# multicycle_ctrl_fsm

multicycle_ctrl_fsm/layer_met1.png
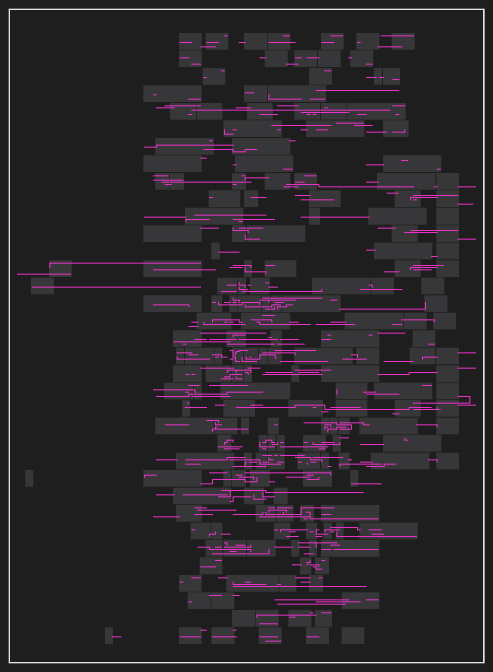

==> src/rtl/multicycle_ctrl_fsm.sv <==
// Multi-cycle control unit for the 16-bit processor. It sequences fetch, decode, execute, memory and write-back.
// Every output is registered from the next state and the next IR, so all outputs are Moore outputs.
module multicycle_ctrl_fsm #(
    parameter int DATA_W     = 16,
    parameter int OPCODE_W   = 4,
    parameter int REG_ADDR_W = 4,
    parameter int ALU_OP_W   = 4
) (
    input  logic                  clk,
    input  logic                  reset,
    input  logic [DATA_W-1:0]     instr,
    output logic                  imem_req,
    input  logic                  imem_ready,
    input  logic                  alu_lt,
    input  logic                  alu_eq,
    output logic                  alu_start,
    input  logic                  alu_done,
    output logic                  dmem_req,
    output logic                  dmem_we,
    input  logic                  dmem_ready,
    output logic [REG_ADDR_W-1:0] reg_addr_a,
    output logic [REG_ADDR_W-1:0] reg_addr_b,
    output logic [REG_ADDR_W-1:0] reg_addr_c,
    output logic                  reg_we,
    output logic [ALU_OP_W-1:0]   alu_op,
    output logic                  im_en,
    output logic                  wb_sel,
    output logic                  pc_inc,
    output logic                  pc_load,
    output logic                  illegal_op,
    output logic [2:0]            state_dbg
);

    typedef enum logic [2:0] {
        S_IDLE     = 3'd0,
        S_FETCH    = 3'd1,
        S_DECODE   = 3'd2,
        S_EXEC     = 3'd3,
        S_ALU_WAIT = 3'd4,
        S_MEM      = 3'd5,
        S_WB       = 3'd6,
        S_TAKEN    = 3'd7
    } state_t;

    localparam logic [3:0] OP_ADD  = 4'd0;
    localparam logic [3:0] OP_ADDI = 4'd1;
    localparam logic [3:0] OP_SUB  = 4'd2;
    localparam logic [3:0] OP_SUBI = 4'd3;
    localparam logic [3:0] OP_MULT = 4'd4;
    localparam logic [3:0] OP_SW   = 4'd5;
    localparam logic [3:0] OP_LW   = 4'd6;
    localparam logic [3:0] OP_LT   = 4'd7;
    localparam logic [3:0] OP_NAND = 4'd8;
    localparam logic [3:0] OP_DIV  = 4'd9;
    localparam logic [3:0] OP_MOD  = 4'd10;
    localparam logic [3:0] OP_LTE  = 4'd11;
    localparam logic [3:0] OP_BLT  = 4'd12;
    localparam logic [3:0] OP_BGE  = 4'd13;
    localparam logic [3:0] OP_BEQ  = 4'd14;
    localparam logic [3:0] OP_JUMP = 4'd15;

    typedef struct packed {
        logic                  imem_req;
        logic                  alu_start;
        logic                  dmem_req;
        logic                  dmem_we;
        logic [REG_ADDR_W-1:0] addr_a;
        logic [REG_ADDR_W-1:0] addr_b;
        logic [REG_ADDR_W-1:0] addr_c;
        logic                  reg_we;
        logic [ALU_OP_W-1:0]   alu_op;
        logic                  im_en;
        logic                  wb_sel;
        logic                  pc_inc;
        logic                  pc_load;
        logic                  illegal_op;
    } ctrl_t;

    state_t              state_r;
    state_t              state_nxt_s;
    logic [DATA_W-1:0]   ir_r;
    logic [DATA_W-1:0]   ir_nxt_s;
    ctrl_t               ctrl_r;
    ctrl_t               ctrl_nxt_s;
    logic [3:0]          op_s;
    logic                illegal_s;

    // Only opcodes 0..15 exist; any set bit above the low nibble is undefined.
    function automatic logic is_illegal(input logic [DATA_W-1:0] ir);
        logic [OPCODE_W-1:0] opc;
        opc = ir[DATA_W-1 -: OPCODE_W];
        return (opc >> 3'd4) != {OPCODE_W{1'b0}};
    endfunction

    function automatic logic [3:0] op_low(input logic [DATA_W-1:0] ir);
        logic [OPCODE_W-1:0] opc;
        opc = ir[DATA_W-1 -: OPCODE_W];
        return opc[3:0];
    endfunction

    function automatic logic [ALU_OP_W-1:0] alu_op_of(input logic [3:0] op);
        logic [ALU_OP_W-1:0] res;
        case (op)
            OP_SUB, OP_SUBI:                res = ALU_OP_W'(3'd1);
            OP_MULT:                        res = ALU_OP_W'(3'd2);
            OP_NAND:                        res = ALU_OP_W'(3'd3);
            OP_DIV:                         res = ALU_OP_W'(3'd4);
            OP_MOD:                         res = ALU_OP_W'(3'd5);
            OP_LT, OP_BLT, OP_BGE, OP_BEQ:  res = ALU_OP_W'(3'd6);
            OP_LTE:                         res = ALU_OP_W'(3'd7);
            default:                        res = ALU_OP_W'(3'd0);
        endcase
        return res;
    endfunction

    function automatic ctrl_t ctrl_of(input state_t st, input logic [DATA_W-1:0] ir);
        ctrl_t      c;
        logic [3:0] op;
        logic       is_divmod;
        op        = op_low(ir);
        is_divmod = (op == OP_DIV) || (op == OP_MOD);
        c         = '0;
        c.addr_a  = ir[DATA_W-OPCODE_W-1 -: REG_ADDR_W];
        c.addr_b  = ir[DATA_W-OPCODE_W-REG_ADDR_W-1 -: REG_ADDR_W];
        c.addr_c  = ir[DATA_W-OPCODE_W-2*REG_ADDR_W-1 -: REG_ADDR_W];
        case (st)
            S_FETCH:  c.imem_req = 1'b1;
            S_DECODE: begin
                c.pc_inc     = 1'b1;
                c.illegal_op = is_illegal(ir);
            end
            S_EXEC: begin
                c.alu_op    = alu_op_of(op);
                c.im_en     = (op == OP_ADDI) || (op == OP_SUBI) || (op == OP_SW) || (op == OP_LW);
                c.alu_start = is_divmod;
                c.reg_we    = (op == OP_ADD) || (op == OP_ADDI) || (op == OP_SUB) || (op == OP_SUBI) ||
                              (op == OP_MULT) || (op == OP_NAND) || (op == OP_LT) || (op == OP_LTE);
            end
            S_ALU_WAIT: c.alu_op = alu_op_of(op);
            // Keep the address operands selected for the whole memory access.
            S_MEM: begin
                c.alu_op   = alu_op_of(op);
                c.im_en    = 1'b1;
                c.dmem_req = 1'b1;
                c.dmem_we  = (op == OP_SW);
            end
            S_WB: begin
                c.reg_we = 1'b1;
                c.wb_sel = (op == OP_LW);
                c.alu_op = is_divmod ? alu_op_of(op) : {ALU_OP_W{1'b0}};
            end
            S_TAKEN:  c.pc_load = 1'b1;
            default:  c.imem_req = 1'b0;
        endcase
        c.addr_a = c.im_en ? {REG_ADDR_W{1'b0}} : c.addr_a;
        return c;
    endfunction

    assign op_s      = op_low(ir_r);
    assign illegal_s = is_illegal(ir_r);

    // Next-state and next-IR selection.
    always_comb begin
        state_nxt_s = state_r;
        ir_nxt_s    = ir_r;
        case (state_r)
            S_IDLE: state_nxt_s = S_FETCH;
            S_FETCH: begin
                if (imem_ready) begin
                    ir_nxt_s    = instr;
                    state_nxt_s = S_DECODE;
                end else begin
                    state_nxt_s = S_FETCH;
                end
            end
            S_DECODE: begin
                if (illegal_s) begin
                    state_nxt_s = S_FETCH;
                end else if (op_s == OP_JUMP) begin
                    state_nxt_s = S_TAKEN;
                end else begin
                    state_nxt_s = S_EXEC;
                end
            end
            S_EXEC: begin
                case (op_s)
                    OP_DIV, OP_MOD: state_nxt_s = S_ALU_WAIT;
                    OP_SW, OP_LW:   state_nxt_s = S_MEM;
                    OP_BLT:         state_nxt_s = alu_lt  ? S_TAKEN : S_FETCH;
                    OP_BGE:         state_nxt_s = !alu_lt ? S_TAKEN : S_FETCH;
                    OP_BEQ:         state_nxt_s = alu_eq  ? S_TAKEN : S_FETCH;
                    default:        state_nxt_s = S_FETCH;
                endcase
            end
            S_ALU_WAIT: state_nxt_s = alu_done ? S_WB : S_ALU_WAIT;
            S_MEM: begin
                if (dmem_ready) begin
                    state_nxt_s = (op_s == OP_LW) ? S_WB : S_FETCH;
                end else begin
                    state_nxt_s = S_MEM;
                end
            end
            S_WB:    state_nxt_s = S_FETCH;
            S_TAKEN: state_nxt_s = S_FETCH;
            default: state_nxt_s = S_IDLE;
        endcase
    end

    // Output decode for the state being entered.
    always_comb begin
        ctrl_nxt_s = ctrl_of(state_nxt_s, ir_nxt_s);
    end

    // State, IR and registered outputs; reset aborts any handshake at once.
    always_ff @(posedge clk or posedge reset) begin
        if (reset) begin
            state_r <= S_IDLE;
            ir_r    <= {DATA_W{1'b0}};
            ctrl_r  <= '0;
        end else begin
            state_r <= state_nxt_s;
            ir_r    <= ir_nxt_s;
            ctrl_r  <= ctrl_nxt_s;
        end
    end

    assign imem_req   = ctrl_r.imem_req;
    assign alu_start  = ctrl_r.alu_start;
    assign dmem_req   = ctrl_r.dmem_req;
    assign dmem_we    = ctrl_r.dmem_we;
    assign reg_addr_a = ctrl_r.addr_a;
    assign reg_addr_b = ctrl_r.addr_b;
    assign reg_addr_c = ctrl_r.addr_c;
    assign reg_we     = ctrl_r.reg_we;
    assign alu_op     = ctrl_r.alu_op;
    assign im_en      = ctrl_r.im_en;
    assign wb_sel     = ctrl_r.wb_sel;
    assign pc_inc     = ctrl_r.pc_inc;
    assign pc_load    = ctrl_r.pc_load;
    assign illegal_op = ctrl_r.illegal_op;
    assign state_dbg  = state_r;

endmodule
==> config.mk <==
export PLATFORM = sky130hd
export DESIGN_NAME = multicycle_ctrl_fsm
export DESIGN_NICKNAME = d
export VERILOG_FILES = /design/src/rtl/multicycle_ctrl_fsm.sv
export SDC_FILE = /design/constraint.sdc
export NUM_CORES = 1
export LEC_CHECK = 0
export CAP_MARGIN = 20
export CORE_ASPECT_RATIO = 1.4
export CORE_MARGIN = 2
export CORE_UTILIZATION = 25
export CTS_BUF_LIST = sky130_fd_sc_hd__clkbuf_8 sky130_fd_sc_hd__clkbuf_16
export DETAILED_ROUTE_END_ITERATION = 8
export HOLD_SLACK_MARGIN = 0.15
export SETUP_SLACK_MARGIN = 0.5
export SLEW_MARGIN = 20
export SYNTH_ARGS = -nofsm -noshare
export SYNTH_HDL_FRONTEND = slang
export SYNTH_SLANG_ARGS = --single-unit
==> constraint.sdc <==
create_clock -name clk -period 6.9 [get_ports clk]
set_input_delay 1.035 -clock clk [delete_from_list [all_inputs] [get_ports clk]]
set_output_delay 1.035 -clock clk [all_outputs]
set_load 0.05 [all_outputs]
# floor_request_encoder

## src/rtl/floor_request_encoder.sv

```systemverilog
`default_nettype none
// ============================================================================
//  Module      : floor_request_encoder
//  Description : Synchronizes and debounces three floor buttons, latches them
//                as pending requests (request lamps) and offers the nearest
//                pending floor, as a 4-bit floor code, to the elevator
//                controller over a valid/ack handshake.
//  Ports       : new_clock     - system clock, rising edge
//                reset         - synchronous, active-high
//                btn[2:0]      - raw asynchronous buttons, bit n = floor n
//                current_floor - controller's present floor code (0..2 valid)
//                ack           - controller accepts the offered floor
//                req_floor     - offered floor code (registered)
//                req_valid     - offer is active (registered)
//                pending[2:0]  - outstanding requests, one-hot per floor
//  Revision    : 1.0 - initial release
// ============================================================================
module floor_request_encoder #(
  parameter int DEBOUNCE_CYCLES = 4
) (
  input  logic       new_clock,
  input  logic       reset,
  input  logic [2:0] btn,
  input  logic [3:0] current_floor,
  input  logic       ack,
  output logic [3:0] req_floor,
  output logic       req_valid,
  output logic [2:0] pending
);

  localparam logic [3:0] DEB_MAX  = 4'(DEBOUNCE_CYCLES);
  localparam logic [3:0] DEB_LAST = 4'(DEBOUNCE_CYCLES - 1);

  typedef enum logic [0:0] {
    ST_IDLE  = 1'b0,
    ST_OFFER = 1'b1
  } state_t;

  logic [2:0] press_set;

  // --------------------------------------------------------------------------
  // Per-button input path: 2-flop synchronizer, saturating stable-high
  // counter and an armed flag that allows one registration per press.
  // --------------------------------------------------------------------------
  for (genvar gi = 0; gi < 3; gi++) begin : g_btn
    logic       sync1_q, sync1_d;
    logic       sync2_q, sync2_d;
    logic       armed_q, armed_d;
    logic [3:0] cnt_q, cnt_d;
    logic       press;

    always_comb begin
      sync1_d = btn[gi];
      sync2_d = sync1_q;
      press   = 1'b0;
      cnt_d   = cnt_q;
      armed_d = armed_q;
      if (!sync2_q) begin
        cnt_d   = 4'd0;
        armed_d = 1'b1;
      end else begin
        // Fire on the sample that brings the counter to DEBOUNCE_CYCLES, so
        // the pending bit appears in the same cycle the counter saturates.
        press   = armed_q && (cnt_q >= DEB_LAST);
        cnt_d   = (cnt_q < DEB_MAX) ? cnt_q + 4'd1 : cnt_q;
        armed_d = armed_q && !press;
      end
    end

    always_ff @(posedge new_clock) begin
      if (reset) begin
        sync1_q <= 1'b0;
        sync2_q <= 1'b0;
        cnt_q   <= 4'd0;
        armed_q <= 1'b1;
      end else begin
        sync1_q <= sync1_d;
        sync2_q <= sync2_d;
        cnt_q   <= cnt_d;
        armed_q <= armed_d;
      end
    end

    assign press_set[gi] = press;
  end : g_btn

  // --------------------------------------------------------------------------
  // Request latch, target selection and offer FSM
  // --------------------------------------------------------------------------
  state_t     state_q, state_d;
  logic       dir_up_q, dir_up_d;
  logic [2:0] pending_q, pending_d;
  logic [3:0] req_floor_q, req_floor_d;
  logic       req_valid_q, req_valid_d;

  logic [1:0] sel_floor;
  logic [1:0] best_dist;
  logic [1:0] cand_dist;
  logic [1:0] cand_floor;
  logic       found;
  logic [2:0] clr;

  // Nearest pending floor. Floors are scanned upward; an equal distance only
  // replaces the earlier (lower) candidate when travelling up, which resolves
  // the single possible tie (floors 0 and 2 from floor 1) toward dir.
  always_comb begin
    sel_floor  = 2'd0;
    best_dist  = 2'd3;
    cand_dist  = 2'd0;
    cand_floor = 2'd0;
    found      = 1'b0;
    for (int f = 0; f < 3; f++) begin
      cand_floor = 2'(f);
      cand_dist  = (cand_floor >= current_floor[1:0]) ?
                   cand_floor - current_floor[1:0] :
                   current_floor[1:0] - cand_floor;
      if (pending_q[f] &&
          (!found || (cand_dist < best_dist) ||
           ((cand_dist == best_dist) && dir_up_q))) begin
        sel_floor = cand_floor;
        best_dist = cand_dist;
        found     = 1'b1;
      end
    end
  end

  always_comb begin
    state_d     = state_q;
    dir_up_d    = dir_up_q;
    req_floor_d = req_floor_q;
    req_valid_d = req_valid_q;
    clr         = 3'b000;
    case (state_q)
      ST_IDLE: begin
        if ((pending_q != 3'b000) && (current_floor <= 4'd2)) begin
          req_floor_d = {2'b00, sel_floor};
          req_valid_d = 1'b1;
          state_d     = ST_OFFER;
        end
      end
      ST_OFFER: begin
        if (ack) begin
          clr         = 3'b001 << req_floor_q[1:0];
          req_valid_d = 1'b0;
          state_d     = ST_IDLE;
          if (req_floor_q > current_floor) begin
            dir_up_d = 1'b1;
          end else if (req_floor_q < current_floor) begin
            dir_up_d = 1'b0;
          end
        end
      end
      default: state_d = ST_IDLE;
    endcase
    // The ack clear is applied after the set, so a press completing on the
    // acknowledged floor in the same cycle is consumed.
    pending_d = (pending_q | press_set) & ~clr;
  end

  always_ff @(posedge new_clock) begin
    if (reset) begin
      state_q     <= ST_IDLE;
      dir_up_q    <= 1'b1;
      pending_q   <= 3'b000;
      req_floor_q <= 4'b0000;
      req_valid_q <= 1'b0;
    end else begin
      state_q     <= state_d;
      dir_up_q    <= dir_up_d;
      pending_q   <= pending_d;
      req_floor_q <= req_floor_d;
      req_valid_q <= req_valid_d;
    end
  end

  assign req_floor = req_floor_q;
  assign req_valid = req_valid_q;
  assign pending   = pending_q;

endmodule : floor_request_encoder
`default_nettype wire

```

## config.mk

```make
export PLATFORM = sky130hd
export DESIGN_NAME = floor_request_encoder
export DESIGN_NICKNAME = d
export VERILOG_FILES = /design/src/rtl/floor_request_encoder.sv
export SDC_FILE = /design/constraint.sdc
export NUM_CORES = 1
export LEC_CHECK = 0
export CAP_MARGIN = 30
export CORE_MARGIN = 3
export CORE_UTILIZATION = 40
export DETAILED_ROUTE_END_ITERATION = 10
export PLACE_DENSITY = 0.58
export SYNTH_ARGS = -nofsm -noshare
export SYNTH_HDL_FRONTEND = slang
export SYNTH_SLANG_ARGS = --single-unit
```

## constraint.sdc

```tcl
create_clock -name new_clock -period 5.1 [get_ports new_clock]
set_clock_uncertainty 0.15 [all_clocks]
set_input_delay 1.02 -clock new_clock [delete_from_list [all_inputs] [get_ports new_clock]]
set_output_delay 1.02 -clock new_clock [all_outputs]
set_load 0.005 [all_outputs]
```

floor_request_encoder/layer_met3.png
Scale bar: 20 um.
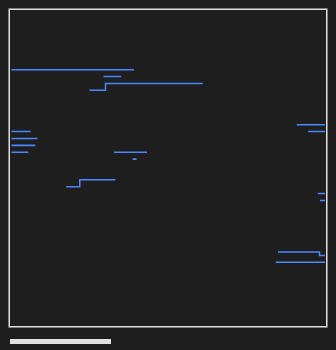
share of all routed wire: 5.0%
main direction: horizontal
nets with wire on the layer: 13
wire length on this layer: 113 um
total length of routed wires: 2270 um
total via count after detailed routing: 990

==> summary.txt, floor_request_encoder <==
Numbers from the implementation run.

The internal portion of total power is 359 uW. The number of clock buffers added by TritonCTS is 5. The count of flip-flops and latches is 29. The first global-routing pass estimated 3970 um of wire. The total iterations of the first detailed-routing run is 4. The count of flip-flops with a built-in enable after synthesis is 0. The arrival time reported for the critical path endpoint is 3.55 ns. At the placement stage, the worst setup path has a slack of 1.33 ns. In this run the critical register-to-register path is captured at req_floor[0].

In this run the layout overhead on the synthesized area is reported as 21.4%. In this build the clock could be raised as far as 287 MHz. Ranked by total cell area, the synthesized netlist is headed by sky130_fd_sc_hd__dfxtp_1 (46%), sky130_fd_sc_hd__ha_1 (11%), sky130_fd_sc_hd__nor2_1 (5.6%).

The run finished with clean final reports. The total number of yosys warnings is 0. The combinational gate power is 24.8 uW. For reference, the final report shows the max-slew violation count at 0. The group that draws the most power in this run is registers. The layout cell share with drive strength beyond 1 is 0.0637.

Looking at the global route congestion table, the highest-usage layer is met2. Tracing the worst setup path back leads to its startpoint at current_floor[0]. The final layout reports a setup TNS of 0 ns.

The tally of nets with antenna violations remaining after routing is 0. The final timing report counts setup violations totalling 0. The path length in cells of the critical path is 11. The switching portion of total power comes to 0.198. The via count of the first global-routing pass came to 961.

The required time of the critical path is 5.17 ns. The clock tree root driver cell is sky130_fd_sc_hd__clkbuf_4. The fraction of power consumed by combinational cells is 0.055. The family of cells with the greatest summed delay on the critical path is buffers and inverters. In the Yosys stats the netlist draws on 31 distinct library cells. Per the layout area report, the combinational gate area comes to 638 um2. The TritonCTS sink count is 29. The pin count of the biggest net entering global routing is 19.

The total power of the final layout is 448 uW. The number of cells on the worst reg-to-reg path is 7. The later-pin clock latency in the skew report is 0.32 ns. By area, the class that comes first in the final layout consists of logic gates.

The core region is 2900 um2. The highest layer used for signal routing is met4. For met3 alone, demand over resource in global routing was 0.0522. The global routing met1 resource utilization is 0.133.

The number of flip-flops under the largest register name is 12. In the finished layout, the clock tree contains a buffer count of 7. The tool flagged a number of max-cap violations equal to 0. The tally of non-filler cells in the final layout is 199.
[floor_request_encoder: kinds of logic (layout without fill, tap and decap cells)]
group / after synthesis / in the layout / synth area share
buffers and inverters: 14 / 34 / 0.0471
AOI/OAI and AO/OA: 32 / 32 / 0.179
other: 1 / 2 / 0.00294
xor gates and xnor gates: 3 / 3 / 0.0206
and+or+nand+nor: 44 / 44 / 0.172
DFF: 29 / 29 / 0.455
adders and majority gates: 11 / 11 / 0.108
muxes: 2 / 2 / 0.0157
multicycle_ctrl_fsm/layer_met2.png
Scale bar: 20 um.
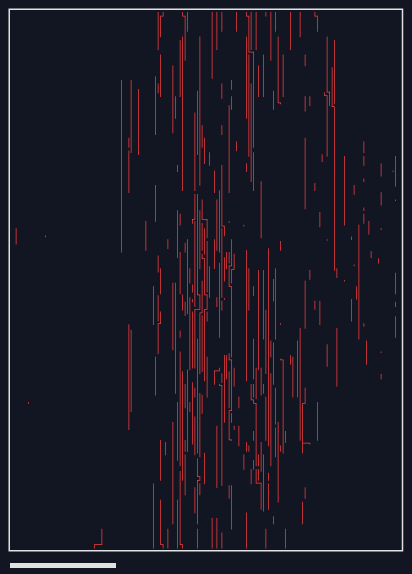
share of all routed wire: 55%
main direction: vertical
longest straight run: 37.1 um
wire length on this layer: 1,900 um
nets with wire on the layer: 189
total length of routed wires: 3480 um
met2 usage: 0.185

## Picture notes: multicycle_ctrl_fsm/layer_met1.png
wire length on this layer: 1,340 um
nets with wire on the layer: 186
share of all routed wire: 39%
longest straight run: 30.8 um
main direction: horizontal
fraction of met1 tracks used by global routing: 0.109
total via count after detailed routing: 1,188

==> summary.txt, multicycle_ctrl_fsm <==
Numbers from the implementation run.

The run finished with clean final reports. The final timing report lists a hold violation count of 0. ir_r holds more flip-flops than any other register. The detailed placer reported the number of placed instances as 257. 92 cells are multi-input combinational gates. In the final layout, the multi-input gates occupy 711 um2. The most common logic cell in the final layout is sky130_fd_sc_hd__clkdlybuf4s50_1. Global route summary, busiest routing layer listed as met2. The number of buffers between clock root and the deepest sink is 2.

After synthesis, the share of cell area in mux cells is 0.117. The reported clock group power is 187 uW. Setup total negative slack on the finished layout was measured at 0 ns. The antenna diode instance count is 0. The leakage power summed over all cells is 0.979 nW.

The average instance in the mapped netlist occupies 11.8 um2. The start point of the critical path is imem_ready. The destination of the worst register-to-register timing path is alu_op[0]. The layout cell share with drive strength beyond 1 is 0.178. The worst min-delay path category is flop to flop.

The synthesized design contains 0 enable-type register cells. The share of synthesized area occupied by flip-flops and latches is 0.517. The capture endpoint of the worst hold path is ir_r[10]. Derived from the worst setup path, the maximum achievable clock frequency is 295 MHz.

Of the total power, the share spent switching nets is 0.454. The net switching component of the power is 560 uW. The number of buffers inserted by hold repair at cts is 0. The total tool warning count is 29. In the synthesized netlist, the cells that appear most often are sky130_fd_sc_hd__dfrtp_1 (35), sky130_fd_sc_hd__mux2_2 (13), sky130_fd_sc_hd__nor2_1 (12), sky130_fd_sc_hd__buf_4 (10), sky130_fd_sc_hd__nand2_1 (10). The count of nets left with antenna violations once routing finished came out at 0. The met3 usage is 0.0199. The routability congestion estimate is 0.809.

The layout report gives the multi-input gate share of total cell area as 0.307. The required time of the critical path is 7.07 ns. In this run, the synthesized area fraction spent on AND-OR/OR-AND gates is recorded as 0.0878.

Of all the cell area in the finished design, non-clock buffers hold 0.215. The met1 layer wirelength in the final routing is 1340 um. Sorting the synthesized cells by area gives the leading types as sky130_fd_sc_hd__dfrtp_1 (52%), sky130_fd_sc_hd__mux2_2 (8.6%), sky130_fd_sc_hd__buf_4 (4.4%). The total of plain and repair buffers excluding clock buffers is 50.
[multicycle_ctrl_fsm: critical path, stage by stage]
cell                              delay [ns]
sky130_fd_sc_hd__clkdlybuf4s50_1        0.45
sky130_fd_sc_hd__and4bb_4               0.47
sky130_fd_sc_hd__mux2_2                 0.43
sky130_fd_sc_hd__inv_1                  0.09
sky130_fd_sc_hd__ha_1                   0.24
sky130_fd_sc_hd__nor2_1                 0.12
sky130_fd_sc_hd__o311a_4                0.38
sky130_fd_sc_hd__a2111oi_2              0.33

# cipher_cfg_regfile

cipher_cfg_regfile/clocks.png
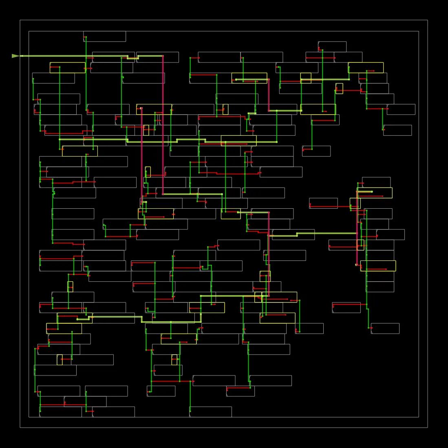

## config.mk

```make
export PLATFORM = sky130hd
export DESIGN_NAME = cipher_cfg_regfile
export DESIGN_NICKNAME = d
export VERILOG_FILES = /design/src/rtl/cipher_cfg_regfile.sv
export SDC_FILE = /design/constraint.sdc
export NUM_CORES = 1
export LEC_CHECK = 0
export ABC_AREA = 1
export CORE_MARGIN = 2
export CORE_UTILIZATION = 55
export DETAILED_ROUTE_END_ITERATION = 12
export PLACE_DENSITY_LB_ADDON = 0.08
export RECOVER_POWER = 25
export SLEW_MARGIN = 25
export SYNTH_ARGS = -nofsm -noshare
export SYNTH_HDL_FRONTEND = slang
export SYNTH_SLANG_ARGS = --single-unit
```

## constraint.sdc

```tcl
create_clock -name clk -period 7.9 [get_ports clk]
set_input_delay 1.58 -clock clk [delete_from_list [all_inputs] [get_ports clk]]
set_output_delay 1.58 -clock clk [all_outputs]
set_load 0.005 [all_outputs]
```

## src/rtl/cipher_cfg_regfile.sv

```systemverilog
// Purpose: cipher select + double-buffered key register file with sticky LOCK and error counter.
// Latency: access sampled at edge N completes (done/error/rdata) during cycle N+1.
// Backpressure: none; one access accepted every cycle, done pulses once per access.
module cipher_cfg_regfile #(
    parameter int ADDR_WIDTH = 8,
    parameter int REG_WIDTH  = 16,
    parameter int NUM_KEYS   = 3,
    parameter int SEL_WIDTH  = 2,
    parameter int KEY_BASE   = 'h10,
    parameter int KEY_STRIDE = 2
) (
    input  logic                          clk,
    input  logic                          rst_n,
    input  logic [ADDR_WIDTH-1:0]         addr,
    input  logic                          read,
    input  logic                          write,
    input  logic [REG_WIDTH-1:0]          wdata,
    output logic [REG_WIDTH-1:0]          rdata,
    output logic                          done,
    output logic                          error,
    output logic [REG_WIDTH-1:0]          select,
    output logic [NUM_KEYS*REG_WIDTH-1:0] keys
);

    logic [SEL_WIDTH-1:0] sel_q;
    logic [REG_WIDTH-1:0] shadow_q [NUM_KEYS];
    logic [REG_WIDTH-1:0] active_q [NUM_KEYS];
    logic                 lock_q;
    logic                 pend_q;
    logic [7:0]           errcnt_q;
    logic                 done_q;
    logic                 error_q;
    logic [REG_WIDTH-1:0] rdata_q;

    logic [31:0]          addr_ext;
    logic                 hit_sel, hit_ctrl, hit_stat, hit_shadow, hit_active;
    logic [NUM_KEYS-1:0]  shadow_oh;
    logic [REG_WIDTH-1:0] key_rd;
    logic                 acc, acc_err, wr_ok, rd_ok;
    logic [REG_WIDTH-1:0] rd_val;

    // Address decode: fixed control registers plus interleaved shadow/active key pairs.
    always_comb begin
        addr_ext   = 32'(addr);
        hit_sel    = (addr_ext == 32'd0);
        hit_ctrl   = (addr_ext == 32'd1);
        hit_stat   = (addr_ext == 32'd2);
        shadow_oh  = '0;
        hit_active = 1'b0;
        key_rd     = '0;
        for (int k = 0; k < NUM_KEYS; k++) begin
            if (addr_ext == 32'(KEY_BASE + k * KEY_STRIDE)) begin
                shadow_oh[k] = 1'b1;
                key_rd       = shadow_q[k];
            end
            if (addr_ext == 32'(KEY_BASE + k * KEY_STRIDE + 1)) begin
                hit_active = 1'b1;
                key_rd     = active_q[k];
            end
        end
        hit_shadow = |shadow_oh;
    end

    // Access classification: any rejected access leaves state untouched apart from ERRCNT.
    always_comb begin
        acc     = read | write;
        acc_err = acc && (!(hit_sel | hit_ctrl | hit_stat | hit_shadow | hit_active)
                          || (read && write)
                          || (write && hit_active)
                          || (write && lock_q));
        wr_ok   = write && !acc_err;
        rd_ok   = read && !acc_err;
    end

    // Read mux; CTRL reads back only the LOCK bit, COMMIT is write-only.
    always_comb begin
        rd_val = '0;
        if (hit_sel) begin
            rd_val[SEL_WIDTH-1:0] = sel_q;
        end else if (hit_ctrl) begin
            rd_val[1] = lock_q;
        end else if (hit_stat) begin
            rd_val[0]    = pend_q;
            rd_val[1]    = lock_q;
            rd_val[15:8] = errcnt_q;
        end else begin
            rd_val = key_rd;
        end
    end

    // State and response registers; an access coinciding with reset is dropped.
    always_ff @(posedge clk) begin
        if (!rst_n) begin
            sel_q    <= '0;
            lock_q   <= 1'b0;
            pend_q   <= 1'b0;
            errcnt_q <= '0;
            done_q   <= 1'b0;
            error_q  <= 1'b0;
            rdata_q  <= '0;
            for (int k = 0; k < NUM_KEYS; k++) begin
                shadow_q[k] <= '0;
                active_q[k] <= '0;
            end
        end else begin
            done_q  <= acc;
            error_q <= acc_err;
            rdata_q <= rd_ok ? rd_val : '0;
            if (acc_err && (errcnt_q != 8'hFF)) begin
                errcnt_q <= errcnt_q + 8'd1;
            end
            if (wr_ok) begin
                if (hit_sel) begin
                    sel_q <= wdata[SEL_WIDTH-1:0];
                end
                if (hit_ctrl) begin
                    if (wdata[0]) begin
                        for (int k = 0; k < NUM_KEYS; k++) begin
                            active_q[k] <= shadow_q[k];
                        end
                        pend_q <= 1'b0;
                    end
                    if (wdata[1]) begin
                        lock_q <= 1'b1;
                    end
                end
                if (hit_stat) begin
                    errcnt_q <= '0;
                end
                for (int k = 0; k < NUM_KEYS; k++) begin
                    if (shadow_oh[k]) begin
                        shadow_q[k] <= wdata;
                        pend_q      <= 1'b1;
                    end
                end
            end
        end
    end

    // Output packing: response registers and zero-extended select / active key bus.
    always_comb begin
        rdata                  = rdata_q;
        done                   = done_q;
        error                  = error_q;
        select                 = '0;
        select[SEL_WIDTH-1:0]  = sel_q;
        keys                   = '0;
        for (int k = 0; k < NUM_KEYS; k++) begin
            keys[k*REG_WIDTH +: REG_WIDTH] = active_q[k];
        end
    end

endmodule

```

# bcd_sseg_scan

## src/rtl/sseg_pkg.sv

```systemverilog
// Shared types, active-low segment patterns ({dp,g,f,e,d,c,b,a}) and the BCD
// digit decode function used by the seven-segment scan driver.
package sseg_pkg;

  typedef logic [3:0] bcd_digit_t;

  localparam logic [7:0] SEG_0     = 8'hC0;
  localparam logic [7:0] SEG_1     = 8'hF9;
  localparam logic [7:0] SEG_2     = 8'hA4;
  localparam logic [7:0] SEG_3     = 8'hB0;
  localparam logic [7:0] SEG_4     = 8'h99;
  localparam logic [7:0] SEG_5     = 8'h92;
  localparam logic [7:0] SEG_6     = 8'h82;
  localparam logic [7:0] SEG_7     = 8'hF8;
  localparam logic [7:0] SEG_8     = 8'h80;
  localparam logic [7:0] SEG_9     = 8'h90;
  localparam logic [7:0] SEG_DASH  = 8'hBF;
  localparam logic [7:0] SEG_BLANK = 8'hFF;

  // Non-decimal codes render as a dash so corrupt digits are visible.
  function automatic logic [7:0] bcd2seg(input bcd_digit_t v);
    case (v)
      4'd0:    bcd2seg = SEG_0;
      4'd1:    bcd2seg = SEG_1;
      4'd2:    bcd2seg = SEG_2;
      4'd3:    bcd2seg = SEG_3;
      4'd4:    bcd2seg = SEG_4;
      4'd5:    bcd2seg = SEG_5;
      4'd6:    bcd2seg = SEG_6;
      4'd7:    bcd2seg = SEG_7;
      4'd8:    bcd2seg = SEG_8;
      4'd9:    bcd2seg = SEG_9;
      default: bcd2seg = SEG_DASH;
    endcase
  endfunction

endpackage

```

## src/rtl/sseg_digit_dec.sv

```systemverilog
// Combinational decoder from one BCD digit to its active-low segment pattern.
module sseg_digit_dec
  import sseg_pkg::*;
(
  input  bcd_digit_t  digit,
  output logic [7:0]  seg
);

  assign seg = bcd2seg(digit);

endmodule

```

## src/rtl/bcd_sseg_scan.sv

```systemverilog
// Four-digit multiplexed seven-segment driver with frame-synchronous updates,
// overflow blinking and optional leading-zero blanking (macro LZ_BLANK_EN).
module bcd_sseg_scan
  import sseg_pkg::*;
#(
  parameter int REFRESH_DIV  = 50000,
  parameter int BLINK_FRAMES = 64
)
(
  input  logic        clk,
  input  logic        rst_n,
  input  logic        load,
  input  logic [15:0] bcd_in,
  input  logic        ovf_in,
  output logic [7:0]  sseg,
  output logic [7:0]  an,
  output logic        frame
);

  localparam int PW = (REFRESH_DIV > 1) ? $clog2(REFRESH_DIV) : 1;
  localparam logic [PW-1:0] PCNT_MAX = PW'(REFRESH_DIV - 1);
  localparam int FW = (BLINK_FRAMES > 1) ? $clog2(BLINK_FRAMES) : 1;
  localparam logic [FW-1:0] FCNT_MAX = FW'(BLINK_FRAMES - 1);

  logic [PW-1:0] pcnt;
  logic [1:0]    dig;
  logic          pwrap;
  logic          fb;

  logic [15:0]   pend_bcd;
  logic          pend_ovf;
  logic          pend_v;
  logic [15:0]   shad_bcd;
  logic          shad_ovf;

  logic [FW-1:0] fcnt;
  logic          blink_ph;

  bcd_digit_t    sel_digit;
  logic [7:0]    dec_seg;
  logic          lz_blank;

  assign pwrap = (pcnt == PCNT_MAX);
  assign fb    = pwrap && (dig == 2'd3);

  // Slot timing: prescaler and digit index
  always_ff @(posedge clk) begin
    if (!rst_n) begin
      pcnt <= '0;
      dig  <= 2'd0;
    end else if (pwrap) begin
      pcnt <= '0;
      dig  <= dig + 2'd1;
    end else begin
      pcnt <= pcnt + 1'b1;
    end
  end

  // Pending data needs no reset: pend_v alone decides whether it is used.
  always_ff @(posedge clk) begin
    if (load) begin
      pend_bcd <= bcd_in;
      pend_ovf <= ovf_in;
    end
  end

  // Shadow only changes on the frame boundary, so a frame never mixes values
  always_ff @(posedge clk) begin
    if (!rst_n) begin
      pend_v   <= 1'b0;
      shad_bcd <= '0;
      shad_ovf <= 1'b0;
    end else if (fb) begin
      pend_v <= 1'b0;
      if (load) begin
        shad_bcd <= bcd_in;
        shad_ovf <= ovf_in;
      end else if (pend_v) begin
        shad_bcd <= pend_bcd;
        shad_ovf <= pend_ovf;
      end
    end else if (load) begin
      pend_v <= 1'b1;
    end
  end

  always_ff @(posedge clk) begin
    if (!rst_n) begin
      fcnt     <= '0;
      blink_ph <= 1'b0;
    end else if (fb) begin
      if (fcnt == FCNT_MAX) begin
        fcnt     <= '0;
        blink_ph <= ~blink_ph;
      end else begin
        fcnt <= fcnt + 1'b1;
      end
    end
  end

  // Digit select and decode on the current slot
  always_comb begin
    sel_digit = shad_bcd[3:0];
    case (dig)
      2'd1:    sel_digit = shad_bcd[7:4];
      2'd2:    sel_digit = shad_bcd[11:8];
      2'd3:    sel_digit = shad_bcd[15:12];
      default: sel_digit = shad_bcd[3:0];
    endcase
  end

  sseg_digit_dec u_dec (
    .digit (sel_digit),
    .seg   (dec_seg)
  );

`ifdef LZ_BLANK_EN
  logic [1:0] msd;

  // Any nonzero code, including invalid ones, counts as significant.
  always_comb begin
    msd = 2'd0;
    if (shad_bcd[15:12] != 4'd0)     msd = 2'd3;
    else if (shad_bcd[11:8] != 4'd0) msd = 2'd2;
    else if (shad_bcd[7:4] != 4'd0)  msd = 2'd1;
  end

  assign lz_blank = (dig > msd);
`else
  assign lz_blank = 1'b0;
`endif

  // Output register: drives the board pins one cycle after the slot state
  always_ff @(posedge clk) begin
    if (!rst_n) begin
      sseg  <= SEG_BLANK;
      an    <= 8'hFF;
      frame <= 1'b0;
    end else begin
      sseg  <= lz_blank ? SEG_BLANK : dec_seg;
      an    <= (shad_ovf && blink_ph) ? 8'hFF : ~(8'h01 << dig);
      frame <= fb;
    end
  end

endmodule
```

## config.mk

```make
export PLATFORM = sky130hd
export DESIGN_NAME = bcd_sseg_scan
export DESIGN_NICKNAME = d
export VERILOG_FILES = /design/src/rtl/sseg_pkg.sv /design/src/rtl/sseg_digit_dec.sv /design/src/rtl/bcd_sseg_scan.sv
export SDC_FILE = /design/constraint.sdc
export NUM_CORES = 1
export LEC_CHECK = 0
export CORE_AREA = 2 2 121 76
export DETAILED_ROUTE_END_ITERATION = 10
export DIE_AREA = 0 0 123 78
export MAX_ROUTING_LAYER = met4
export SETUP_SLACK_MARGIN = 0.3
export SYNTH_ARGS = -nofsm -noshare
export SYNTH_HDL_FRONTEND = slang
export SYNTH_SLANG_ARGS = --single-unit
```

## constraint.sdc

```tcl
create_clock -name clk -period 2.2 [get_ports clk]
set_input_delay 0.22 -clock clk [delete_from_list [all_inputs] [get_ports clk]]
set_output_delay 0.22 -clock clk [all_outputs]
set_load 0.02 [all_outputs]
```

# id_pipe_stage_flat

<file path="config.mk">
export PLATFORM = sky130hd
export DESIGN_NAME = id_pipe_stage_flat
export DESIGN_NICKNAME = d
export VERILOG_FILES = /design/src/rtl/id_pipe_stage_if.sv /design/src/rtl/id_pipe_stage.sv /design/src/flat_wrapper.sv
export SDC_FILE = /design/constraint.sdc
export NUM_CORES = 2
export LEC_CHECK = 0
export CAP_MARGIN = 20
export CORE_MARGIN = 1
export CORE_UTILIZATION = 45
export DETAILED_ROUTE_END_ITERATION = 10
export HOLD_SLACK_MARGIN = 0.15
export PLACE_DENSITY = 0.6
export SYNTH_ARGS = -nofsm -noshare
export SYNTH_HDL_FRONTEND = slang
export SYNTH_SLANG_ARGS = --single-unit
</file>
<file path="constraint.sdc">
create_clock -name clk -period 5.3 [get_ports clk]
set_input_delay 1.59 -clock clk [delete_from_list [all_inputs] [get_ports clk]]
set_output_delay 1.59 -clock clk [all_outputs]
set_load 0.02 [all_outputs]
</file>
<file path="src/rtl/id_pipe_stage_if.sv">
// Handshake and payload bundle between the IF stage, the ID/EX register and write-back.
// The master side drives instructions and write-backs; the slave side is the decode stage.
interface id_pipe_stage_if #(
    parameter int XLEN = 32,
    parameter int AW   = 5
);
    logic            in_valid;
    logic            in_ready;
    logic [XLEN-1:0] in_npc;
    logic [31:0]     in_ir;
    logic            imm_sign;
    logic            wb_en;
    logic [AW-1:0]   wb_addr;
    logic [XLEN-1:0] wb_data;
    logic            flush;
    logic            out_valid;
    logic            out_ready;
    logic [XLEN-1:0] out_npc;
    logic [31:0]     out_ir;
    logic [XLEN-1:0] out_a;
    logic [XLEN-1:0] out_b;
    logic [XLEN-1:0] out_imm;

    modport master (
        output in_valid, in_npc, in_ir, imm_sign, wb_en, wb_addr, wb_data, flush, out_ready,
        input  in_ready, out_valid, out_npc, out_ir, out_a, out_b, out_imm
    );

    modport slave (
        input  in_valid, in_npc, in_ir, imm_sign, wb_en, wb_addr, wb_data, flush, out_ready,
        output in_ready, out_valid, out_npc, out_ir, out_a, out_b, out_imm
    );
endinterface

</file>
<file path="src/rtl/id_pipe_stage.sv">
// Instruction-decode stage: register file, operand fetch with write-back bypass,
// immediate extension and a single-entry ID/EX register with valid/ready flow control.
module id_pipe_stage #(
    parameter int XLEN      = 32,
    parameter int REG_COUNT = 32,
    parameter int IMM_W     = 16
) (
    input  logic            clk,
    input  logic            rst_n,
    id_pipe_stage_if.slave  io_bus
);
    localparam int AW = $clog2(REG_COUNT);
    localparam logic [XLEN-1:0] EXT_MASK = ~((XLEN'(1) << IMM_W) - XLEN'(1));

    logic [XLEN-1:0] r_regs [REG_COUNT];
    logic            r_outValid;
    logic [XLEN-1:0] r_outNpc;
    logic [31:0]     r_outIr;
    logic [XLEN-1:0] r_outA;
    logic [XLEN-1:0] r_outB;
    logic [XLEN-1:0] r_outImm;

    logic [AW-1:0]   w_rs;
    logic [AW-1:0]   w_rt;
    logic [AW-1:0]   w_heldRs;
    logic [AW-1:0]   w_heldRt;
    logic            w_wbHit;
    logic            w_inReady;
    logic            w_load;
    logic [XLEN-1:0] w_opA;
    logic [XLEN-1:0] w_opB;
    logic [XLEN-1:0] w_imm;

    assign w_rs     = io_bus.in_ir[21 +: AW];
    assign w_rt     = io_bus.in_ir[16 +: AW];
    assign w_heldRs = r_outIr[21 +: AW];
    assign w_heldRt = r_outIr[16 +: AW];
    assign w_wbHit  = io_bus.wb_en && (io_bus.wb_addr != '0);

    // Reset is folded in so the stage never advertises readiness while held in reset.
    assign w_inReady = rst_n && !io_bus.flush && (!r_outValid || io_bus.out_ready);
    assign w_load    = io_bus.in_valid && w_inReady;

    // Write-back wins over the stored value so an instruction sees a same-cycle write.
    always_comb begin
        w_opA = r_regs[w_rs];
        w_opB = r_regs[w_rt];
        if (w_wbHit && (io_bus.wb_addr == w_rs)) w_opA = io_bus.wb_data;
        if (w_wbHit && (io_bus.wb_addr == w_rt)) w_opB = io_bus.wb_data;
    end

    always_comb begin
        w_imm = XLEN'(io_bus.in_ir[IMM_W-1:0]);
        if (io_bus.imm_sign && io_bus.in_ir[IMM_W-1]) w_imm = w_imm | EXT_MASK;
    end

    always_ff @(posedge clk or negedge rst_n) begin
        if (!rst_n) begin
            for (int i = 0; i < REG_COUNT; i++) r_regs[i] <= '0;
        end else if (w_wbHit) begin
            r_regs[io_bus.wb_addr] <= io_bus.wb_data;
        end
    end

    // Flush beats everything; a held instruction keeps tracking write-backs to its sources.
    always_ff @(posedge clk or negedge rst_n) begin
        if (!rst_n) begin
            r_outValid <= 1'b0;
            r_outNpc   <= '0;
            r_outIr    <= '0;
            r_outA     <= '0;
            r_outB     <= '0;
            r_outImm   <= '0;
        end else if (io_bus.flush) begin
            r_outValid <= 1'b0;
        end else if (w_load) begin
            r_outValid <= 1'b1;
            r_outNpc   <= io_bus.in_npc;
            r_outIr    <= io_bus.in_ir;
            r_outA     <= w_opA;
            r_outB     <= w_opB;
            r_outImm   <= w_imm;
        end else if (r_outValid && io_bus.out_ready) begin
            r_outValid <= 1'b0;
        end else if (r_outValid) begin
            if (w_wbHit && (io_bus.wb_addr == w_heldRs)) r_outA <= io_bus.wb_data;
            if (w_wbHit && (io_bus.wb_addr == w_heldRt)) r_outB <= io_bus.wb_data;
        end
    end

    assign io_bus.in_ready  = w_inReady;
    assign io_bus.out_valid = r_outValid;
    assign io_bus.out_npc   = r_outNpc;
    assign io_bus.out_ir    = r_outIr;
    assign io_bus.out_a     = r_outA;
    assign io_bus.out_b     = r_outB;
    assign io_bus.out_imm   = r_outImm;
endmodule

</file>
<file path="src/flat_wrapper.sv">
// flat-port wrapper written by rule: the top's interface ports become plain ports
module id_pipe_stage_flat 
#(
    parameter int XLEN      = 32,
    parameter int REG_COUNT = 32,
    parameter int IMM_W     = 16
)
  (clk, rst_n, io_bus_in_valid, io_bus_in_npc, io_bus_in_ir, io_bus_imm_sign, io_bus_wb_en, io_bus_wb_addr, io_bus_wb_data, io_bus_flush, io_bus_out_ready, io_bus_in_ready, io_bus_out_valid, io_bus_out_npc, io_bus_out_ir, io_bus_out_a, io_bus_out_b, io_bus_out_imm);
  id_pipe_stage_if #(.XLEN(XLEN), .AW(($clog2(REG_COUNT)))) io_bus_i ();
  input  logic clk;
  input  logic rst_n;
  input wire logic [$bits(io_bus_i.in_valid)-1:0] io_bus_in_valid;
  input wire logic [$bits(io_bus_i.in_npc)-1:0] io_bus_in_npc;
  input wire logic [$bits(io_bus_i.in_ir)-1:0] io_bus_in_ir;
  input wire logic [$bits(io_bus_i.imm_sign)-1:0] io_bus_imm_sign;
  input wire logic [$bits(io_bus_i.wb_en)-1:0] io_bus_wb_en;
  input wire logic [$bits(io_bus_i.wb_addr)-1:0] io_bus_wb_addr;
  input wire logic [$bits(io_bus_i.wb_data)-1:0] io_bus_wb_data;
  input wire logic [$bits(io_bus_i.flush)-1:0] io_bus_flush;
  input wire logic [$bits(io_bus_i.out_ready)-1:0] io_bus_out_ready;
  output wire logic [$bits(io_bus_i.in_ready)-1:0] io_bus_in_ready;
  output wire logic [$bits(io_bus_i.out_valid)-1:0] io_bus_out_valid;
  output wire logic [$bits(io_bus_i.out_npc)-1:0] io_bus_out_npc;
  output wire logic [$bits(io_bus_i.out_ir)-1:0] io_bus_out_ir;
  output wire logic [$bits(io_bus_i.out_a)-1:0] io_bus_out_a;
  output wire logic [$bits(io_bus_i.out_b)-1:0] io_bus_out_b;
  output wire logic [$bits(io_bus_i.out_imm)-1:0] io_bus_out_imm;
  assign io_bus_i.in_valid = io_bus_in_valid;
  assign io_bus_i.in_npc = io_bus_in_npc;
  assign io_bus_i.in_ir = io_bus_in_ir;
  assign io_bus_i.imm_sign = io_bus_imm_sign;
  assign io_bus_i.wb_en = io_bus_wb_en;
  assign io_bus_i.wb_addr = io_bus_wb_addr;
  assign io_bus_i.wb_data = io_bus_wb_data;
  assign io_bus_i.flush = io_bus_flush;
  assign io_bus_i.out_ready = io_bus_out_ready;
  assign io_bus_in_ready = io_bus_i.in_ready;
  assign io_bus_out_valid = io_bus_i.out_valid;
  assign io_bus_out_npc = io_bus_i.out_npc;
  assign io_bus_out_ir = io_bus_i.out_ir;
  assign io_bus_out_a = io_bus_i.out_a;
  assign io_bus_out_b = io_bus_i.out_b;
  assign io_bus_out_imm = io_bus_i.out_imm;
  id_pipe_stage #(.XLEN(XLEN), .REG_COUNT(REG_COUNT), .IMM_W(IMM_W)) u_core (.clk(clk), .rst_n(rst_n), .io_bus(io_bus_i));
endmodule
</file>

## Gallery

Signal wires on met2.
panel A
Scale bar: 100 um.
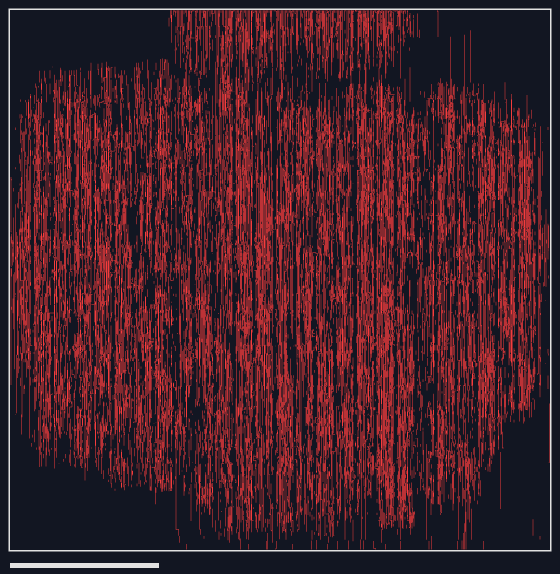
panel B
Scale bar: 20 um.
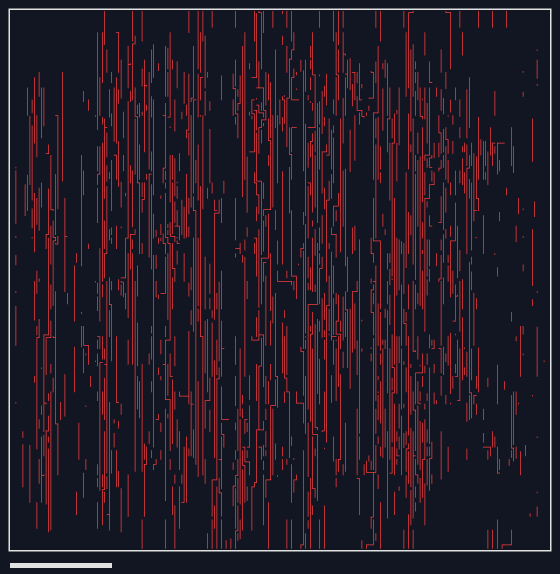
panel C
Scale bar: 20 um.
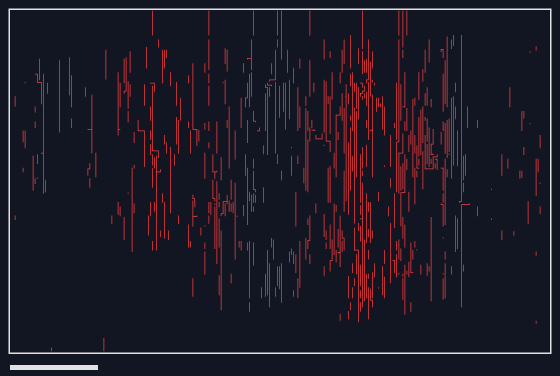
bcd_sseg_scan: panel C
id_pipe_stage_flat: panel A
cipher_cfg_regfile: panel B
- smallest die: panel C
- largest die: panel A

cipher_cfg_regfile/layer_met3.png
Scale bar: 20 um.
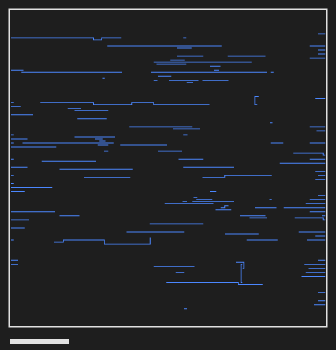
nets with wire on the layer: 96
share of all routed wire: 7.6%
longest straight run: 38.6 um
met3 routing resource usage after global routing: 0.0699
total length of routed wires: 13,700 um
total via count after detailed routing: 4,482

Notes on cipher_cfg_regfile/clocks.png above:
layout clock buffer count: 19
clock network power consumption: 629 uW
Post-Route Skew: 0.00529 ns
clock insertion delay at the later pin of the skew report: 0.53 ns
number of CTS-inserted buffers: 17

==> summary.txt, cipher_cfg_regfile <==
Numbers from the implementation run.

In this run the maximum-capacitance check reported violations numbering 0. The timing report gives the biggest stage delay along the critical path as 0.59 ns. Per report_power, the top consumer among the power groups is registers. The setup slack at placement is 3.14 ns. Across all stage logs, warnings added up to 26. Averaged over all synthesized cells, the footprint is 9.34 um2. The y dimension of the die is 106 um. Ranked by instance count, the synthesized netlist is headed by sky130_fd_sc_hd__nand2_1 (108), sky130_fd_sc_hd__inv_1 (98), sky130_fd_sc_hd__edfxtp_1 (96), sky130_fd_sc_hd__nor2_1 (94), sky130_fd_sc_hd__nor3_1 (47). The share of Yosys cell area claimed by the top area cell type is 0.501. The path length in cells of the critical path is 12. The final setup violation count is 0.

The tally of nets with antenna violations remaining after routing is 0. The total number of yosys warnings is 0. The total number of H-tree levels is 4. The share of total power dissipated in combinational logic is 0.052. The clock share of power is 0.434. The flow ran to the end, and the final reports show no timing, DRC or antenna violations. The net switching component of the power is 315 uW. The reported sequential group power is 745 uW. The relative area of non-clock buffer cells in the final design is 0.137.

The count of flip-flops and latches is 126. VDD sags by at most 0.000235 V. The repair_antennas step left the layout with diodes totalling 0. Summed over all failing endpoints, the final setup total negative slack is 0 ns.

Detailed placement finished with a half-perimeter wire length of 8960 um. The area recorded from the Yosys report for this design is 5750 um2. The tally of unique sky130hd cells used after synthesis is 34. The TritonCTS sink count is 126. During tapcell insertion the tool placed 136 well taps.

The die covers 11,300 um2.
## cipher_cfg_regfile: layer usage
layer / up-vias / global-route usage / wire length [um]
met5: - / 0 / 0
met4: 0 / 0.0996 / 245
met3: 24 / 0.0699 / 1040
met2: 181 / 0.419 / 6870
met1: 2111 / 0.313 / 5510
li1: 2166 / - / -
## cipher_cfg_regfile: worst min-delay path, stage by stage (launching register included)
cell and delay [ns]:
sky130_fd_sc_hd__dfxtp_1 0.32, sky130_fd_sc_hd__nand2_1 0.06, sky130_fd_sc_hd__a21oi_1 0.06
bcd_sseg_scan/layer_met1.png
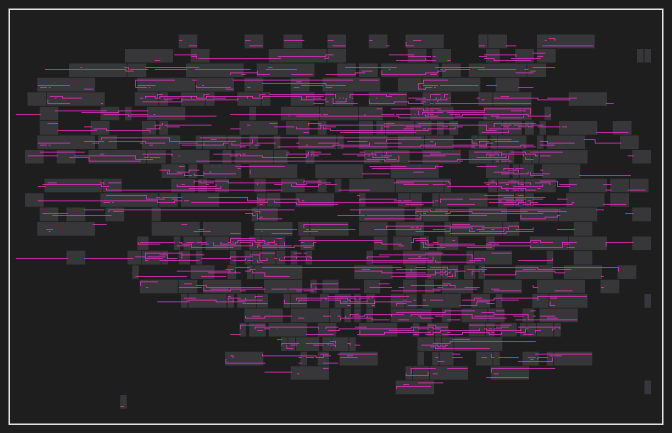
longest straight run: 41.6 um
share of all routed wire: 54%
main direction: horizontal
nets with wire on the layer: 318
wire length on this layer: 3,430 um
total length of routed wires: 6400 um
fraction of met1 tracks used by global routing: 0.216

bcd_sseg_scan/metal_density.png
Scale bar: 20 um. 25 x 16 tiles, from dark purple (low) to yellow (high), scaled to the fullest tile. Values are wire area over tile area, all layers added.
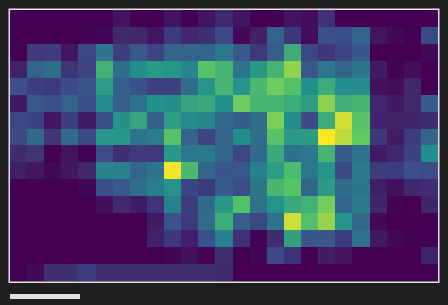
fullest tile: 0.44
tiles over half the peak: 17%
emptiest ninth of the die: south-west
nearly empty tiles: 25%
densest ninth of the die: center
total via count after detailed routing: 2,253
All-Layer GR Usage: 0.145
detail-routed net length per standard cell: 14.1 um

==> summary.txt, bcd_sseg_scan <==
Numbers from the implementation run.

The run finished with clean final reports. The layout filler cell count is 799. The TritonCTS buffer count is 9. The number of buffers inserted by hold repair at cts is 0. The pin count of the biggest net entering global routing is 36. The layout report lists the multi-input gate area as 1550 um2. Of the total standard cell area in the layout, the sequential portion is 0.404.

The final core utilization is 0.477. The origin of the critical flop-to-flop path is dig[0]. The combined flip-flop and latch cell area is 1620 um2.

After synthesis, the netlist uses 46 different library cells. The layout has 42 buffers outside the clock class. The destination of the worst register-to-register timing path is sseg[4]. In the Yosys report the total cell count is 299. The via count of the first global-routing pass is 2,047.

Of the total synthesized cell area, the portion taken by AND, OR, NAND and NOR gates is 0.169. OpenSTA, run right after detailed placement, puts the worst setup slack at 0.0783 ns. The layout overhead on the synthesized area is 24.6%. Measured on the final layout, the clock distribution area share stands at 0.0634.

The share of synthesized area occupied by flip-flops and latches is 0.501. The share of the core area taken by cells at floorplan is 0.383. The highest cell delay on the worst timing path is 0.39 ns. Per the finish-stage timing summary, setup violations number 0. Looking at the setup timing report, the critical path kind is flop to flop. The relative area of non-clock buffer cells in the final design is 0.0999. Clock buffers in the final layout number 14. The clock net in this run drives a total of 72 sinks.

The first-pass GRT wire length is 10,300 um. The least setup slack across all paths after layout is 0.292 ns. The biggest area contributor in the post-synthesis netlist is sky130_fd_sc_hd__dfxtp_1. In the global route stage, met3 resource usage came out at 0.0456. The worst setup path is launched from a flop. During tapcell insertion the tool placed 112 well taps.

The power per standard cell area is 709 nW/um2. The design has 72 sequential cells.
## bcd_sseg_scan: flip-flops by register name, summed over array words and instances, names as in the netlist
name / count
pcnt: 16
pend_bcd: 16
shad_bcd: 16
sseg: 7
fcnt: 6
an: 4
dig: 2
blink_ph: 1
frame: 1
pend_ovf: 1
pend_v: 1
shad_ovf: 1
## bcd_sseg_scan: power groups by stage
stage	Combinational, mW	Sequential (mW)	Clock [mW]
after global placement	0.157	1.44	0
after global routing	0.173	1.41	1.36
final	0.158	1.41	1.28
after detailed placement	0.159	1.44	0
after CTS	0.160	1.41	1.31
after floorplan	0.0800	1.44	0
id_pipe_stage_flat/layer_met1.png
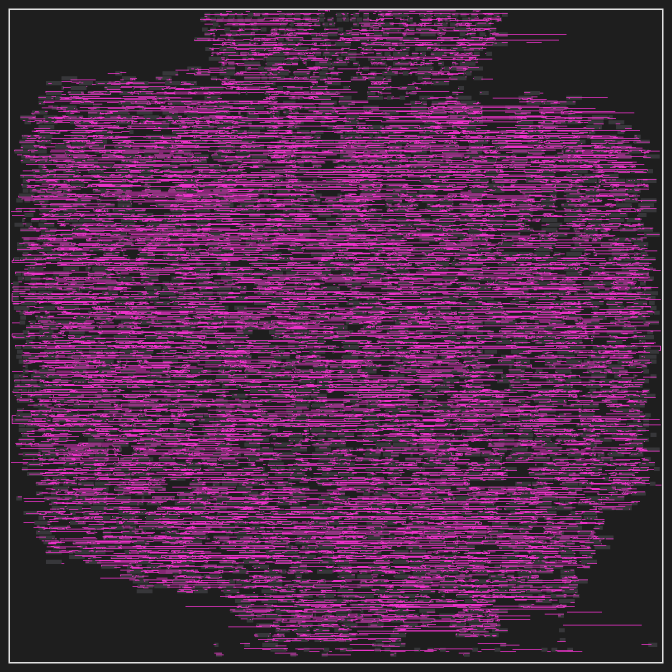
wire length on this layer: 79.6 mm
main direction: horizontal
nets with wire on the layer: 4,280
fraction of met1 tracks used by global routing: 0.405
total via count after detailed routing: 39,814

id_pipe_stage_flat/clocks.png
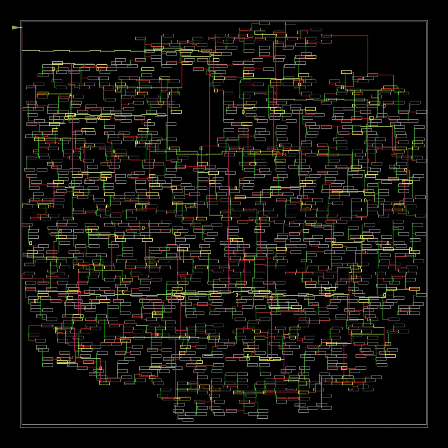
clock network power consumption: 9.38 mW
number of CTS-inserted buffers: 133
layout clock buffer count: 196
Post-Route Skew: 0.0204 ns

==> summary.txt, id_pipe_stage_flat <==
Numbers from the implementation run.

The routed via count divided by cell count is 6.37. The worst reg-to-reg setup slack is 2.56 ns. At the worst endpoint, the required time is 3.71 ns.

The run finished with clean final reports. The die width is 363 um. The most used cell along the critical path is sky130_fd_sc_hd__clkdlybuf4s50_1. The clock tree root driver cell is sky130_fd_sc_hd__clkbuf_16. The end point of the critical path is io_bus_in_ready. The class occupying the most area after layout is reported as sequential cells. The total placed instance area is 63,700 um2.

2,659 cells are multi-input combinational gates. The registers of the reported paths see a clock transition of 0.06 ns. Dividing total power by cell area gives a power density of 388 nW/um2.

The first-pass GRT wire length is 286,000 um. The number of placement rows is 132. The signal on the critical path passes through clkdlybuf4s50_1 > nor2b_1 > and2_1 > clkdlybuf4s50_1. The post-synthesis average cell area is 13.5 um2. At the worst endpoint, the arrival time is 3.12 ns. In the detailed route, the total length drawn on met3 is 12,800 um. Summing all multiplexer cells gives an area fraction of 0.348.

The post-synthesis net count is 4,448. On met3, the global router reports a usage of 0.0516. The script parses the final routing iteration and logs DRC violations as 0. The total routing usage reported by global routing is 0.298. The dominant logic cell type in the layout is sky130_fd_sc_hd__dfrtp_1. The element type at the critical path end is an output pin. After synthesis the cells add up to 58,700 um2. Routing resource usage on met2 recorded by global route was 0.477. Pins over their slew limit in the final report were tallied at 0. The most critical min-delay path falls under flop to flop. The register fraction of the total cell area is 0.423. Entering global routing, the biggest net connects 153 pins.

The adder-cell area share of the yosys netlist is 0. After the last flow step, the layout net total stands at 4,518. The total of plain and repair buffers excluding clock buffers is 441. In the final routed layout, each cell accounts on average for 31.0 um. The worst setup path is launched from an input port.

Summed over all failing endpoints, the final setup total negative slack is 0 ns. After clock tree synthesis, the repair step resized 0 gates. The highest supply drop recorded on VDD is 0.000349 V.

On the worst path, the slowest cell contributes a delay of 0.60 ns. The synthesized design contains 0 enable-type register cells. The setup slack at placement is 0.587 ns. The final layout contains a sequential cell count of 1,154. The design received a total of 1,742 well taps at floorplan. In this run the tools logged warnings totalling 42.

The highest fanout seen on the critical path is 4. The synthesis-stage register bit count is 1,154. Wire segments on met2 add up to 93,500 um in the final route.
id_pipe_stage_flat: registers in the layout (all words and copies together) (netlist names):
signal,flops
u_core.io_bus.out_a,32
u_core.io_bus.out_imm,17
u_core.io_bus.out_npc,32
u_core.r_regs,1024
u_core.io_bus.out_b,32
u_core.io_bus.out_ir,16
u_core.io_bus.out_valid,1
id_pipe_stage_flat: report_power, final:
part	switching, mW	internal, mW	leakage, nW
clock network	3.76	5.62	2.19
registers	1.29	10.5	14.7
logic	2.28	3.06	12.4

# systolic_seq

systolic_seq/clocks.png
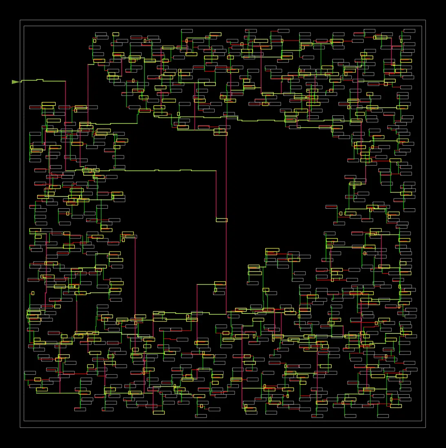

## config.mk

```make
export PLATFORM = sky130hd
export DESIGN_NAME = systolic_seq
export DESIGN_NICKNAME = d
export VERILOG_FILES = /design/src/rtl/systolic_seq.sv
export SDC_FILE = /design/constraint.sdc
export NUM_CORES = 1
export LEC_CHECK = 0
export CORE_AREA = 3 3 329 331
export CTS_CLUSTER_DIAMETER = 30
export DETAILED_ROUTE_END_ITERATION = 8
export DIE_AREA = 0 0 332 334
export PLACE_DENSITY_LB_ADDON = 0.2
export SLEW_MARGIN = 20
export SYNTH_ARGS = -nofsm -noshare
export SYNTH_HDL_FRONTEND = slang
export SYNTH_SLANG_ARGS = --single-unit
```

## constraint.sdc

```tcl
create_clock -name clk -period 17.19 [get_ports clk]
set_input_delay 1.719 -clock clk [delete_from_list [all_inputs] [get_ports clk]]
set_output_delay 1.719 -clock clk [all_outputs]
set_load 0.01 [all_outputs]
```

## src/rtl/systolic_seq.sv

```systemverilog
// Operand sequencer for a 4x4 output-stationary MAC array: clear, skewed feed, flush, capture.
// Optional macro SEQ_ACCUM_EN adds an `accumulate` input that skips the clear for K-tiling.
module systolic_seq #(
    parameter int DATA_W       = 8,
    parameter int ACC_W        = 16,
    parameter int FLUSH_CYCLES = 3
) (
    input  logic                  clk,
    input  logic                  rst,
    input  logic                  start,
    input  logic                  abort,
    input  logic [16*DATA_W-1:0]  a_mat,
    input  logic [16*DATA_W-1:0]  b_mat,
`ifdef SEQ_ACCUM_EN
    input  logic                  accumulate,
`endif
    input  logic [16*ACC_W-1:0]   arr_data,
    output logic                  busy,
    output logic                  done,
    output logic [16*ACC_W-1:0]   result,
    output logic                  arr_we,
    output logic                  arr_clr,
    output logic [4*DATA_W-1:0]   arr_a_in,
    output logic [4*DATA_W-1:0]   arr_b_in,
    output logic [2:0]            state_dbg
);

    typedef enum logic [2:0] {S_IDLE, S_CLEAR, S_FEED, S_FLUSH, S_CAPTURE} state_t;

    localparam int FC_W = (FLUSH_CYCLES < 2) ? 1 : $clog2(FLUSH_CYCLES);
    localparam logic [FC_W-1:0] FC_LAST = (FLUSH_CYCLES > 0) ? FC_W'(FLUSH_CYCLES - 1) : '0;

    state_t                state, state_n;
    logic [2:0]            t, t_n;
    logic [FC_W-1:0]       fcnt, fcnt_n;
    logic [16*DATA_W-1:0]  a_reg, b_reg, a_src, b_src;
    logic [4*DATA_W-1:0]   a_bus_n, b_bus_n;
    logic                  busy_n, done_n, we_n, clr_n, feed_n, load, cap;
    logic                  accum_sel;

`ifdef SEQ_ACCUM_EN
    assign accum_sel = accumulate;
`else
    assign accum_sel = 1'b0;
`endif

    assign state_dbg = state;

    // Every registered output is computed for the state being entered, so it holds for that whole state.
    always_comb begin
        state_n = state;
        t_n     = t;
        fcnt_n  = fcnt;
        busy_n  = 1'b0;
        done_n  = 1'b0;
        we_n    = 1'b0;
        clr_n   = 1'b0;
        feed_n  = 1'b0;
        load    = 1'b0;
        cap     = 1'b0;
        case (state)
            S_IDLE: begin
                if (start) begin
                    load   = 1'b1;
                    busy_n = 1'b1;
                    t_n    = '0;
                    if (accum_sel) begin
                        state_n = S_FEED;
                        we_n    = 1'b1;
                        feed_n  = 1'b1;
                    end else begin
                        state_n = S_CLEAR;
                        clr_n   = 1'b1;
                    end
                end
            end
            S_CLEAR: begin
                state_n = S_FEED;
                t_n     = '0;
                busy_n  = 1'b1;
                we_n    = 1'b1;
                feed_n  = 1'b1;
            end
            S_FEED: begin
                busy_n = 1'b1;
                if (t == 3'd6) begin
                    if (FLUSH_CYCLES == 0) begin
                        state_n = S_CAPTURE;
                    end else begin
                        state_n = S_FLUSH;
                        fcnt_n  = '0;
                        we_n    = 1'b1;
                    end
                end else begin
                    t_n    = t + 3'd1;
                    we_n   = 1'b1;
                    feed_n = 1'b1;
                end
            end
            S_FLUSH: begin
                busy_n = 1'b1;
                if (fcnt == FC_LAST) begin
                    state_n = S_CAPTURE;
                end else begin
                    fcnt_n = fcnt + FC_W'(1);
                    we_n   = 1'b1;
                end
            end
            S_CAPTURE: begin
                state_n = S_IDLE;
                done_n  = 1'b1;
                cap     = 1'b1;
            end
            default: state_n = S_IDLE;
        endcase
        if (abort && state != S_IDLE) begin
            state_n = S_IDLE;
            t_n     = '0;
            busy_n  = 1'b0;
            done_n  = 1'b0;
            we_n    = 1'b0;
            clr_n   = 1'b0;
            feed_n  = 1'b0;
            cap     = 1'b0;
        end
    end

    // The first feed step can be issued straight from IDLE, before the operand registers load.
    always_comb begin
        a_src   = (state == S_IDLE) ? a_mat : a_reg;
        b_src   = (state == S_IDLE) ? b_mat : b_reg;
        a_bus_n = '0;
        b_bus_n = '0;
        if (feed_n) begin
            for (int l = 0; l < 4; l++) begin
                if (int'(t_n) - l >= 0 && int'(t_n) - l <= 3) begin
                    a_bus_n[DATA_W*l +: DATA_W] = a_src[DATA_W*(4*l + int'(t_n) - l) +: DATA_W];
                    b_bus_n[DATA_W*l +: DATA_W] = b_src[DATA_W*(4*(int'(t_n) - l) + l) +: DATA_W];
                end
            end
        end
    end

    always_ff @(posedge clk or posedge rst) begin
        if (rst) begin
            state    <= S_IDLE;
            t        <= '0;
            fcnt     <= '0;
            a_reg    <= '0;
            b_reg    <= '0;
            busy     <= 1'b0;
            done     <= 1'b0;
            result   <= '0;
            arr_we   <= 1'b0;
            arr_clr  <= 1'b0;
            arr_a_in <= '0;
            arr_b_in <= '0;
        end else begin
            state    <= state_n;
            t        <= t_n;
            fcnt     <= fcnt_n;
            busy     <= busy_n;
            done     <= done_n;
            arr_we   <= we_n;
            arr_clr  <= clr_n;
            arr_a_in <= a_bus_n;
            arr_b_in <= b_bus_n;
            if (load) begin
                a_reg <= a_mat;
                b_reg <= b_mat;
            end
            if (cap) begin
                result <= arr_data;
            end
        end
    end

endmodule

```

# assoc_drain

<file path="config.mk">
export PLATFORM = sky130hd
export DESIGN_NAME = assoc_drain
export DESIGN_NICKNAME = d
export VERILOG_FILES = /design/src/rtl/assoc_drain.sv
export SDC_FILE = /design/constraint.sdc
export NUM_CORES = 1
export LEC_CHECK = 0
export CAP_MARGIN = 20
export CORE_ASPECT_RATIO = 1.5
export CORE_UTILIZATION = 55
export CTS_CLUSTER_DIAMETER = 60
export CTS_CLUSTER_SIZE = 14
export DETAILED_ROUTE_END_ITERATION = 6
export PLACE_DENSITY = 0.73
export SLEW_MARGIN = 20
export SYNTH_ARGS = -nofsm -noshare
export SYNTH_HDL_FRONTEND = slang
export SYNTH_SLANG_ARGS = --single-unit
</file>
<file path="constraint.sdc">
create_clock -name clk -period 7.9 [get_ports clk]
set_input_delay 1.58 -clock clk [delete_from_list [all_inputs] [get_ports clk]]
set_output_delay 1.58 -clock clk [all_outputs]
set_load 0.02 [all_outputs]
</file>
<file path="src/rtl/assoc_drain.sv">
// assoc_drain: key-associative insertion-ordered buffer that drains all entries
// oldest-first through a valid/ready port on request.
`default_nettype none

module assoc_drain #(
  parameter int KEY_WIDTH   = 5,
  parameter int DATA_WIDTH  = 8,
  parameter int BUFFER_SIZE = 16,
  parameter int COUNT_WIDTH = 5
) (
  input  logic                   clk,
  input  logic                   rst,
  input  logic                   wr_en,
  input  logic [KEY_WIDTH-1:0]   wr_key,
  input  logic [DATA_WIDTH-1:0]  wr_data,
  input  logic                   start,
  input  logic                   out_ready,
  output logic                   out_valid,
  output logic [KEY_WIDTH-1:0]   out_key,
  output logic [DATA_WIDTH-1:0]  out_data,
  output logic [COUNT_WIDTH-1:0] count,
  output logic                   busy,
  output logic                   done,
  output logic                   wr_drop
);

  typedef enum logic [1:0] {
    IDLE  = 2'd0,
    DRAIN = 2'd1,
    DONE  = 2'd2
  } state_t;

  localparam logic [COUNT_WIDTH-1:0] FULL = COUNT_WIDTH'(BUFFER_SIZE);

  state_t                  state;
  logic [BUFFER_SIZE-1:0]  slot_valid;
  logic [KEY_WIDTH-1:0]    slot_key  [BUFFER_SIZE];
  logic [DATA_WIDTH-1:0]   slot_data [BUFFER_SIZE];

  logic [BUFFER_SIZE-1:0]  match;
  logic                    hit;
  logic                    do_insert;
  logic [COUNT_WIDTH-1:0]  count_after_write;

  // Only valid slots take part in the key compare.
  for (genvar i = 0; i < BUFFER_SIZE; i++) begin : g_match
    assign match[i] = slot_valid[i] && (slot_key[i] == wr_key);
  end

  assign hit               = |match;
  assign do_insert         = (state == IDLE) && wr_en && !hit && (count != FULL);
  assign count_after_write = count + {{(COUNT_WIDTH-1){1'b0}}, do_insert};

  assign out_valid = (state == DRAIN);
  assign busy      = (state != IDLE);
  assign done      = (state == DONE);
  assign out_key   = slot_key[0];
  assign out_data  = slot_data[0];

  always_ff @(posedge clk or negedge rst) begin
    if (!rst) begin
      state      <= IDLE;
      slot_valid <= '0;
      count      <= '0;
      wr_drop    <= 1'b0;
      for (int i = 0; i < BUFFER_SIZE; i++) begin
        slot_key[i]  <= '0;
        slot_data[i] <= '0;
      end
    end else begin
      wr_drop <= wr_en && ((state != IDLE) || (!hit && (count == FULL)));
      case (state)
        IDLE: begin
          if (wr_en && hit) begin
            for (int i = 0; i < BUFFER_SIZE; i++) begin
              if (match[i]) slot_data[i] <= wr_data;
            end
          end else if (do_insert) begin
            for (int i = 0; i < BUFFER_SIZE; i++) begin
              if (COUNT_WIDTH'(i) == count) begin
                slot_valid[i] <= 1'b1;
                slot_key[i]   <= wr_key;
                slot_data[i]  <= wr_data;
              end
            end
          end
          count <= count_after_write;
          // A same-cycle write is counted before deciding whether anything drains.
          if (start) state <= (count_after_write != '0) ? DRAIN : DONE;
        end
        DRAIN: begin
          if (out_ready) begin
            for (int i = 0; i < BUFFER_SIZE - 1; i++) begin
              slot_valid[i] <= slot_valid[i+1];
              slot_key[i]   <= slot_key[i+1];
              slot_data[i]  <= slot_data[i+1];
            end
            slot_valid[BUFFER_SIZE-1] <= 1'b0;
            slot_key[BUFFER_SIZE-1]   <= '0;
            slot_data[BUFFER_SIZE-1]  <= '0;
            count <= count - 1'b1;
            if (count == {{(COUNT_WIDTH-1){1'b0}}, 1'b1}) state <= DONE;
          end
        end
        DONE:    state <= IDLE;
        default: state <= IDLE;
      endcase
    end
  end

endmodule

`default_nettype wire

</file>
# scroll_seg_driver

===== src/rtl/scroll_seg_driver.sv =====
`default_nettype none
// ============================================================================
// Module  : scroll_seg_driver
// Brief   : Scrolls a 16-digit hex message through an 8-digit multiplexed
//           7-segment display. Optional pause blink via PAUSE_BLINK_EN.
// Revision: 1.0 - initial release
// ============================================================================
module scroll_seg_driver #(
  parameter int SCAN_DIV   = 100000,
  parameter int SCROLL_DIV = 50000000
`ifdef PAUSE_BLINK_EN
  ,
  parameter int BLINK_DIV  = 50000000
`endif
) (
  input  logic       clk,
  input  logic       rst,
  input  logic       restart_in,
  input  logic       pause_in,
  output logic [7:0] seg_out,
  output logic [7:0] an_out,
  output logic [3:0] pos_out
);

  localparam int c_SCAN_W   = (SCAN_DIV > 1) ? $clog2(SCAN_DIV) : 1;
  localparam int c_SCROLL_W = (SCROLL_DIV > 1) ? $clog2(SCROLL_DIV) : 1;
  localparam logic [c_SCAN_W-1:0]   c_SCAN_MAX   = c_SCAN_W'(SCAN_DIV - 1);
  localparam logic [c_SCROLL_W-1:0] c_SCROLL_MAX = c_SCROLL_W'(SCROLL_DIV - 1);

  logic [1:0]            r_restart_sync;
  logic [1:0]            r_pause_sync;
  logic                  r_restart_prev;
  logic [c_SCAN_W-1:0]   r_scan_cnt;
  logic [2:0]            r_scan_idx;
  logic [c_SCROLL_W-1:0] r_scroll_cnt;
  logic [3:0]            r_pos;
  logic [7:0]            r_an;
  logic [7:0]            r_seg;

  logic                  w_sync_pause;
  logic                  w_restart_evt;
  logic                  w_blank;
  logic [3:0]            w_glyph_idx;

  function automatic logic [7:0] f_glyph(input logic [3:0] d);
    logic [7:0] g;
    case (d)
      4'h0:    g = 8'h3F;
      4'h1:    g = 8'h06;
      4'h2:    g = 8'h5B;
      4'h3:    g = 8'h4F;
      4'h4:    g = 8'h66;
      4'h5:    g = 8'h6D;
      4'h6:    g = 8'h7D;
      4'h7:    g = 8'h07;
      4'h8:    g = 8'h7F;
      4'h9:    g = 8'h6F;
      4'hA:    g = 8'h77;
      4'hB:    g = 8'h7C;
      4'hC:    g = 8'h39;
      4'hD:    g = 8'h5E;
      4'hE:    g = 8'h79;
      default: g = 8'h71;
    endcase
    return g;
  endfunction

  // Both inputs originate in a slower clock domain, hence the 2-flop stages.
  always_ff @(posedge clk) begin
    if (rst) begin
      r_restart_sync <= 2'b00;
      r_pause_sync   <= 2'b00;
      r_restart_prev <= 1'b0;
    end else begin
      r_restart_sync <= {r_restart_sync[0], restart_in};
      r_pause_sync   <= {r_pause_sync[0], pause_in};
      r_restart_prev <= r_restart_sync[1];
    end
  end

  assign w_sync_pause  = r_pause_sync[1];
  assign w_restart_evt = r_restart_sync[1] & ~r_restart_prev;

  always_ff @(posedge clk) begin
    if (rst) begin
      r_scan_cnt <= '0;
      r_scan_idx <= 3'd0;
    end else if (r_scan_cnt == c_SCAN_MAX) begin
      r_scan_cnt <= '0;
      r_scan_idx <= r_scan_idx + 3'd1;
    end else begin
      r_scan_cnt <= r_scan_cnt + 1'b1;
    end
  end

  // Restart wins over a coincident scroll wrap; pause freezes count and pos.
  always_ff @(posedge clk) begin
    if (rst) begin
      r_scroll_cnt <= '0;
      r_pos        <= 4'd0;
    end else if (w_restart_evt) begin
      r_scroll_cnt <= '0;
      r_pos        <= 4'd0;
    end else if (!w_sync_pause) begin
      if (r_scroll_cnt == c_SCROLL_MAX) begin
        r_scroll_cnt <= '0;
        r_pos        <= r_pos + 4'd1;
      end else begin
        r_scroll_cnt <= r_scroll_cnt + 1'b1;
      end
    end
  end

`ifdef PAUSE_BLINK_EN
  localparam int c_BLINK_W = (BLINK_DIV > 1) ? $clog2(BLINK_DIV) : 1;
  localparam logic [c_BLINK_W-1:0] c_BLINK_MAX = c_BLINK_W'(BLINK_DIV - 1);

  logic [c_BLINK_W-1:0] r_blink_cnt;
  logic                 r_blink_off;

  always_ff @(posedge clk) begin
    if (rst || !w_sync_pause) begin
      r_blink_cnt <= '0;
      r_blink_off <= 1'b0;
    end else if (r_blink_cnt == c_BLINK_MAX) begin
      r_blink_cnt <= '0;
      r_blink_off <= ~r_blink_off;
    end else begin
      r_blink_cnt <= r_blink_cnt + 1'b1;
    end
  end

  assign w_blank = w_sync_pause & r_blink_off;
`else
  assign w_blank = 1'b0;
`endif

  assign w_glyph_idx = r_pos + {1'b0, r_scan_idx};

  always_ff @(posedge clk) begin
    if (rst) begin
      r_an  <= 8'h80;
      r_seg <= 8'h3F;
    end else begin
      r_an  <= 8'h80 >> r_scan_idx;
      r_seg <= w_blank ? 8'h00 : f_glyph(w_glyph_idx);
    end
  end

  assign an_out  = r_an;
  assign seg_out = r_seg;
  assign pos_out = r_pos;

endmodule
`default_nettype wire


===== config.mk =====
export PLATFORM = sky130hd
export DESIGN_NAME = scroll_seg_driver
export DESIGN_NICKNAME = d
export VERILOG_FILES = /design/src/rtl/scroll_seg_driver.sv
export SDC_FILE = /design/constraint.sdc
export NUM_CORES = 1
export LEC_CHECK = 0
export ABC_AREA = 1
export ABC_CLOCK_PERIOD_IN_PS = 2400
export CAP_MARGIN = 20
export CORE_UTILIZATION = 35
export CTS_CLUSTER_SIZE = 24
export DETAILED_ROUTE_END_ITERATION = 16
export GPL_ROUTABILITY_DRIVEN = 1
export SETUP_SLACK_MARGIN = 0.2
export SLEW_MARGIN = 20
export SYNTH_ARGS = -nofsm -noshare
export SYNTH_HDL_FRONTEND = slang
export SYNTH_SLANG_ARGS = --single-unit

===== constraint.sdc =====
create_clock -name clk -period 2.4 [get_ports clk]
set_clock_uncertainty 0.05 [all_clocks]
set_input_delay 0.72 -clock clk [delete_from_list [all_inputs] [get_ports clk]]
set_output_delay 0.72 -clock clk [all_outputs]
set_load 0.01 [all_outputs]

# axilite_s

### config.mk
export PLATFORM = sky130hd
export DESIGN_NAME = axilite_s
export DESIGN_NICKNAME = d
export VERILOG_FILES = /design/src/rtl/axilite_pkg.sv /design/src/rtl/axilite_s_regfile.sv /design/src/rtl/axilite_s.sv
export SDC_FILE = /design/constraint.sdc
export NUM_CORES = 1
export LEC_CHECK = 0
export ABC_AREA = 0
export CORE_MARGIN = 5
export CORE_UTILIZATION = 43
export CTS_CLUSTER_SIZE = 30
export DETAILED_ROUTE_END_ITERATION = 7
export GPL_TIMING_DRIVEN = 0
export PLACE_DENSITY_LB_ADDON = 0.3
export REMOVE_ABC_BUFFERS = 1
export SLEW_MARGIN = 20
export SYNTH_ARGS = -nofsm -noshare
export SYNTH_HDL_FRONTEND = slang
export SYNTH_HIERARCHICAL = 1
export SYNTH_SLANG_ARGS = --single-unit
### constraint.sdc
create_clock -name s_axi_aclk -period 3.2 [get_ports s_axi_aclk]
set_input_delay 0.64 -clock s_axi_aclk [delete_from_list [all_inputs] [get_ports s_axi_aclk]]
set_output_delay 0.64 -clock s_axi_aclk [all_outputs]
set_load 0.03 [all_outputs]
### src/rtl/axilite_pkg.sv
// Shared AXI4-Lite definitions: response codes, write/read FSM states and the
// byte-strobe merge used by the register bank.
package axilite_pkg;

    localparam logic [1:0] RESP_OKAY   = 2'b00;
    localparam logic [1:0] RESP_SLVERR = 2'b10;

    typedef enum logic [1:0] {
        W_IDLE,
        W_HAVE_ADDR,
        W_HAVE_DATA,
        W_RESP
    } w_state_t;

    typedef enum logic {
        R_IDLE,
        R_DATA
    } r_state_t;

    function automatic logic [31:0] apply_strb(input logic [31:0] cur,
                                               input logic [31:0] wdata,
                                               input logic [3:0]  strb);
        logic [31:0] merged;
        merged = cur;
        for (int b = 0; b < 4; b++) begin
            if (strb[b]) merged[8*b +: 8] = wdata[8*b +: 8];
        end
        return merged;
    endfunction

endpackage

### src/rtl/axilite_s_regfile.sv
// NUM_REGS x 32-bit register bank with one byte-strobed write port and an
// asynchronous-index read port; read sees the pre-write value on a write edge.
module axilite_s_regfile
    import axilite_pkg::*;
#(
    parameter int NUM_REGS = 16,
    parameter int IDX_W    = $clog2(NUM_REGS)
) (
    input  logic             clk,
    input  logic             rst,
    input  logic             we,
    input  logic [IDX_W-1:0] widx,
    input  logic [31:0]      wdata,
    input  logic [3:0]       wstrb,
    input  logic [IDX_W-1:0] ridx,
    output logic [31:0]      rdata
);

    logic [31:0] regs [NUM_REGS];

    // NOTE: this bank is reset on purpose -- every register must read 0 after reset.
    always_ff @(posedge clk) begin
        if (rst) begin
            for (int i = 0; i < NUM_REGS; i++) regs[i] <= '0;
        end else if (we) begin
            regs[widx] <= apply_strb(regs[widx], wdata, wstrb);
        end
    end

    assign rdata = regs[ridx];

endmodule

### src/rtl/axilite_s.sv
// AXI4-Lite slave: independent write and read FSMs in front of a register bank,
// with byte strobes, SLVERR on out-of-range addresses and a post-write event pulse.
module axilite_s
    import axilite_pkg::*;
#(
    parameter int NUM_REGS = 16,
    parameter int ADDR_W   = 32
) (
    input  logic              s_axi_aclk,
    input  logic              s_axi_areset,
    input  logic              s_axi_awvalid,
    output logic              s_axi_awready,
    input  logic [ADDR_W-1:0] s_axi_awaddr,
    input  logic              s_axi_wvalid,
    output logic              s_axi_wready,
    input  logic [31:0]       s_axi_wdata,
    input  logic [3:0]        s_axi_wstrb,
    output logic              s_axi_bvalid,
    input  logic              s_axi_bready,
    output logic [1:0]        s_axi_bresp,
    input  logic              s_axi_arvalid,
    output logic              s_axi_arready,
    input  logic [ADDR_W-1:0] s_axi_araddr,
    output logic              s_axi_rvalid,
    input  logic              s_axi_rready,
    output logic [31:0]       s_axi_rdata,
    output logic [1:0]        s_axi_rresp,
    output logic              wr_evt
);

    localparam int                IDX_W      = $clog2(NUM_REGS);
    localparam logic [ADDR_W-1:0] ADDR_LIMIT = ADDR_W'(NUM_REGS * 4);

    w_state_t          w_state, w_next;
    r_state_t          r_state, r_next;
    logic [ADDR_W-1:0] aw_addr_q;
    logic [31:0]       w_data_q;
    logic [3:0]        w_strb_q;
    logic [1:0]        bresp_q, rresp_q;
    logic [31:0]       rdata_q;
    logic              wr_evt_q;

    logic              aw_rdy, w_rdy, aw_hs, w_hs, ar_hs;
    logic              latch_aw, latch_w, commit;
    logic [ADDR_W-1:0] c_addr;
    logic [31:0]       c_data;
    logic [3:0]        c_strb;
    logic              c_ok, rf_we, ar_ok;
    logic [31:0]       rf_rdata;

    // Ready decode from state only; reset forces every ready low.
    always_comb begin
        aw_rdy = 1'b0;
        w_rdy  = 1'b0;
        unique case (w_state)
            W_IDLE:      begin aw_rdy = 1'b1; w_rdy = 1'b1; end
            W_HAVE_ADDR: w_rdy  = 1'b1;
            W_HAVE_DATA: aw_rdy = 1'b1;
            default:     ;
        endcase
    end

    assign s_axi_awready = aw_rdy & ~s_axi_areset;
    assign s_axi_wready  = w_rdy & ~s_axi_areset;
    assign s_axi_arready = (r_state == R_IDLE) & ~s_axi_areset;
    assign aw_hs         = s_axi_awvalid & s_axi_awready;
    assign w_hs          = s_axi_wvalid & s_axi_wready;
    assign ar_hs         = s_axi_arvalid & s_axi_arready;

    // NOTE: every output of this block gets a default first, otherwise the untaken branches infer latches.
    always_comb begin
        w_next   = w_state;
        latch_aw = 1'b0;
        latch_w  = 1'b0;
        commit   = 1'b0;
        c_addr   = aw_addr_q;
        c_data   = w_data_q;
        c_strb   = w_strb_q;
        unique case (w_state)
            W_IDLE: begin
                if (aw_hs && w_hs) begin
                    commit = 1'b1;
                    c_addr = s_axi_awaddr;
                    c_data = s_axi_wdata;
                    c_strb = s_axi_wstrb;
                    w_next = W_RESP;
                end else if (aw_hs) begin
                    latch_aw = 1'b1;
                    w_next   = W_HAVE_ADDR;
                end else if (w_hs) begin
                    latch_w = 1'b1;
                    w_next  = W_HAVE_DATA;
                end
            end
            W_HAVE_ADDR: begin
                if (w_hs) begin
                    commit = 1'b1;
                    c_data = s_axi_wdata;
                    c_strb = s_axi_wstrb;
                    w_next = W_RESP;
                end
            end
            W_HAVE_DATA: begin
                if (aw_hs) begin
                    commit = 1'b1;
                    c_addr = s_axi_awaddr;
                    w_next = W_RESP;
                end
            end
            W_RESP: begin
                if (s_axi_bready) w_next = W_IDLE;
            end
            default: w_next = W_IDLE;
        endcase
    end

    assign c_ok  = (c_addr < ADDR_LIMIT);
    assign rf_we = commit & c_ok;

    // NOTE: sequential state uses non-blocking assignments so every register samples pre-edge values.
    always_ff @(posedge s_axi_aclk) begin
        if (s_axi_areset) begin
            w_state   <= W_IDLE;
            aw_addr_q <= '0;
            w_data_q  <= '0;
            w_strb_q  <= '0;
            bresp_q   <= RESP_OKAY;
            wr_evt_q  <= 1'b0;
        end else begin
            w_state  <= w_next;
            wr_evt_q <= rf_we;
            if (latch_aw) aw_addr_q <= s_axi_awaddr;
            if (latch_w) begin
                w_data_q <= s_axi_wdata;
                w_strb_q <= s_axi_wstrb;
            end
            if (commit) bresp_q <= c_ok ? RESP_OKAY : RESP_SLVERR;
        end
    end

    always_comb begin
        r_next = r_state;
        unique case (r_state)
            R_IDLE:  if (ar_hs) r_next = R_DATA;
            R_DATA:  if (s_axi_rready) r_next = R_IDLE;
            default: r_next = R_IDLE;
        endcase
    end

    assign ar_ok = (s_axi_araddr < ADDR_LIMIT);

    always_ff @(posedge s_axi_aclk) begin
        if (s_axi_areset) begin
            r_state <= R_IDLE;
            rdata_q <= '0;
            rresp_q <= RESP_OKAY;
        end else begin
            r_state <= r_next;
            if (ar_hs) begin
                rdata_q <= ar_ok ? rf_rdata : 32'h0;
                rresp_q <= ar_ok ? RESP_OKAY : RESP_SLVERR;
            end
        end
    end

    axilite_s_regfile #(
        .NUM_REGS(NUM_REGS),
        .IDX_W   (IDX_W)
    ) u_regfile (
        .clk  (s_axi_aclk),
        .rst  (s_axi_areset),
        .we   (rf_we),
        .widx (c_addr[IDX_W+1:2]),
        .wdata(c_data),
        .wstrb(c_strb),
        .ridx (s_axi_araddr[IDX_W+1:2]),
        .rdata(rf_rdata)
    );

    assign s_axi_bvalid = (w_state == W_RESP);
    assign s_axi_bresp  = bresp_q;
    assign s_axi_rvalid = (r_state == R_DATA);
    assign s_axi_rdata  = rdata_q;
    assign s_axi_rresp  = rresp_q;
    assign wr_evt       = wr_evt_q;

endmodule


==> layout pictures side by side <==
Signal wires on met2.
shot_01.png
Scale bar: 100 um.
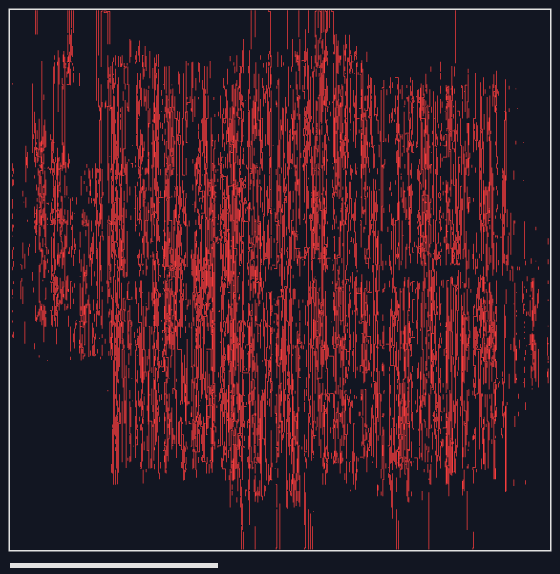
shot_02.png
Scale bar: 100 um.
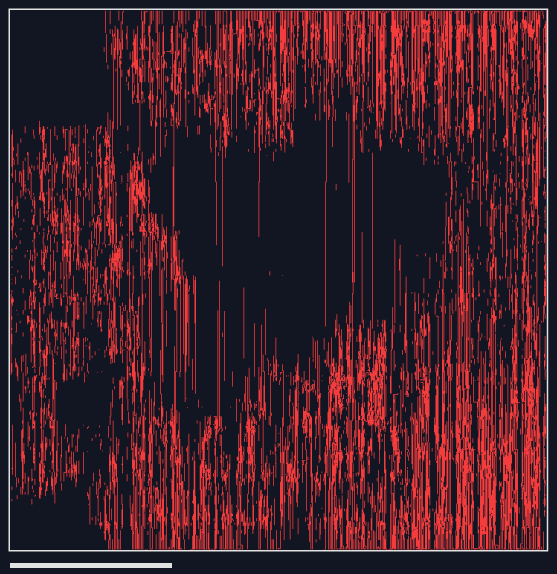
shot_03.png
Scale bar: 50 um.
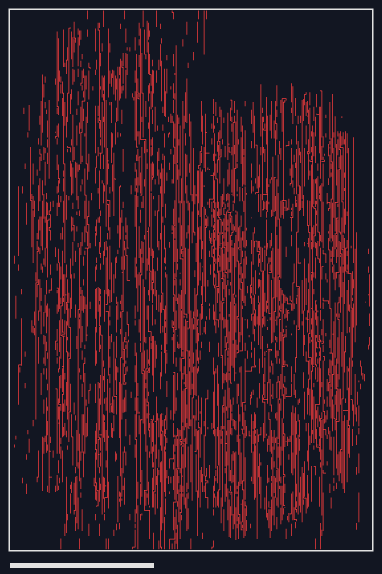
shot_04.png
Scale bar: 20 um.
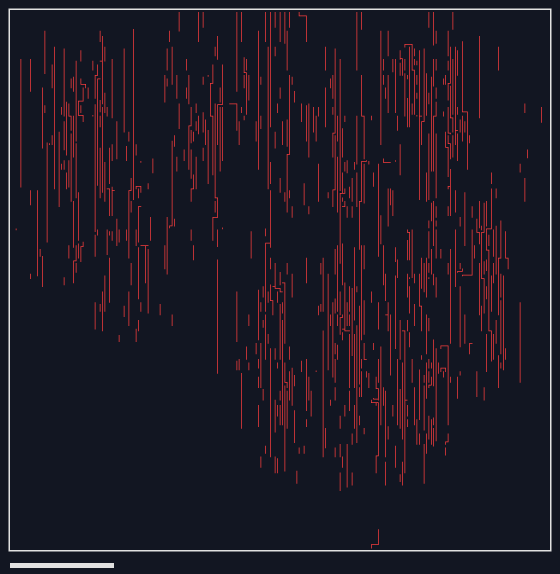
| picture | from |
|---|---|
| shot_04.png | scroll_seg_driver |
| shot_02.png | systolic_seq |
| shot_01.png | axilite_s |
| shot_03.png | assoc_drain |
The one with the largest die is shot_02.png.

scroll_seg_driver/layer_met1.png
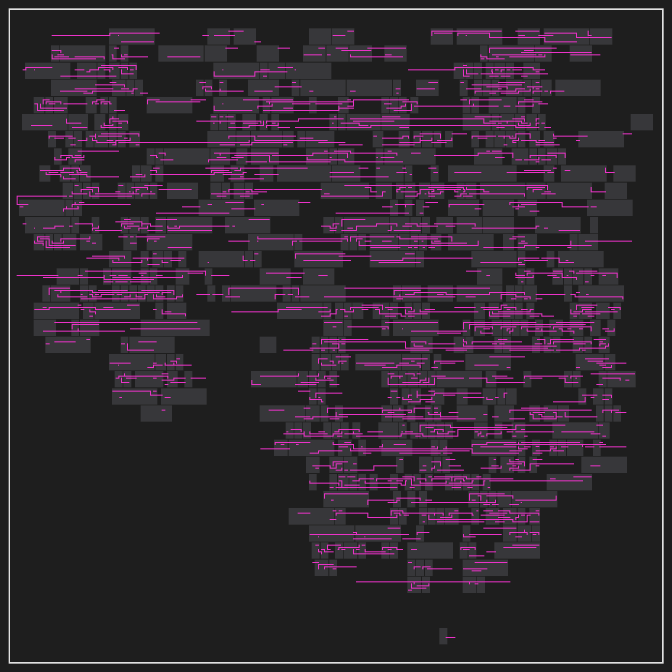
main direction: horizontal
wire length on this layer: 3,570 um
total via count after detailed routing: 3,080
total length of routed wires: 7190 um
fraction of met1 tracks used by global routing: 0.193

scroll_seg_driver/clocks.png
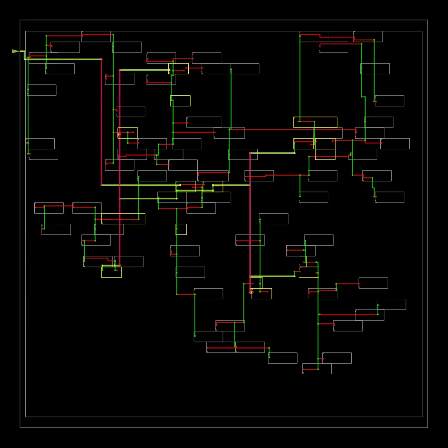
number of sinks on the clock net: 70
layout clock buffer count: 11

==> summary.txt, scroll_seg_driver <==
Numbers from the implementation run.

The run finished with clean final reports. In the floorplan report the effective utilization is 0.365. Walking the critical path from launch to capture passes 2 cell instances.

Per the final report, the share of cell area in clock cells is 0.0549. The number of standard cells reported by yosys is 520. The layout filler cell count is 999. Setup repair after global routing left no endpoint under its margin. The register fraction of the total cell area is 0.332. STA lists the startpoint of the worst register-to-register path as r_scan_idx[0].

The clock period could shrink to 2.10 ns. During synthesis, Yosys emitted a total of 0 warnings. Per the synthesis report, the number of distinct cell types is 33. The post-synthesis average cell area is 6.93 um2.

The most used routing layer in global routing is met2. The power per standard cell area is 554 nW/um2. The global route stage reports its total congestion overflow as 0. The peak supply drop is 0.000333 V. The number of setup buffers added after CTS is 0. The horizontal die dimension reported for this design is 103 um. For this design, the slowest cell found on the critical path is sky130_fd_sc_hd__clkdlybuf4s50_1. The final routed wire length divided by cell count is 10.4 um.

r_scroll_cnt holds more flip-flops than any other register. The highest cell delay on the worst timing path is 0.53 ns. Counting both buffers and inverters, the worst setup path holds a total of 2.

In the post-route analysis, the smallest setup slack over all paths is 0.297 ns. Per the post-synthesis report, the nets total 539. The most common logic cells in the final layout are sky130_fd_sc_hd__nand2_1 (111), sky130_fd_sc_hd__nor2_1 (95), sky130_fd_sc_hd__inv_1 (74). Per the layout report, the design carries 79 non-clock inverters. The length of routed met3 wiring is 174 um. Per the synthesis report, the XOR/XNOR share of the synthesized area is 0.0316.
scroll_seg_driver: where the power goes:
part           total (mW)  switching (mW)  leakage, nW  internal, mW
sequential           1.18          0.0106        0.568          1.17
clock                1.09           0.453        0.116         0.642
combinational      0.0691          0.0443         1.08        0.0248
scroll_seg_driver: kinds of logic (layout without fill, tap and decap cells):
kind of cell             after synthesis  after routing
buffers and inverters                 85            123
flip-flops                            70             70
adder cells (fa/ha/maj)               15             15
AND-OR/OR-AND                         38             38
XOR/XNOR                              13             13
other                                  1              1
AND/OR/NAND/NOR                      298            298
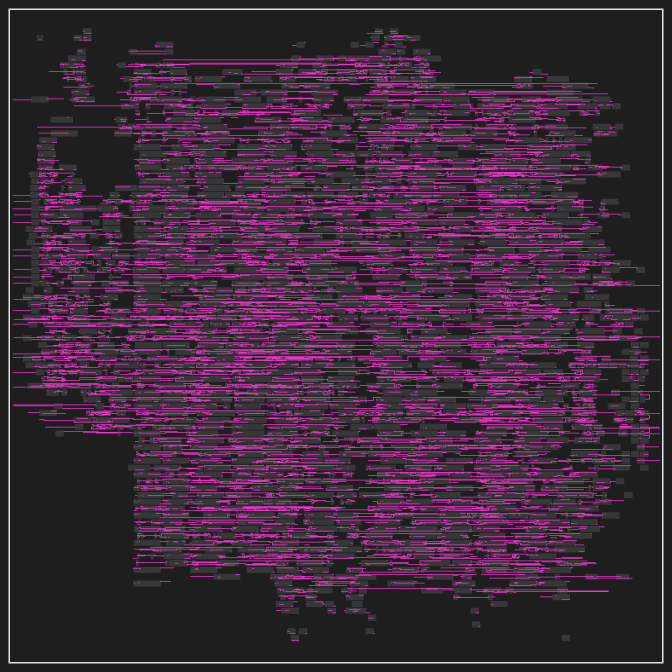
axilite_s/layer_met1.png
wire length on this layer: 28.2 mm
longest straight run: 98.4 um
main direction: horizontal
total length of routed wires: 71,900 um
total via count after detailed routing: 17,385
fraction of met1 tracks used by global routing: 0.279

axilite_s/layer_met4.png
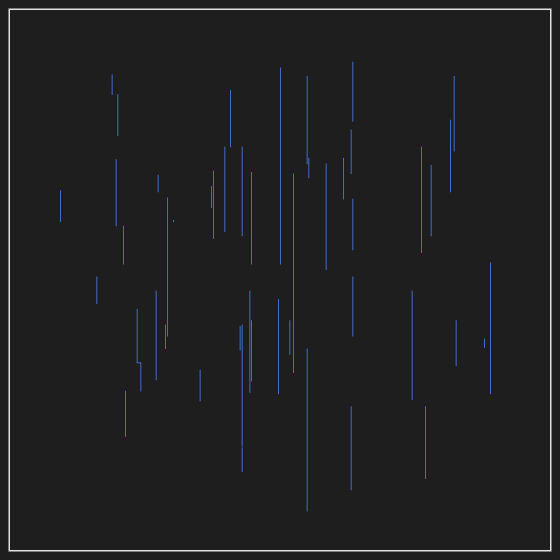
wire length on this layer: 1,600 um
longest straight run: 95.9 um

==> summary.txt, axilite_s <==
Numbers from the implementation run.

The number of cells on the worst reg-to-reg path is 8. The floorplan core density is 0.435. The cell count of the worst hold path is 2. The first detailed-routing pass ran for 5 iterations.

No sink is reached through more buffers than the 3 on the longest clock path. The origin of the critical flop-to-flop path is w_state[0]. The initial antenna violation count is 0. The reported sequential group power is 9.04 mW. The clock tree skew after final layout is 0.0178 ns. The met3 usage is 0.0615. The clock tree from TritonCTS is yes.

The area fraction of the largest cell type after synthesis is 0.572. The flow ran to the end, and the final reports show no timing, DRC or antenna violations. VDD sags by at most 0.000351 V. The total power of the final layout is 19.1 mW. Based on the critical path, the design can be clocked at up to 320 MHz. In this run, the number of DRC markers left after iteration 0 of detailed routing was 1,770. The multiplexer area fraction after synthesis is 0.108. The gate count after technology mapping is 2,059. Among the non-sequential cells, simple AND/OR/NAND/NOR gates take the most area.
==> axilite_s: layout make-up <==
cell class	count	area [um2]	share of cell area
flip-flops and latches	616	17500	0.528
multi-input cells	1255	9650	0.292
repair buffers	217	2630	0.0795
clock buffers	91	1880	0.0570
well taps	837	1050	0.0317
clock inverters	28	372	0.0112
inverters	4	15.0	0.000454
diodes	1	2.50	0.0000757
==> axilite_s: registers in the layout, summed over array words and instances (netlist names) <==
name            cells
aw_addr_q          30
s_axi_bresp         1
s_axi_rdata        32
s_axi_rresp         1
s_axi_rvalid        1
u_regfile/regs    512
w_data_q           32
w_state             2
w_strb_q            4
wr_evt              1
systolic_seq/layer_met1.png
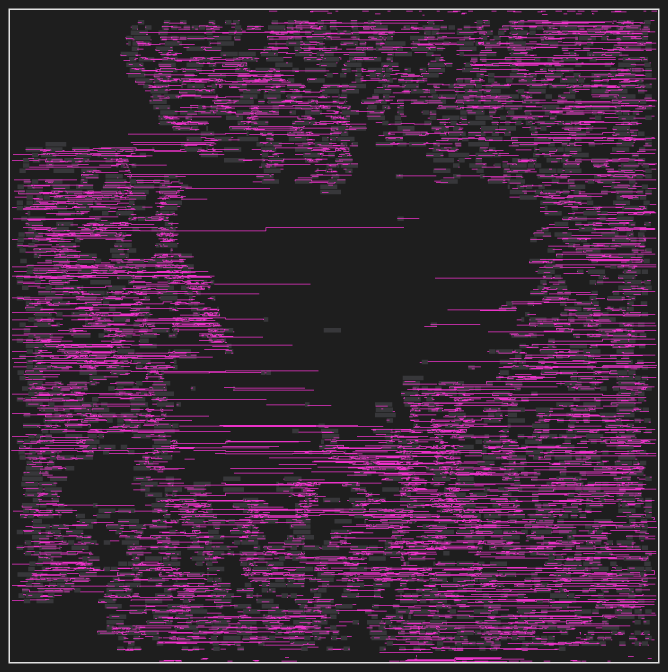
main direction: horizontal
longest straight run: 104 um
wire length on this layer: 40.1 mm
total length of routed wires: 109,000 um
fraction of met1 tracks used by global routing: 0.208
total via count after detailed routing: 19,991

systolic_seq/layer_met3.png
Scale bar: 100 um.
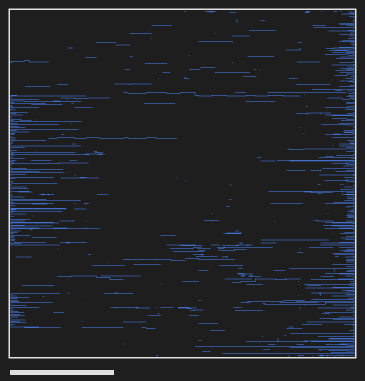
longest straight run: 153 um
wire length on this layer: 9,330 um
share of all routed wire: 8.5%
met3 routing resource usage after global routing: 0.0792

About systolic_seq/clocks.png:
clock insertion delay at the later pin of the skew report: 0.73 ns
clock network power consumption: 3.20 mW

==> summary.txt, systolic_seq <==
Numbers from the implementation run.

After clock tree synthesis, the repair step resized 0 gates. Setup slack on the worst path after placement came out at 10.58 ns. After detailed routing, the number of vias per cell comes to 4.64. In the final routed layout, each cell accounts on average for 25.4 um.

The finished cells cover 41,700 um2. After global routing, the most crowded layer is met2. The placed instances occupy a cell area of 35,700 um2.

The chip occupies 111,000 um2. Measured on the final layout, buffering overhead outside the clock network stands at 0.208. For the worst min-delay path, the startpoint reported by OpenROAD is b_reg[73]. The synthesis-stage register bit count is 588.

The flow reported a cell area power density of 157 nW/um2. The combined flip-flop and latch cell area is 14,700 um2. The final-report hold violation count is 0. During tapcell insertion the tool placed 1,391 well taps. Relative to the synthesized area, the layout overhead comes to 61.1%.

Yosys printed 0 warnings. The layout report gives the multi-input gate share of total cell area as 0.253. Per the layout area report, the combinational gate area comes to 10,600 um2.

The antenna diode instance count is 9. The total power of the final layout is 6.53 mW. The clock tree skew after final layout is 0.0401 ns.

The final setup violation count is 0. The worst hold margin is 0.494 ns. The initial antenna violation count is 30.

Yosys attributes the largest share of cell area to sky130_fd_sc_hd__dfrtp_1 (57%), sky130_fd_sc_hd__mux2_2 (22%), sky130_fd_sc_hd__mux4_2 (5.6%). The element type at the critical path end is a flop. The dominant logic cell type in the layout is sky130_fd_sc_hd__clkdlybuf4s50_1. The total of max-cap violations is 0. Entering global routing, the biggest net connects 137 pins. The flow ran to the end, and the final reports show no timing, DRC or antenna violations. Hold analysis lists the worst path endpoint as b_reg[73]. The die is 334 um tall. At the end of the flow the core is filled with cells to 0.396.

The first detailed-routing pass took 5 iterations. The post-synth count of flops with an enable pin is 0. The critical path maximum fanout is 81. The arrival time reported for the critical path endpoint is 6.50 ns. Of the total standard cell area in the layout, the sequential portion is 0.353.

The category of the critical setup timing path is input port to flop. By area, sequential cells come first. The die is 332 um wide. The origin of the critical flop-to-flop path is state_dbg[0]. The floorplan step records an initial core utilization of 0.246. The starting DRC count in detailed routing is 870. The count of flip-flops and latches is 588.

The critical path endpoint has a required time of 17.80 ns. The most used cell along the critical path is sky130_fd_sc_hd__buf_4. The fraction of power consumed by combinational cells is 0.222. The final layout report lists a non-clock buffer count of 870. The total number of H-tree levels is 4. The sequential power share is 0.288.
-- systolic_seq: routing by layer --
layer | vias up | share of wire
li1 | 8726 | -
met1 | 10246 | 0.37
met2 | 775 | 0.51
met3 | 210 | 0.085
met4 | 34 | 0.038
met5 | - | 0.0022
-- systolic_seq: how the worst max path moves through the flow --
stage | from | endpoint | slack [ns] | cells past startpoint
after floorplan | rst | a_reg[0] | 7.46 | 1
after global placement | abort | result[154] | 10.71 | 7
after detailed placement | abort | result[142] | 10.58 | 7
after CTS | abort | result[142] | 11.39 | 7
after global routing | abort | result[233] | 11.13 | 7
final | abort | result[142] | 11.29 | 7
assoc_drain/layer_met1.png
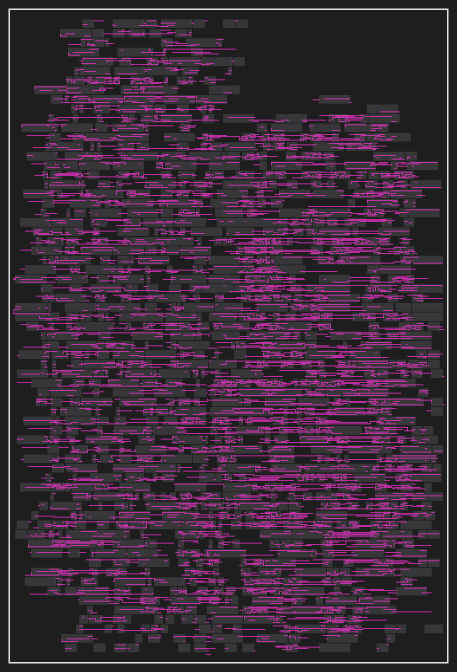
wire length on this layer: 11,400 um
share of all routed wire: 41%
main direction: horizontal
longest straight run: 30.8 um
nets with wire on the layer: 1,114
total via count after detailed routing: 9,007
total length of routed wires: 28,100 um
fraction of met1 tracks used by global routing: 0.298

==> summary.txt, assoc_drain <==
Numbers from the implementation run.

The setup slack at placement is 2.14 ns. The end point of the critical path is state[1]. The number of max-slew violations in the final report is 0. The final non-filler cell area is 13,500 um2. The met3 usage is 0.0260. Setup repair after global routing left no endpoint under its margin. The clock tree cell share of total cell area is 0.0397. The tool flagged a number of max-cap violations equal to 0.

The starting DRC count in detailed routing is 751. The run finished with clean final reports. Per the final report, the share of cell area in non-clock buffers is 0.0419.

The required time of the critical path is 8.34 ns. Warnings raised by the tools during the run amount to 32. The synthesis area per yosys is 12,600 um2.

The number of setup buffers added after CTS is 0. The worst hold margin is 0.495 ns. The met1 layer wirelength in the final routing is 11,400 um.

Per the area breakdown, the dominant cell category is sequential cells. The full die area is 23,600 um2. The post-synthesis average cell area is 10.5 um2. For this run the aggregate overflow at the end of global routing stands at 0.

The final report lists a non-filler cell total of 1,458. Per the timing report, the most critical flop-to-flop path finishes at state[1]. Per the cell usage report, the commonest logic cells after layout are sky130_fd_sc_hd__dfrtp_1 (232), sky130_fd_sc_hd__a21oi_1 (142), sky130_fd_sc_hd__inv_1 (124). The share of the synthesized netlist area taken by xor and xnor gates is 0.0576.

The fraction of cell area in multi-input combinational cells is reported as 0.426. The timing report shows that the slowest cell on the worst path is sky130_fd_sc_hd__clkdlybuf4s50_1. Per Yosys stat, the portion of area used by sequential elements is 0.460. The total of plain and repair buffers excluding clock buffers is 60. The net switching component of the power is 2.48 mW. The final timing report lists clock skew as 0.0167 ns. The multiplexer area fraction after synthesis is 0.131.
## assoc_drain: synth_stat cells, drive strengths merged (2+ instances only)
cell    instances
o22ai          18
and4            5
nand4           4
xnor2          18
o31a           15
nor3           16
nand3          22
nor2           53
nand2          13
buf            39
inv           126
mux2i         136
clkbuf         67
dfrtp         232
ha              7
a221o          80
a31oi           5
mux2            8
o21ai          20
nor4           17
and2            2
xor2           65
and3           75
nor2b          15
a21oi         142

# if_id_stage

if_id_stage/layer_met3.png
Scale bar: 20 um.
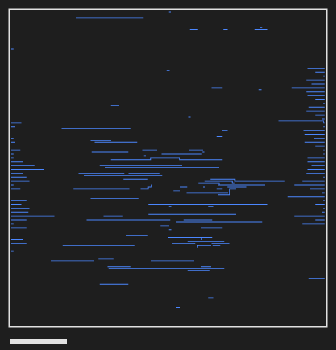

[src/rtl/if_id_stage.sv]
// if_id_stage: fetch PC register plus IF/ID pipeline register with stall, flush and redirect
module if_id_stage (
    input  logic        CLK,
    input  logic        reset,
    input  logic        Stall,
    input  logic        Flush,
    input  logic        PCSrc,
    input  logic [31:0] PCBranch,
    input  logic [31:0] in_Instr,
    output logic [31:0] PC,
    output logic [31:0] Instr,
    output logic [31:0] PCplus4,
    output logic        Valid,
    output logic [4:0]  Rs,
    output logic [4:0]  Rt,
    output logic [4:0]  Rd,
    output logic [4:0]  shamt,
    output logic [15:0] Imm
);
    logic [31:0] pc_plus4;

    assign pc_plus4 = PC + 32'd4;
    assign Rs       = Instr[25:21];
    assign Rt       = Instr[20:16];
    assign Rd       = Instr[15:11];
    assign shamt    = Instr[10:6];
    assign Imm      = Instr[15:0];

    // PC: redirect beats stall; branch target low bits are dropped to keep word alignment
    always_ff @(posedge CLK) begin
        if (reset)
            PC <= 32'd0;
        else if (PCSrc)
            PC <= {PCBranch[31:2], 2'b00};
        else if (!Stall)
            PC <= pc_plus4;
    end

    // IF/ID: a redirect or flush squashes to the all-zero bubble even while stalled
    always_ff @(posedge CLK) begin
        if (reset || PCSrc || Flush) begin
            Instr   <= 32'd0;
            PCplus4 <= 32'd0;
            Valid   <= 1'b0;
        end else if (!Stall) begin
            Instr   <= in_Instr;
            PCplus4 <= pc_plus4;
            Valid   <= 1'b1;
        end
    end
endmodule

[config.mk]
export PLATFORM = sky130hd
export DESIGN_NAME = if_id_stage
export DESIGN_NICKNAME = d
export VERILOG_FILES = /design/src/rtl/if_id_stage.sv
export SDC_FILE = /design/constraint.sdc
export NUM_CORES = 1
export LEC_CHECK = 0
export ABC_CLOCK_PERIOD_IN_PS = 2700
export CORE_MARGIN = 3
export CORE_UTILIZATION = 42
export DETAILED_ROUTE_END_ITERATION = 8
export GPL_TIMING_DRIVEN = 0
export PLACE_DENSITY = 0.85
export SETUP_SLACK_MARGIN = 0.2
export SLEW_MARGIN = 20
export SYNTH_ARGS = -nofsm -noshare
export SYNTH_HDL_FRONTEND = slang
export SYNTH_SLANG_ARGS = --single-unit
[constraint.sdc]
create_clock -name CLK -period 2.7 [get_ports CLK]
set_input_delay 0.27 -clock CLK [delete_from_list [all_inputs] [get_ports CLK]]
set_output_delay 0.27 -clock CLK [all_outputs]
set_load 0.01 [all_outputs]
# fetch_unit_flat

**src/rtl/fetch_unit_if.sv**
```systemverilog
// Fetch-stage bus: instruction memory port, redirect input and decode handshake.
interface fetch_unit_if #(
  parameter int unsigned DWIDTH = 32,
  parameter int unsigned DEPTH  = 2
);
  localparam int unsigned CW = $clog2(DEPTH) + 1;

  logic [31:0]       imem_addr;
  logic [DWIDTH-1:0] imem_instr;
  logic              redirect_valid;
  logic [31:0]       redirect_pc;
  logic              dec_valid;
  logic              dec_ready;
  logic [DWIDTH-1:0] dec_instr;
  logic [31:0]       dec_pc;
  logic [CW-1:0]     q_count;

  // Environment view: memory, execute and decode around the fetch unit.
  modport master (
    input  imem_addr, dec_valid, dec_instr, dec_pc, q_count,
    output imem_instr, redirect_valid, redirect_pc, dec_ready
  );

  // Fetch unit view.
  modport slave (
    output imem_addr, dec_valid, dec_instr, dec_pc, q_count,
    input  imem_instr, redirect_valid, redirect_pc, dec_ready
  );
endinterface

```
**src/rtl/fetch_unit.sv**
```systemverilog
// Instruction fetch stage: owns the PC, queues {pc, instr} pairs for decode,
// and flushes/restarts on redirects from execute.
module fetch_unit #(
  parameter int unsigned DWIDTH   = 32,
  parameter int unsigned DEPTH    = 2,
  parameter logic [31:0] RESET_PC = 32'h0000_0000
) (
  input logic          clk,
  input logic          nrst,
  fetch_unit_if.slave  bus
);
  localparam int unsigned AW = $clog2(DEPTH);
  localparam int unsigned CW = AW + 1;

  logic [31:0]       pc;
  logic [31:0]       q_pc    [DEPTH];
  logic [DWIDTH-1:0] q_instr [DEPTH];
  logic [AW-1:0]     rptr;
  logic [AW-1:0]     wptr;
  logic [CW-1:0]     count;
  logic              pop_c;
  logic              push_c;
  logic              unused_redirect_lsbs_c;

  // Redirect suppresses both queue operations; a full queue still fetches when the head retires.
  always_comb begin
    pop_c  = 1'b0;
    push_c = 1'b0;
    if (!bus.redirect_valid) begin
      pop_c  = (count != '0) && bus.dec_ready;
      push_c = (count < CW'(DEPTH)) || pop_c;
    end
  end

  // PC, pointers and occupancy; reset beats redirect, redirect beats push/pop.
  always_ff @(posedge clk) begin
    if (!nrst) begin
      pc    <= RESET_PC;
      rptr  <= '0;
      wptr  <= '0;
      count <= '0;
    end else if (bus.redirect_valid) begin
      pc    <= {bus.redirect_pc[31:2], 2'b00};
      rptr  <= '0;
      wptr  <= '0;
      count <= '0;
    end else begin
      if (push_c) begin
        pc   <= pc + 32'd4;
        wptr <= wptr + AW'(1);
      end
      if (pop_c) begin
        rptr <= rptr + AW'(1);
      end
      case ({push_c, pop_c})
        2'b10:   count <= count + CW'(1);
        2'b01:   count <= count - CW'(1);
        default: count <= count;
      endcase
    end
  end

  // Queue storage; stale contents are harmless because occupancy gates visibility.
  always_ff @(posedge clk) begin
    if (push_c) begin
      q_pc[wptr]    <= pc;
      q_instr[wptr] <= bus.imem_instr;
    end
  end

  assign bus.imem_addr  = {2'b00, pc[31:2]};
  assign bus.dec_valid  = (count != '0);
  assign bus.dec_pc     = q_pc[rptr];
  assign bus.dec_instr  = q_instr[rptr];
  assign bus.q_count    = count;

  assign unused_redirect_lsbs_c = ^bus.redirect_pc[1:0];
endmodule
```
**src/flat_wrapper.sv**
```systemverilog
// flat-port wrapper written by rule: the top's interface ports become plain ports
module fetch_unit_flat 
#(
  parameter int unsigned DWIDTH   = 32,
  parameter int unsigned DEPTH    = 2,
  parameter logic [31:0] RESET_PC = 32'h0000_0000
)
  (clk, nrst, bus_imem_addr, bus_dec_valid, bus_dec_instr, bus_dec_pc, bus_q_count, bus_imem_instr, bus_redirect_valid, bus_redirect_pc, bus_dec_ready);
  fetch_unit_if #(.DWIDTH(DWIDTH), .DEPTH(DEPTH)) bus_i ();
  input logic clk;
  input logic nrst;
  output wire logic [$bits(bus_i.imem_addr)-1:0] bus_imem_addr;
  output wire logic [$bits(bus_i.dec_valid)-1:0] bus_dec_valid;
  output wire logic [$bits(bus_i.dec_instr)-1:0] bus_dec_instr;
  output wire logic [$bits(bus_i.dec_pc)-1:0] bus_dec_pc;
  output wire logic [$bits(bus_i.q_count)-1:0] bus_q_count;
  input wire logic [$bits(bus_i.imem_instr)-1:0] bus_imem_instr;
  input wire logic [$bits(bus_i.redirect_valid)-1:0] bus_redirect_valid;
  input wire logic [$bits(bus_i.redirect_pc)-1:0] bus_redirect_pc;
  input wire logic [$bits(bus_i.dec_ready)-1:0] bus_dec_ready;
  assign bus_imem_addr = bus_i.imem_addr;
  assign bus_dec_valid = bus_i.dec_valid;
  assign bus_dec_instr = bus_i.dec_instr;
  assign bus_dec_pc = bus_i.dec_pc;
  assign bus_q_count = bus_i.q_count;
  assign bus_i.imem_instr = bus_imem_instr;
  assign bus_i.redirect_valid = bus_redirect_valid;
  assign bus_i.redirect_pc = bus_redirect_pc;
  assign bus_i.dec_ready = bus_dec_ready;
  fetch_unit #(.DWIDTH(DWIDTH), .DEPTH(DEPTH), .RESET_PC(RESET_PC)) u_core (.clk(clk), .nrst(nrst), .bus(bus_i));
endmodule
```
**config.mk**
```make
export PLATFORM = sky130hd
export DESIGN_NAME = fetch_unit_flat
export DESIGN_NICKNAME = d
export VERILOG_FILES = /design/src/rtl/fetch_unit_if.sv /design/src/rtl/fetch_unit.sv /design/src/flat_wrapper.sv
export SDC_FILE = /design/constraint.sdc
export NUM_CORES = 1
export LEC_CHECK = 0
export CAP_MARGIN = 5
export CORE_UTILIZATION = 45
export DETAILED_ROUTE_END_ITERATION = 12
export HOLD_SLACK_MARGIN = 0.06
export PLACE_DENSITY = 0.83
export SLEW_MARGIN = 10
export SYNTH_ARGS = -nofsm -noshare
export SYNTH_HDL_FRONTEND = slang
export SYNTH_SLANG_ARGS = --single-unit
```
**constraint.sdc**
```tcl
create_clock -name clk -period 8 [get_ports clk]
set_clock_uncertainty 0.15 [all_clocks]
set_input_delay 2.4 -clock clk [delete_from_list [all_inputs] [get_ports clk]]
set_output_delay 2.4 -clock clk [all_outputs]
set_load 0.03 [all_outputs]
```
if_id_stage/layer_met4.png
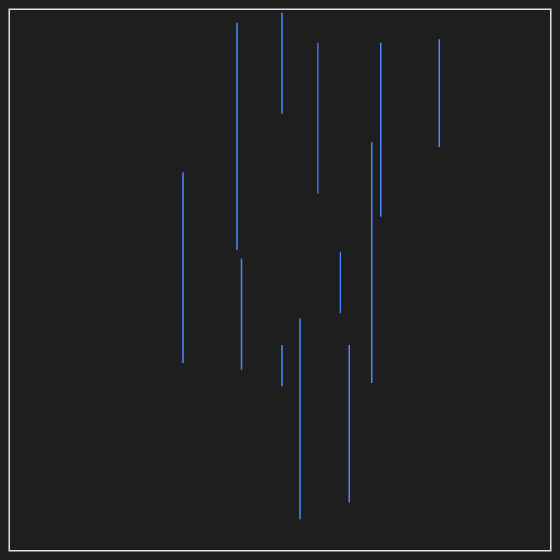
longest straight run: 49.0 um
main direction: vertical
total via count after detailed routing: 4,675
total length of routed wires: 15,900 um

if_id_stage/layer_met1.png
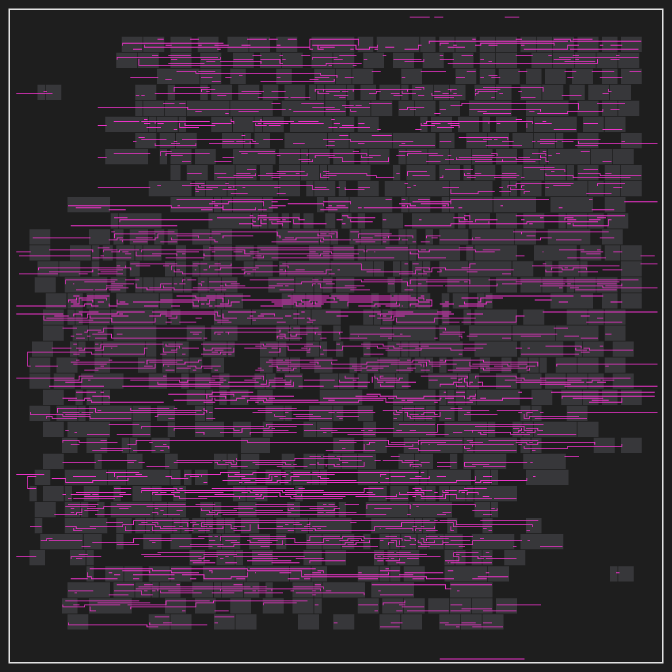
share of all routed wire: 42%
main direction: horizontal
wire length on this layer: 6,750 um
fraction of met1 tracks used by global routing: 0.331

Notes on if_id_stage/layer_met3.png above:
longest straight run: 41.4 um
main direction: horizontal
met3 routing resource usage after global routing: 0.0378

==> summary.txt, if_id_stage <==
Numbers from the implementation run.

The run finished with clean final reports. The total number of H-tree levels is 3. The gate count after technology mapping is 541. At the pin with the least slew margin, the transition time is 0.676 ns. The tally of nets with antenna violations remaining after routing is 0. Detailed placement ended at an HPWL of 12,500 um. The number of buffers between clock root and the deepest sink is 2. The routed via count divided by cell count is 5.24. The flow reported a cell area power density of 415 nW/um2. Among cell families on the critical path, the largest total delay comes from simple AND/OR/NAND/NOR gates. The synthesis-stage register bit count is 93.

The layout has 5 inverters outside the clock class. The minimum period implied by the final worst setup slack is 2.35 ns. The report lists the number of cells resized after CTS as 1. The clock tree from TritonCTS is yes.
-- if_id_stage: final timing paths --
check	cells after the start	start	to	slack, ns
max	6	PC[3]	PC[26]	0.35
min	3	PCBranch[16]	PC[16]	0.47
max reg2reg	6	PC[3]	PC[26]	0.35
min reg2reg	2	PCplus4[3]	PCplus4[3]	0.48
-- if_id_stage: metal layers --
metal  vias to the layer above  wire (um)  track usage
met1                      2203       6750        0.331
met2                       202       7740        0.427
met3                        28       1090       0.0378
met4                         0        357       0.0829
li1                       2242          -            -
met5                         -          0            0
fetch_unit_flat/clocks.png
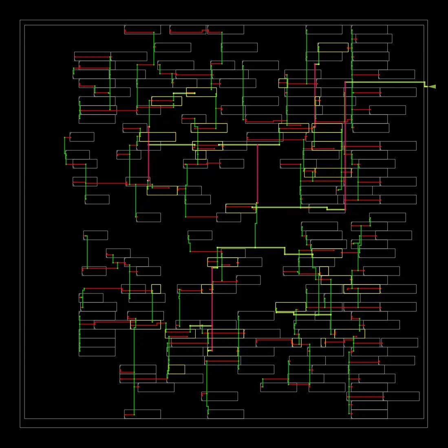
number of flip-flops and latches: 159
clock network power consumption: 882 uW
layout clock buffer count: 20
number of sinks on the clock net: 159

==> summary.txt, fetch_unit_flat <==
Numbers from the implementation run.

The most frequently used cell type in the post-synthesis netlist is sky130_fd_sc_hd__edfxtp_1. The y dimension of the die is 124 um. For reference, the final report shows the max-slew violation count at 0.

The post-synthesis average cell area is 14.3 um2. The cell with the largest stage delay on the worst path is sky130_fd_sc_hd__dfxtp_2. Of the total power, the clock network draws 0.408. The worst hold margin is 0.358 ns. After floorplanning, the core was divided into 44 placement rows. The tally of non-filler cells in the final layout is 818. The compound-cell area share of the yosys netlist is 0.0899. The gate count after technology mapping is 467. The initial antenna violation count is 0. The run finished with clean final reports. According to the floorplan report, the die width is 124 um. Entering global routing, the biggest net connects 63 pins. Internal power comes to 1.65 mW.
fetch_unit_flat: path summary, 6_finish.rpt:
| kind | endpoint | slack [ns] | cells past startpoint |
|---|---|---|---|
| worst min-delay path | u_core.bus.q_count[0] | 0.36 | 2 |
| worst max-delay path | bus_dec_instr[6] | 2.65 | 3 |
| worst min register to register | u_core.bus.q_count[0] | 0.36 | 2 |
| worst max register to register | u_core.q_instr[1][14] | 4.82 | 6 |
fetch_unit_flat: per-layer routing:
layer	vias up	wire length (um)
met1	2223	6200
met3	28	1300
met2	196	7600
li1	2122	-
met5	-	0
met4	0	291


## Gallery

The metal 1 layer.
picture 1
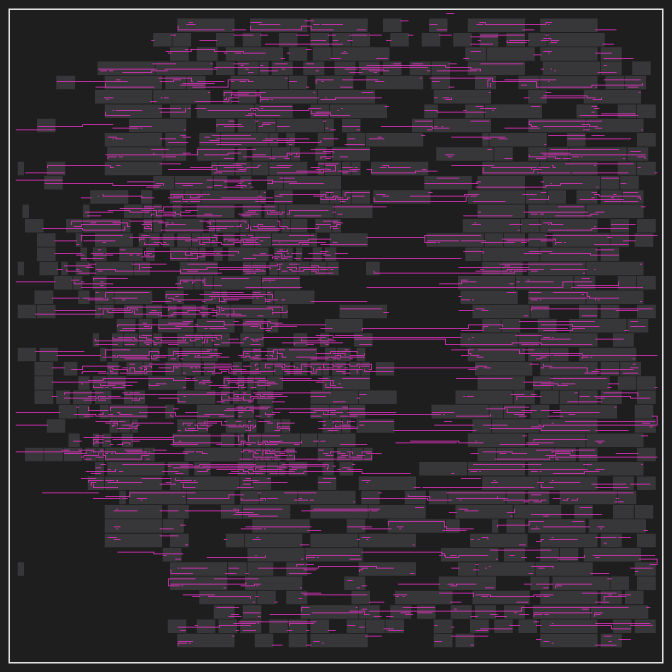
picture 2
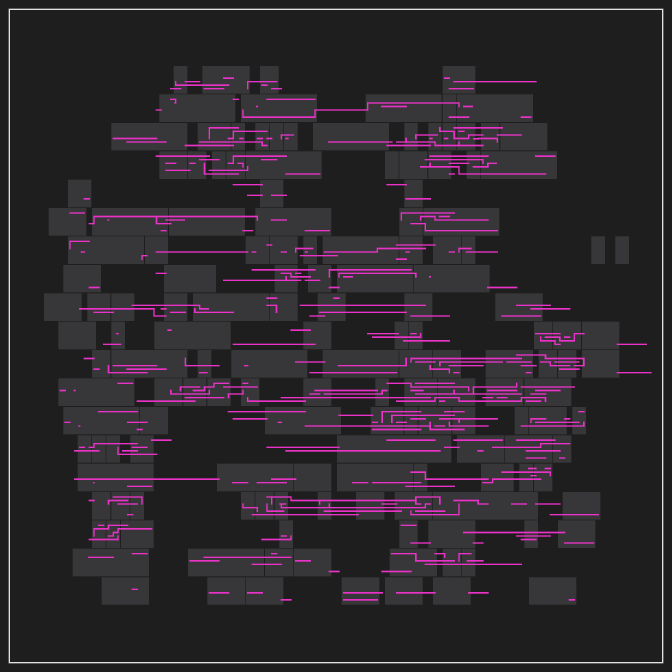
picture 3
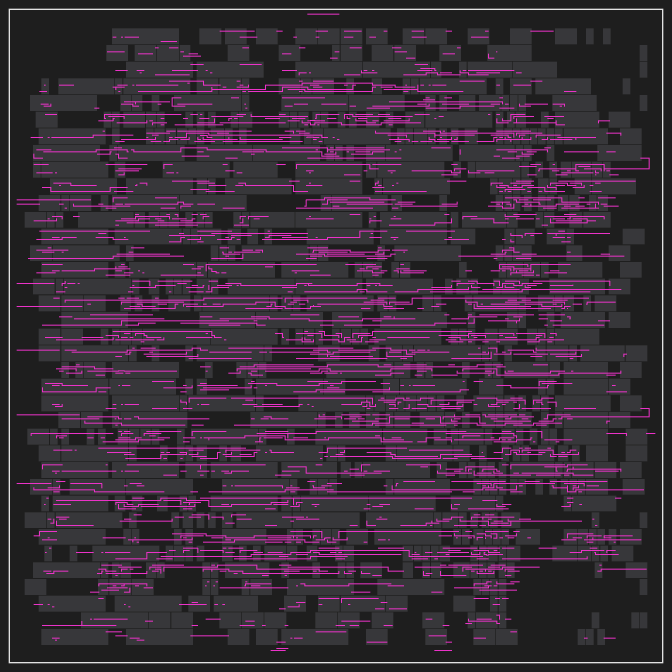
Picture 3 comes from cipher_cfg_regfile.
Picture 2 comes from floor_request_encoder.
Picture 1 comes from fetch_unit_flat.


==> layout pictures side by side <==
Signal wires on met3.
image #1
Scale bar: 100 um.
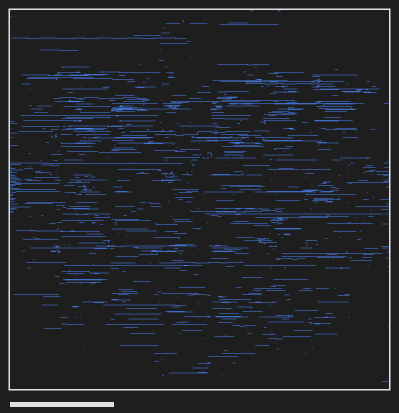
image #2
Scale bar: 20 um.
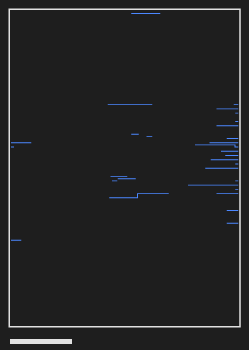
image #3
Scale bar: 20 um.
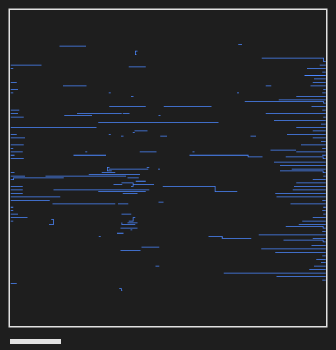
image #4
Scale bar: 20 um.
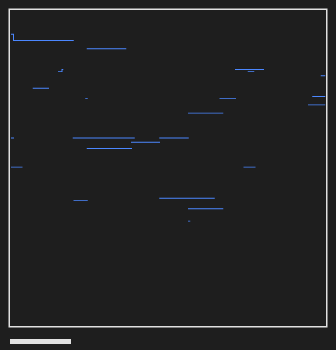
image #5
Scale bar: 20 um.
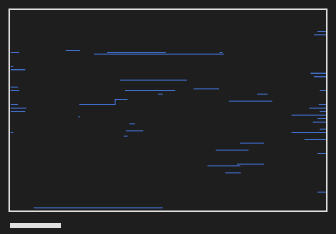
image #6
Scale bar: 50 um.
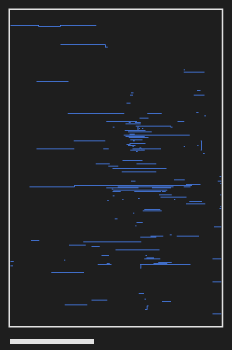
- smallest die: image #2
- largest die: image #1
Image #1 is id_pipe_stage_flat.
Image #3 is fetch_unit_flat.
Image #5 is bcd_sseg_scan.
Image #6 is assoc_drain.
Image #2 is multicycle_ctrl_fsm.
Image #4 is scroll_seg_driver.

Power and IR drop assume default switching activity.
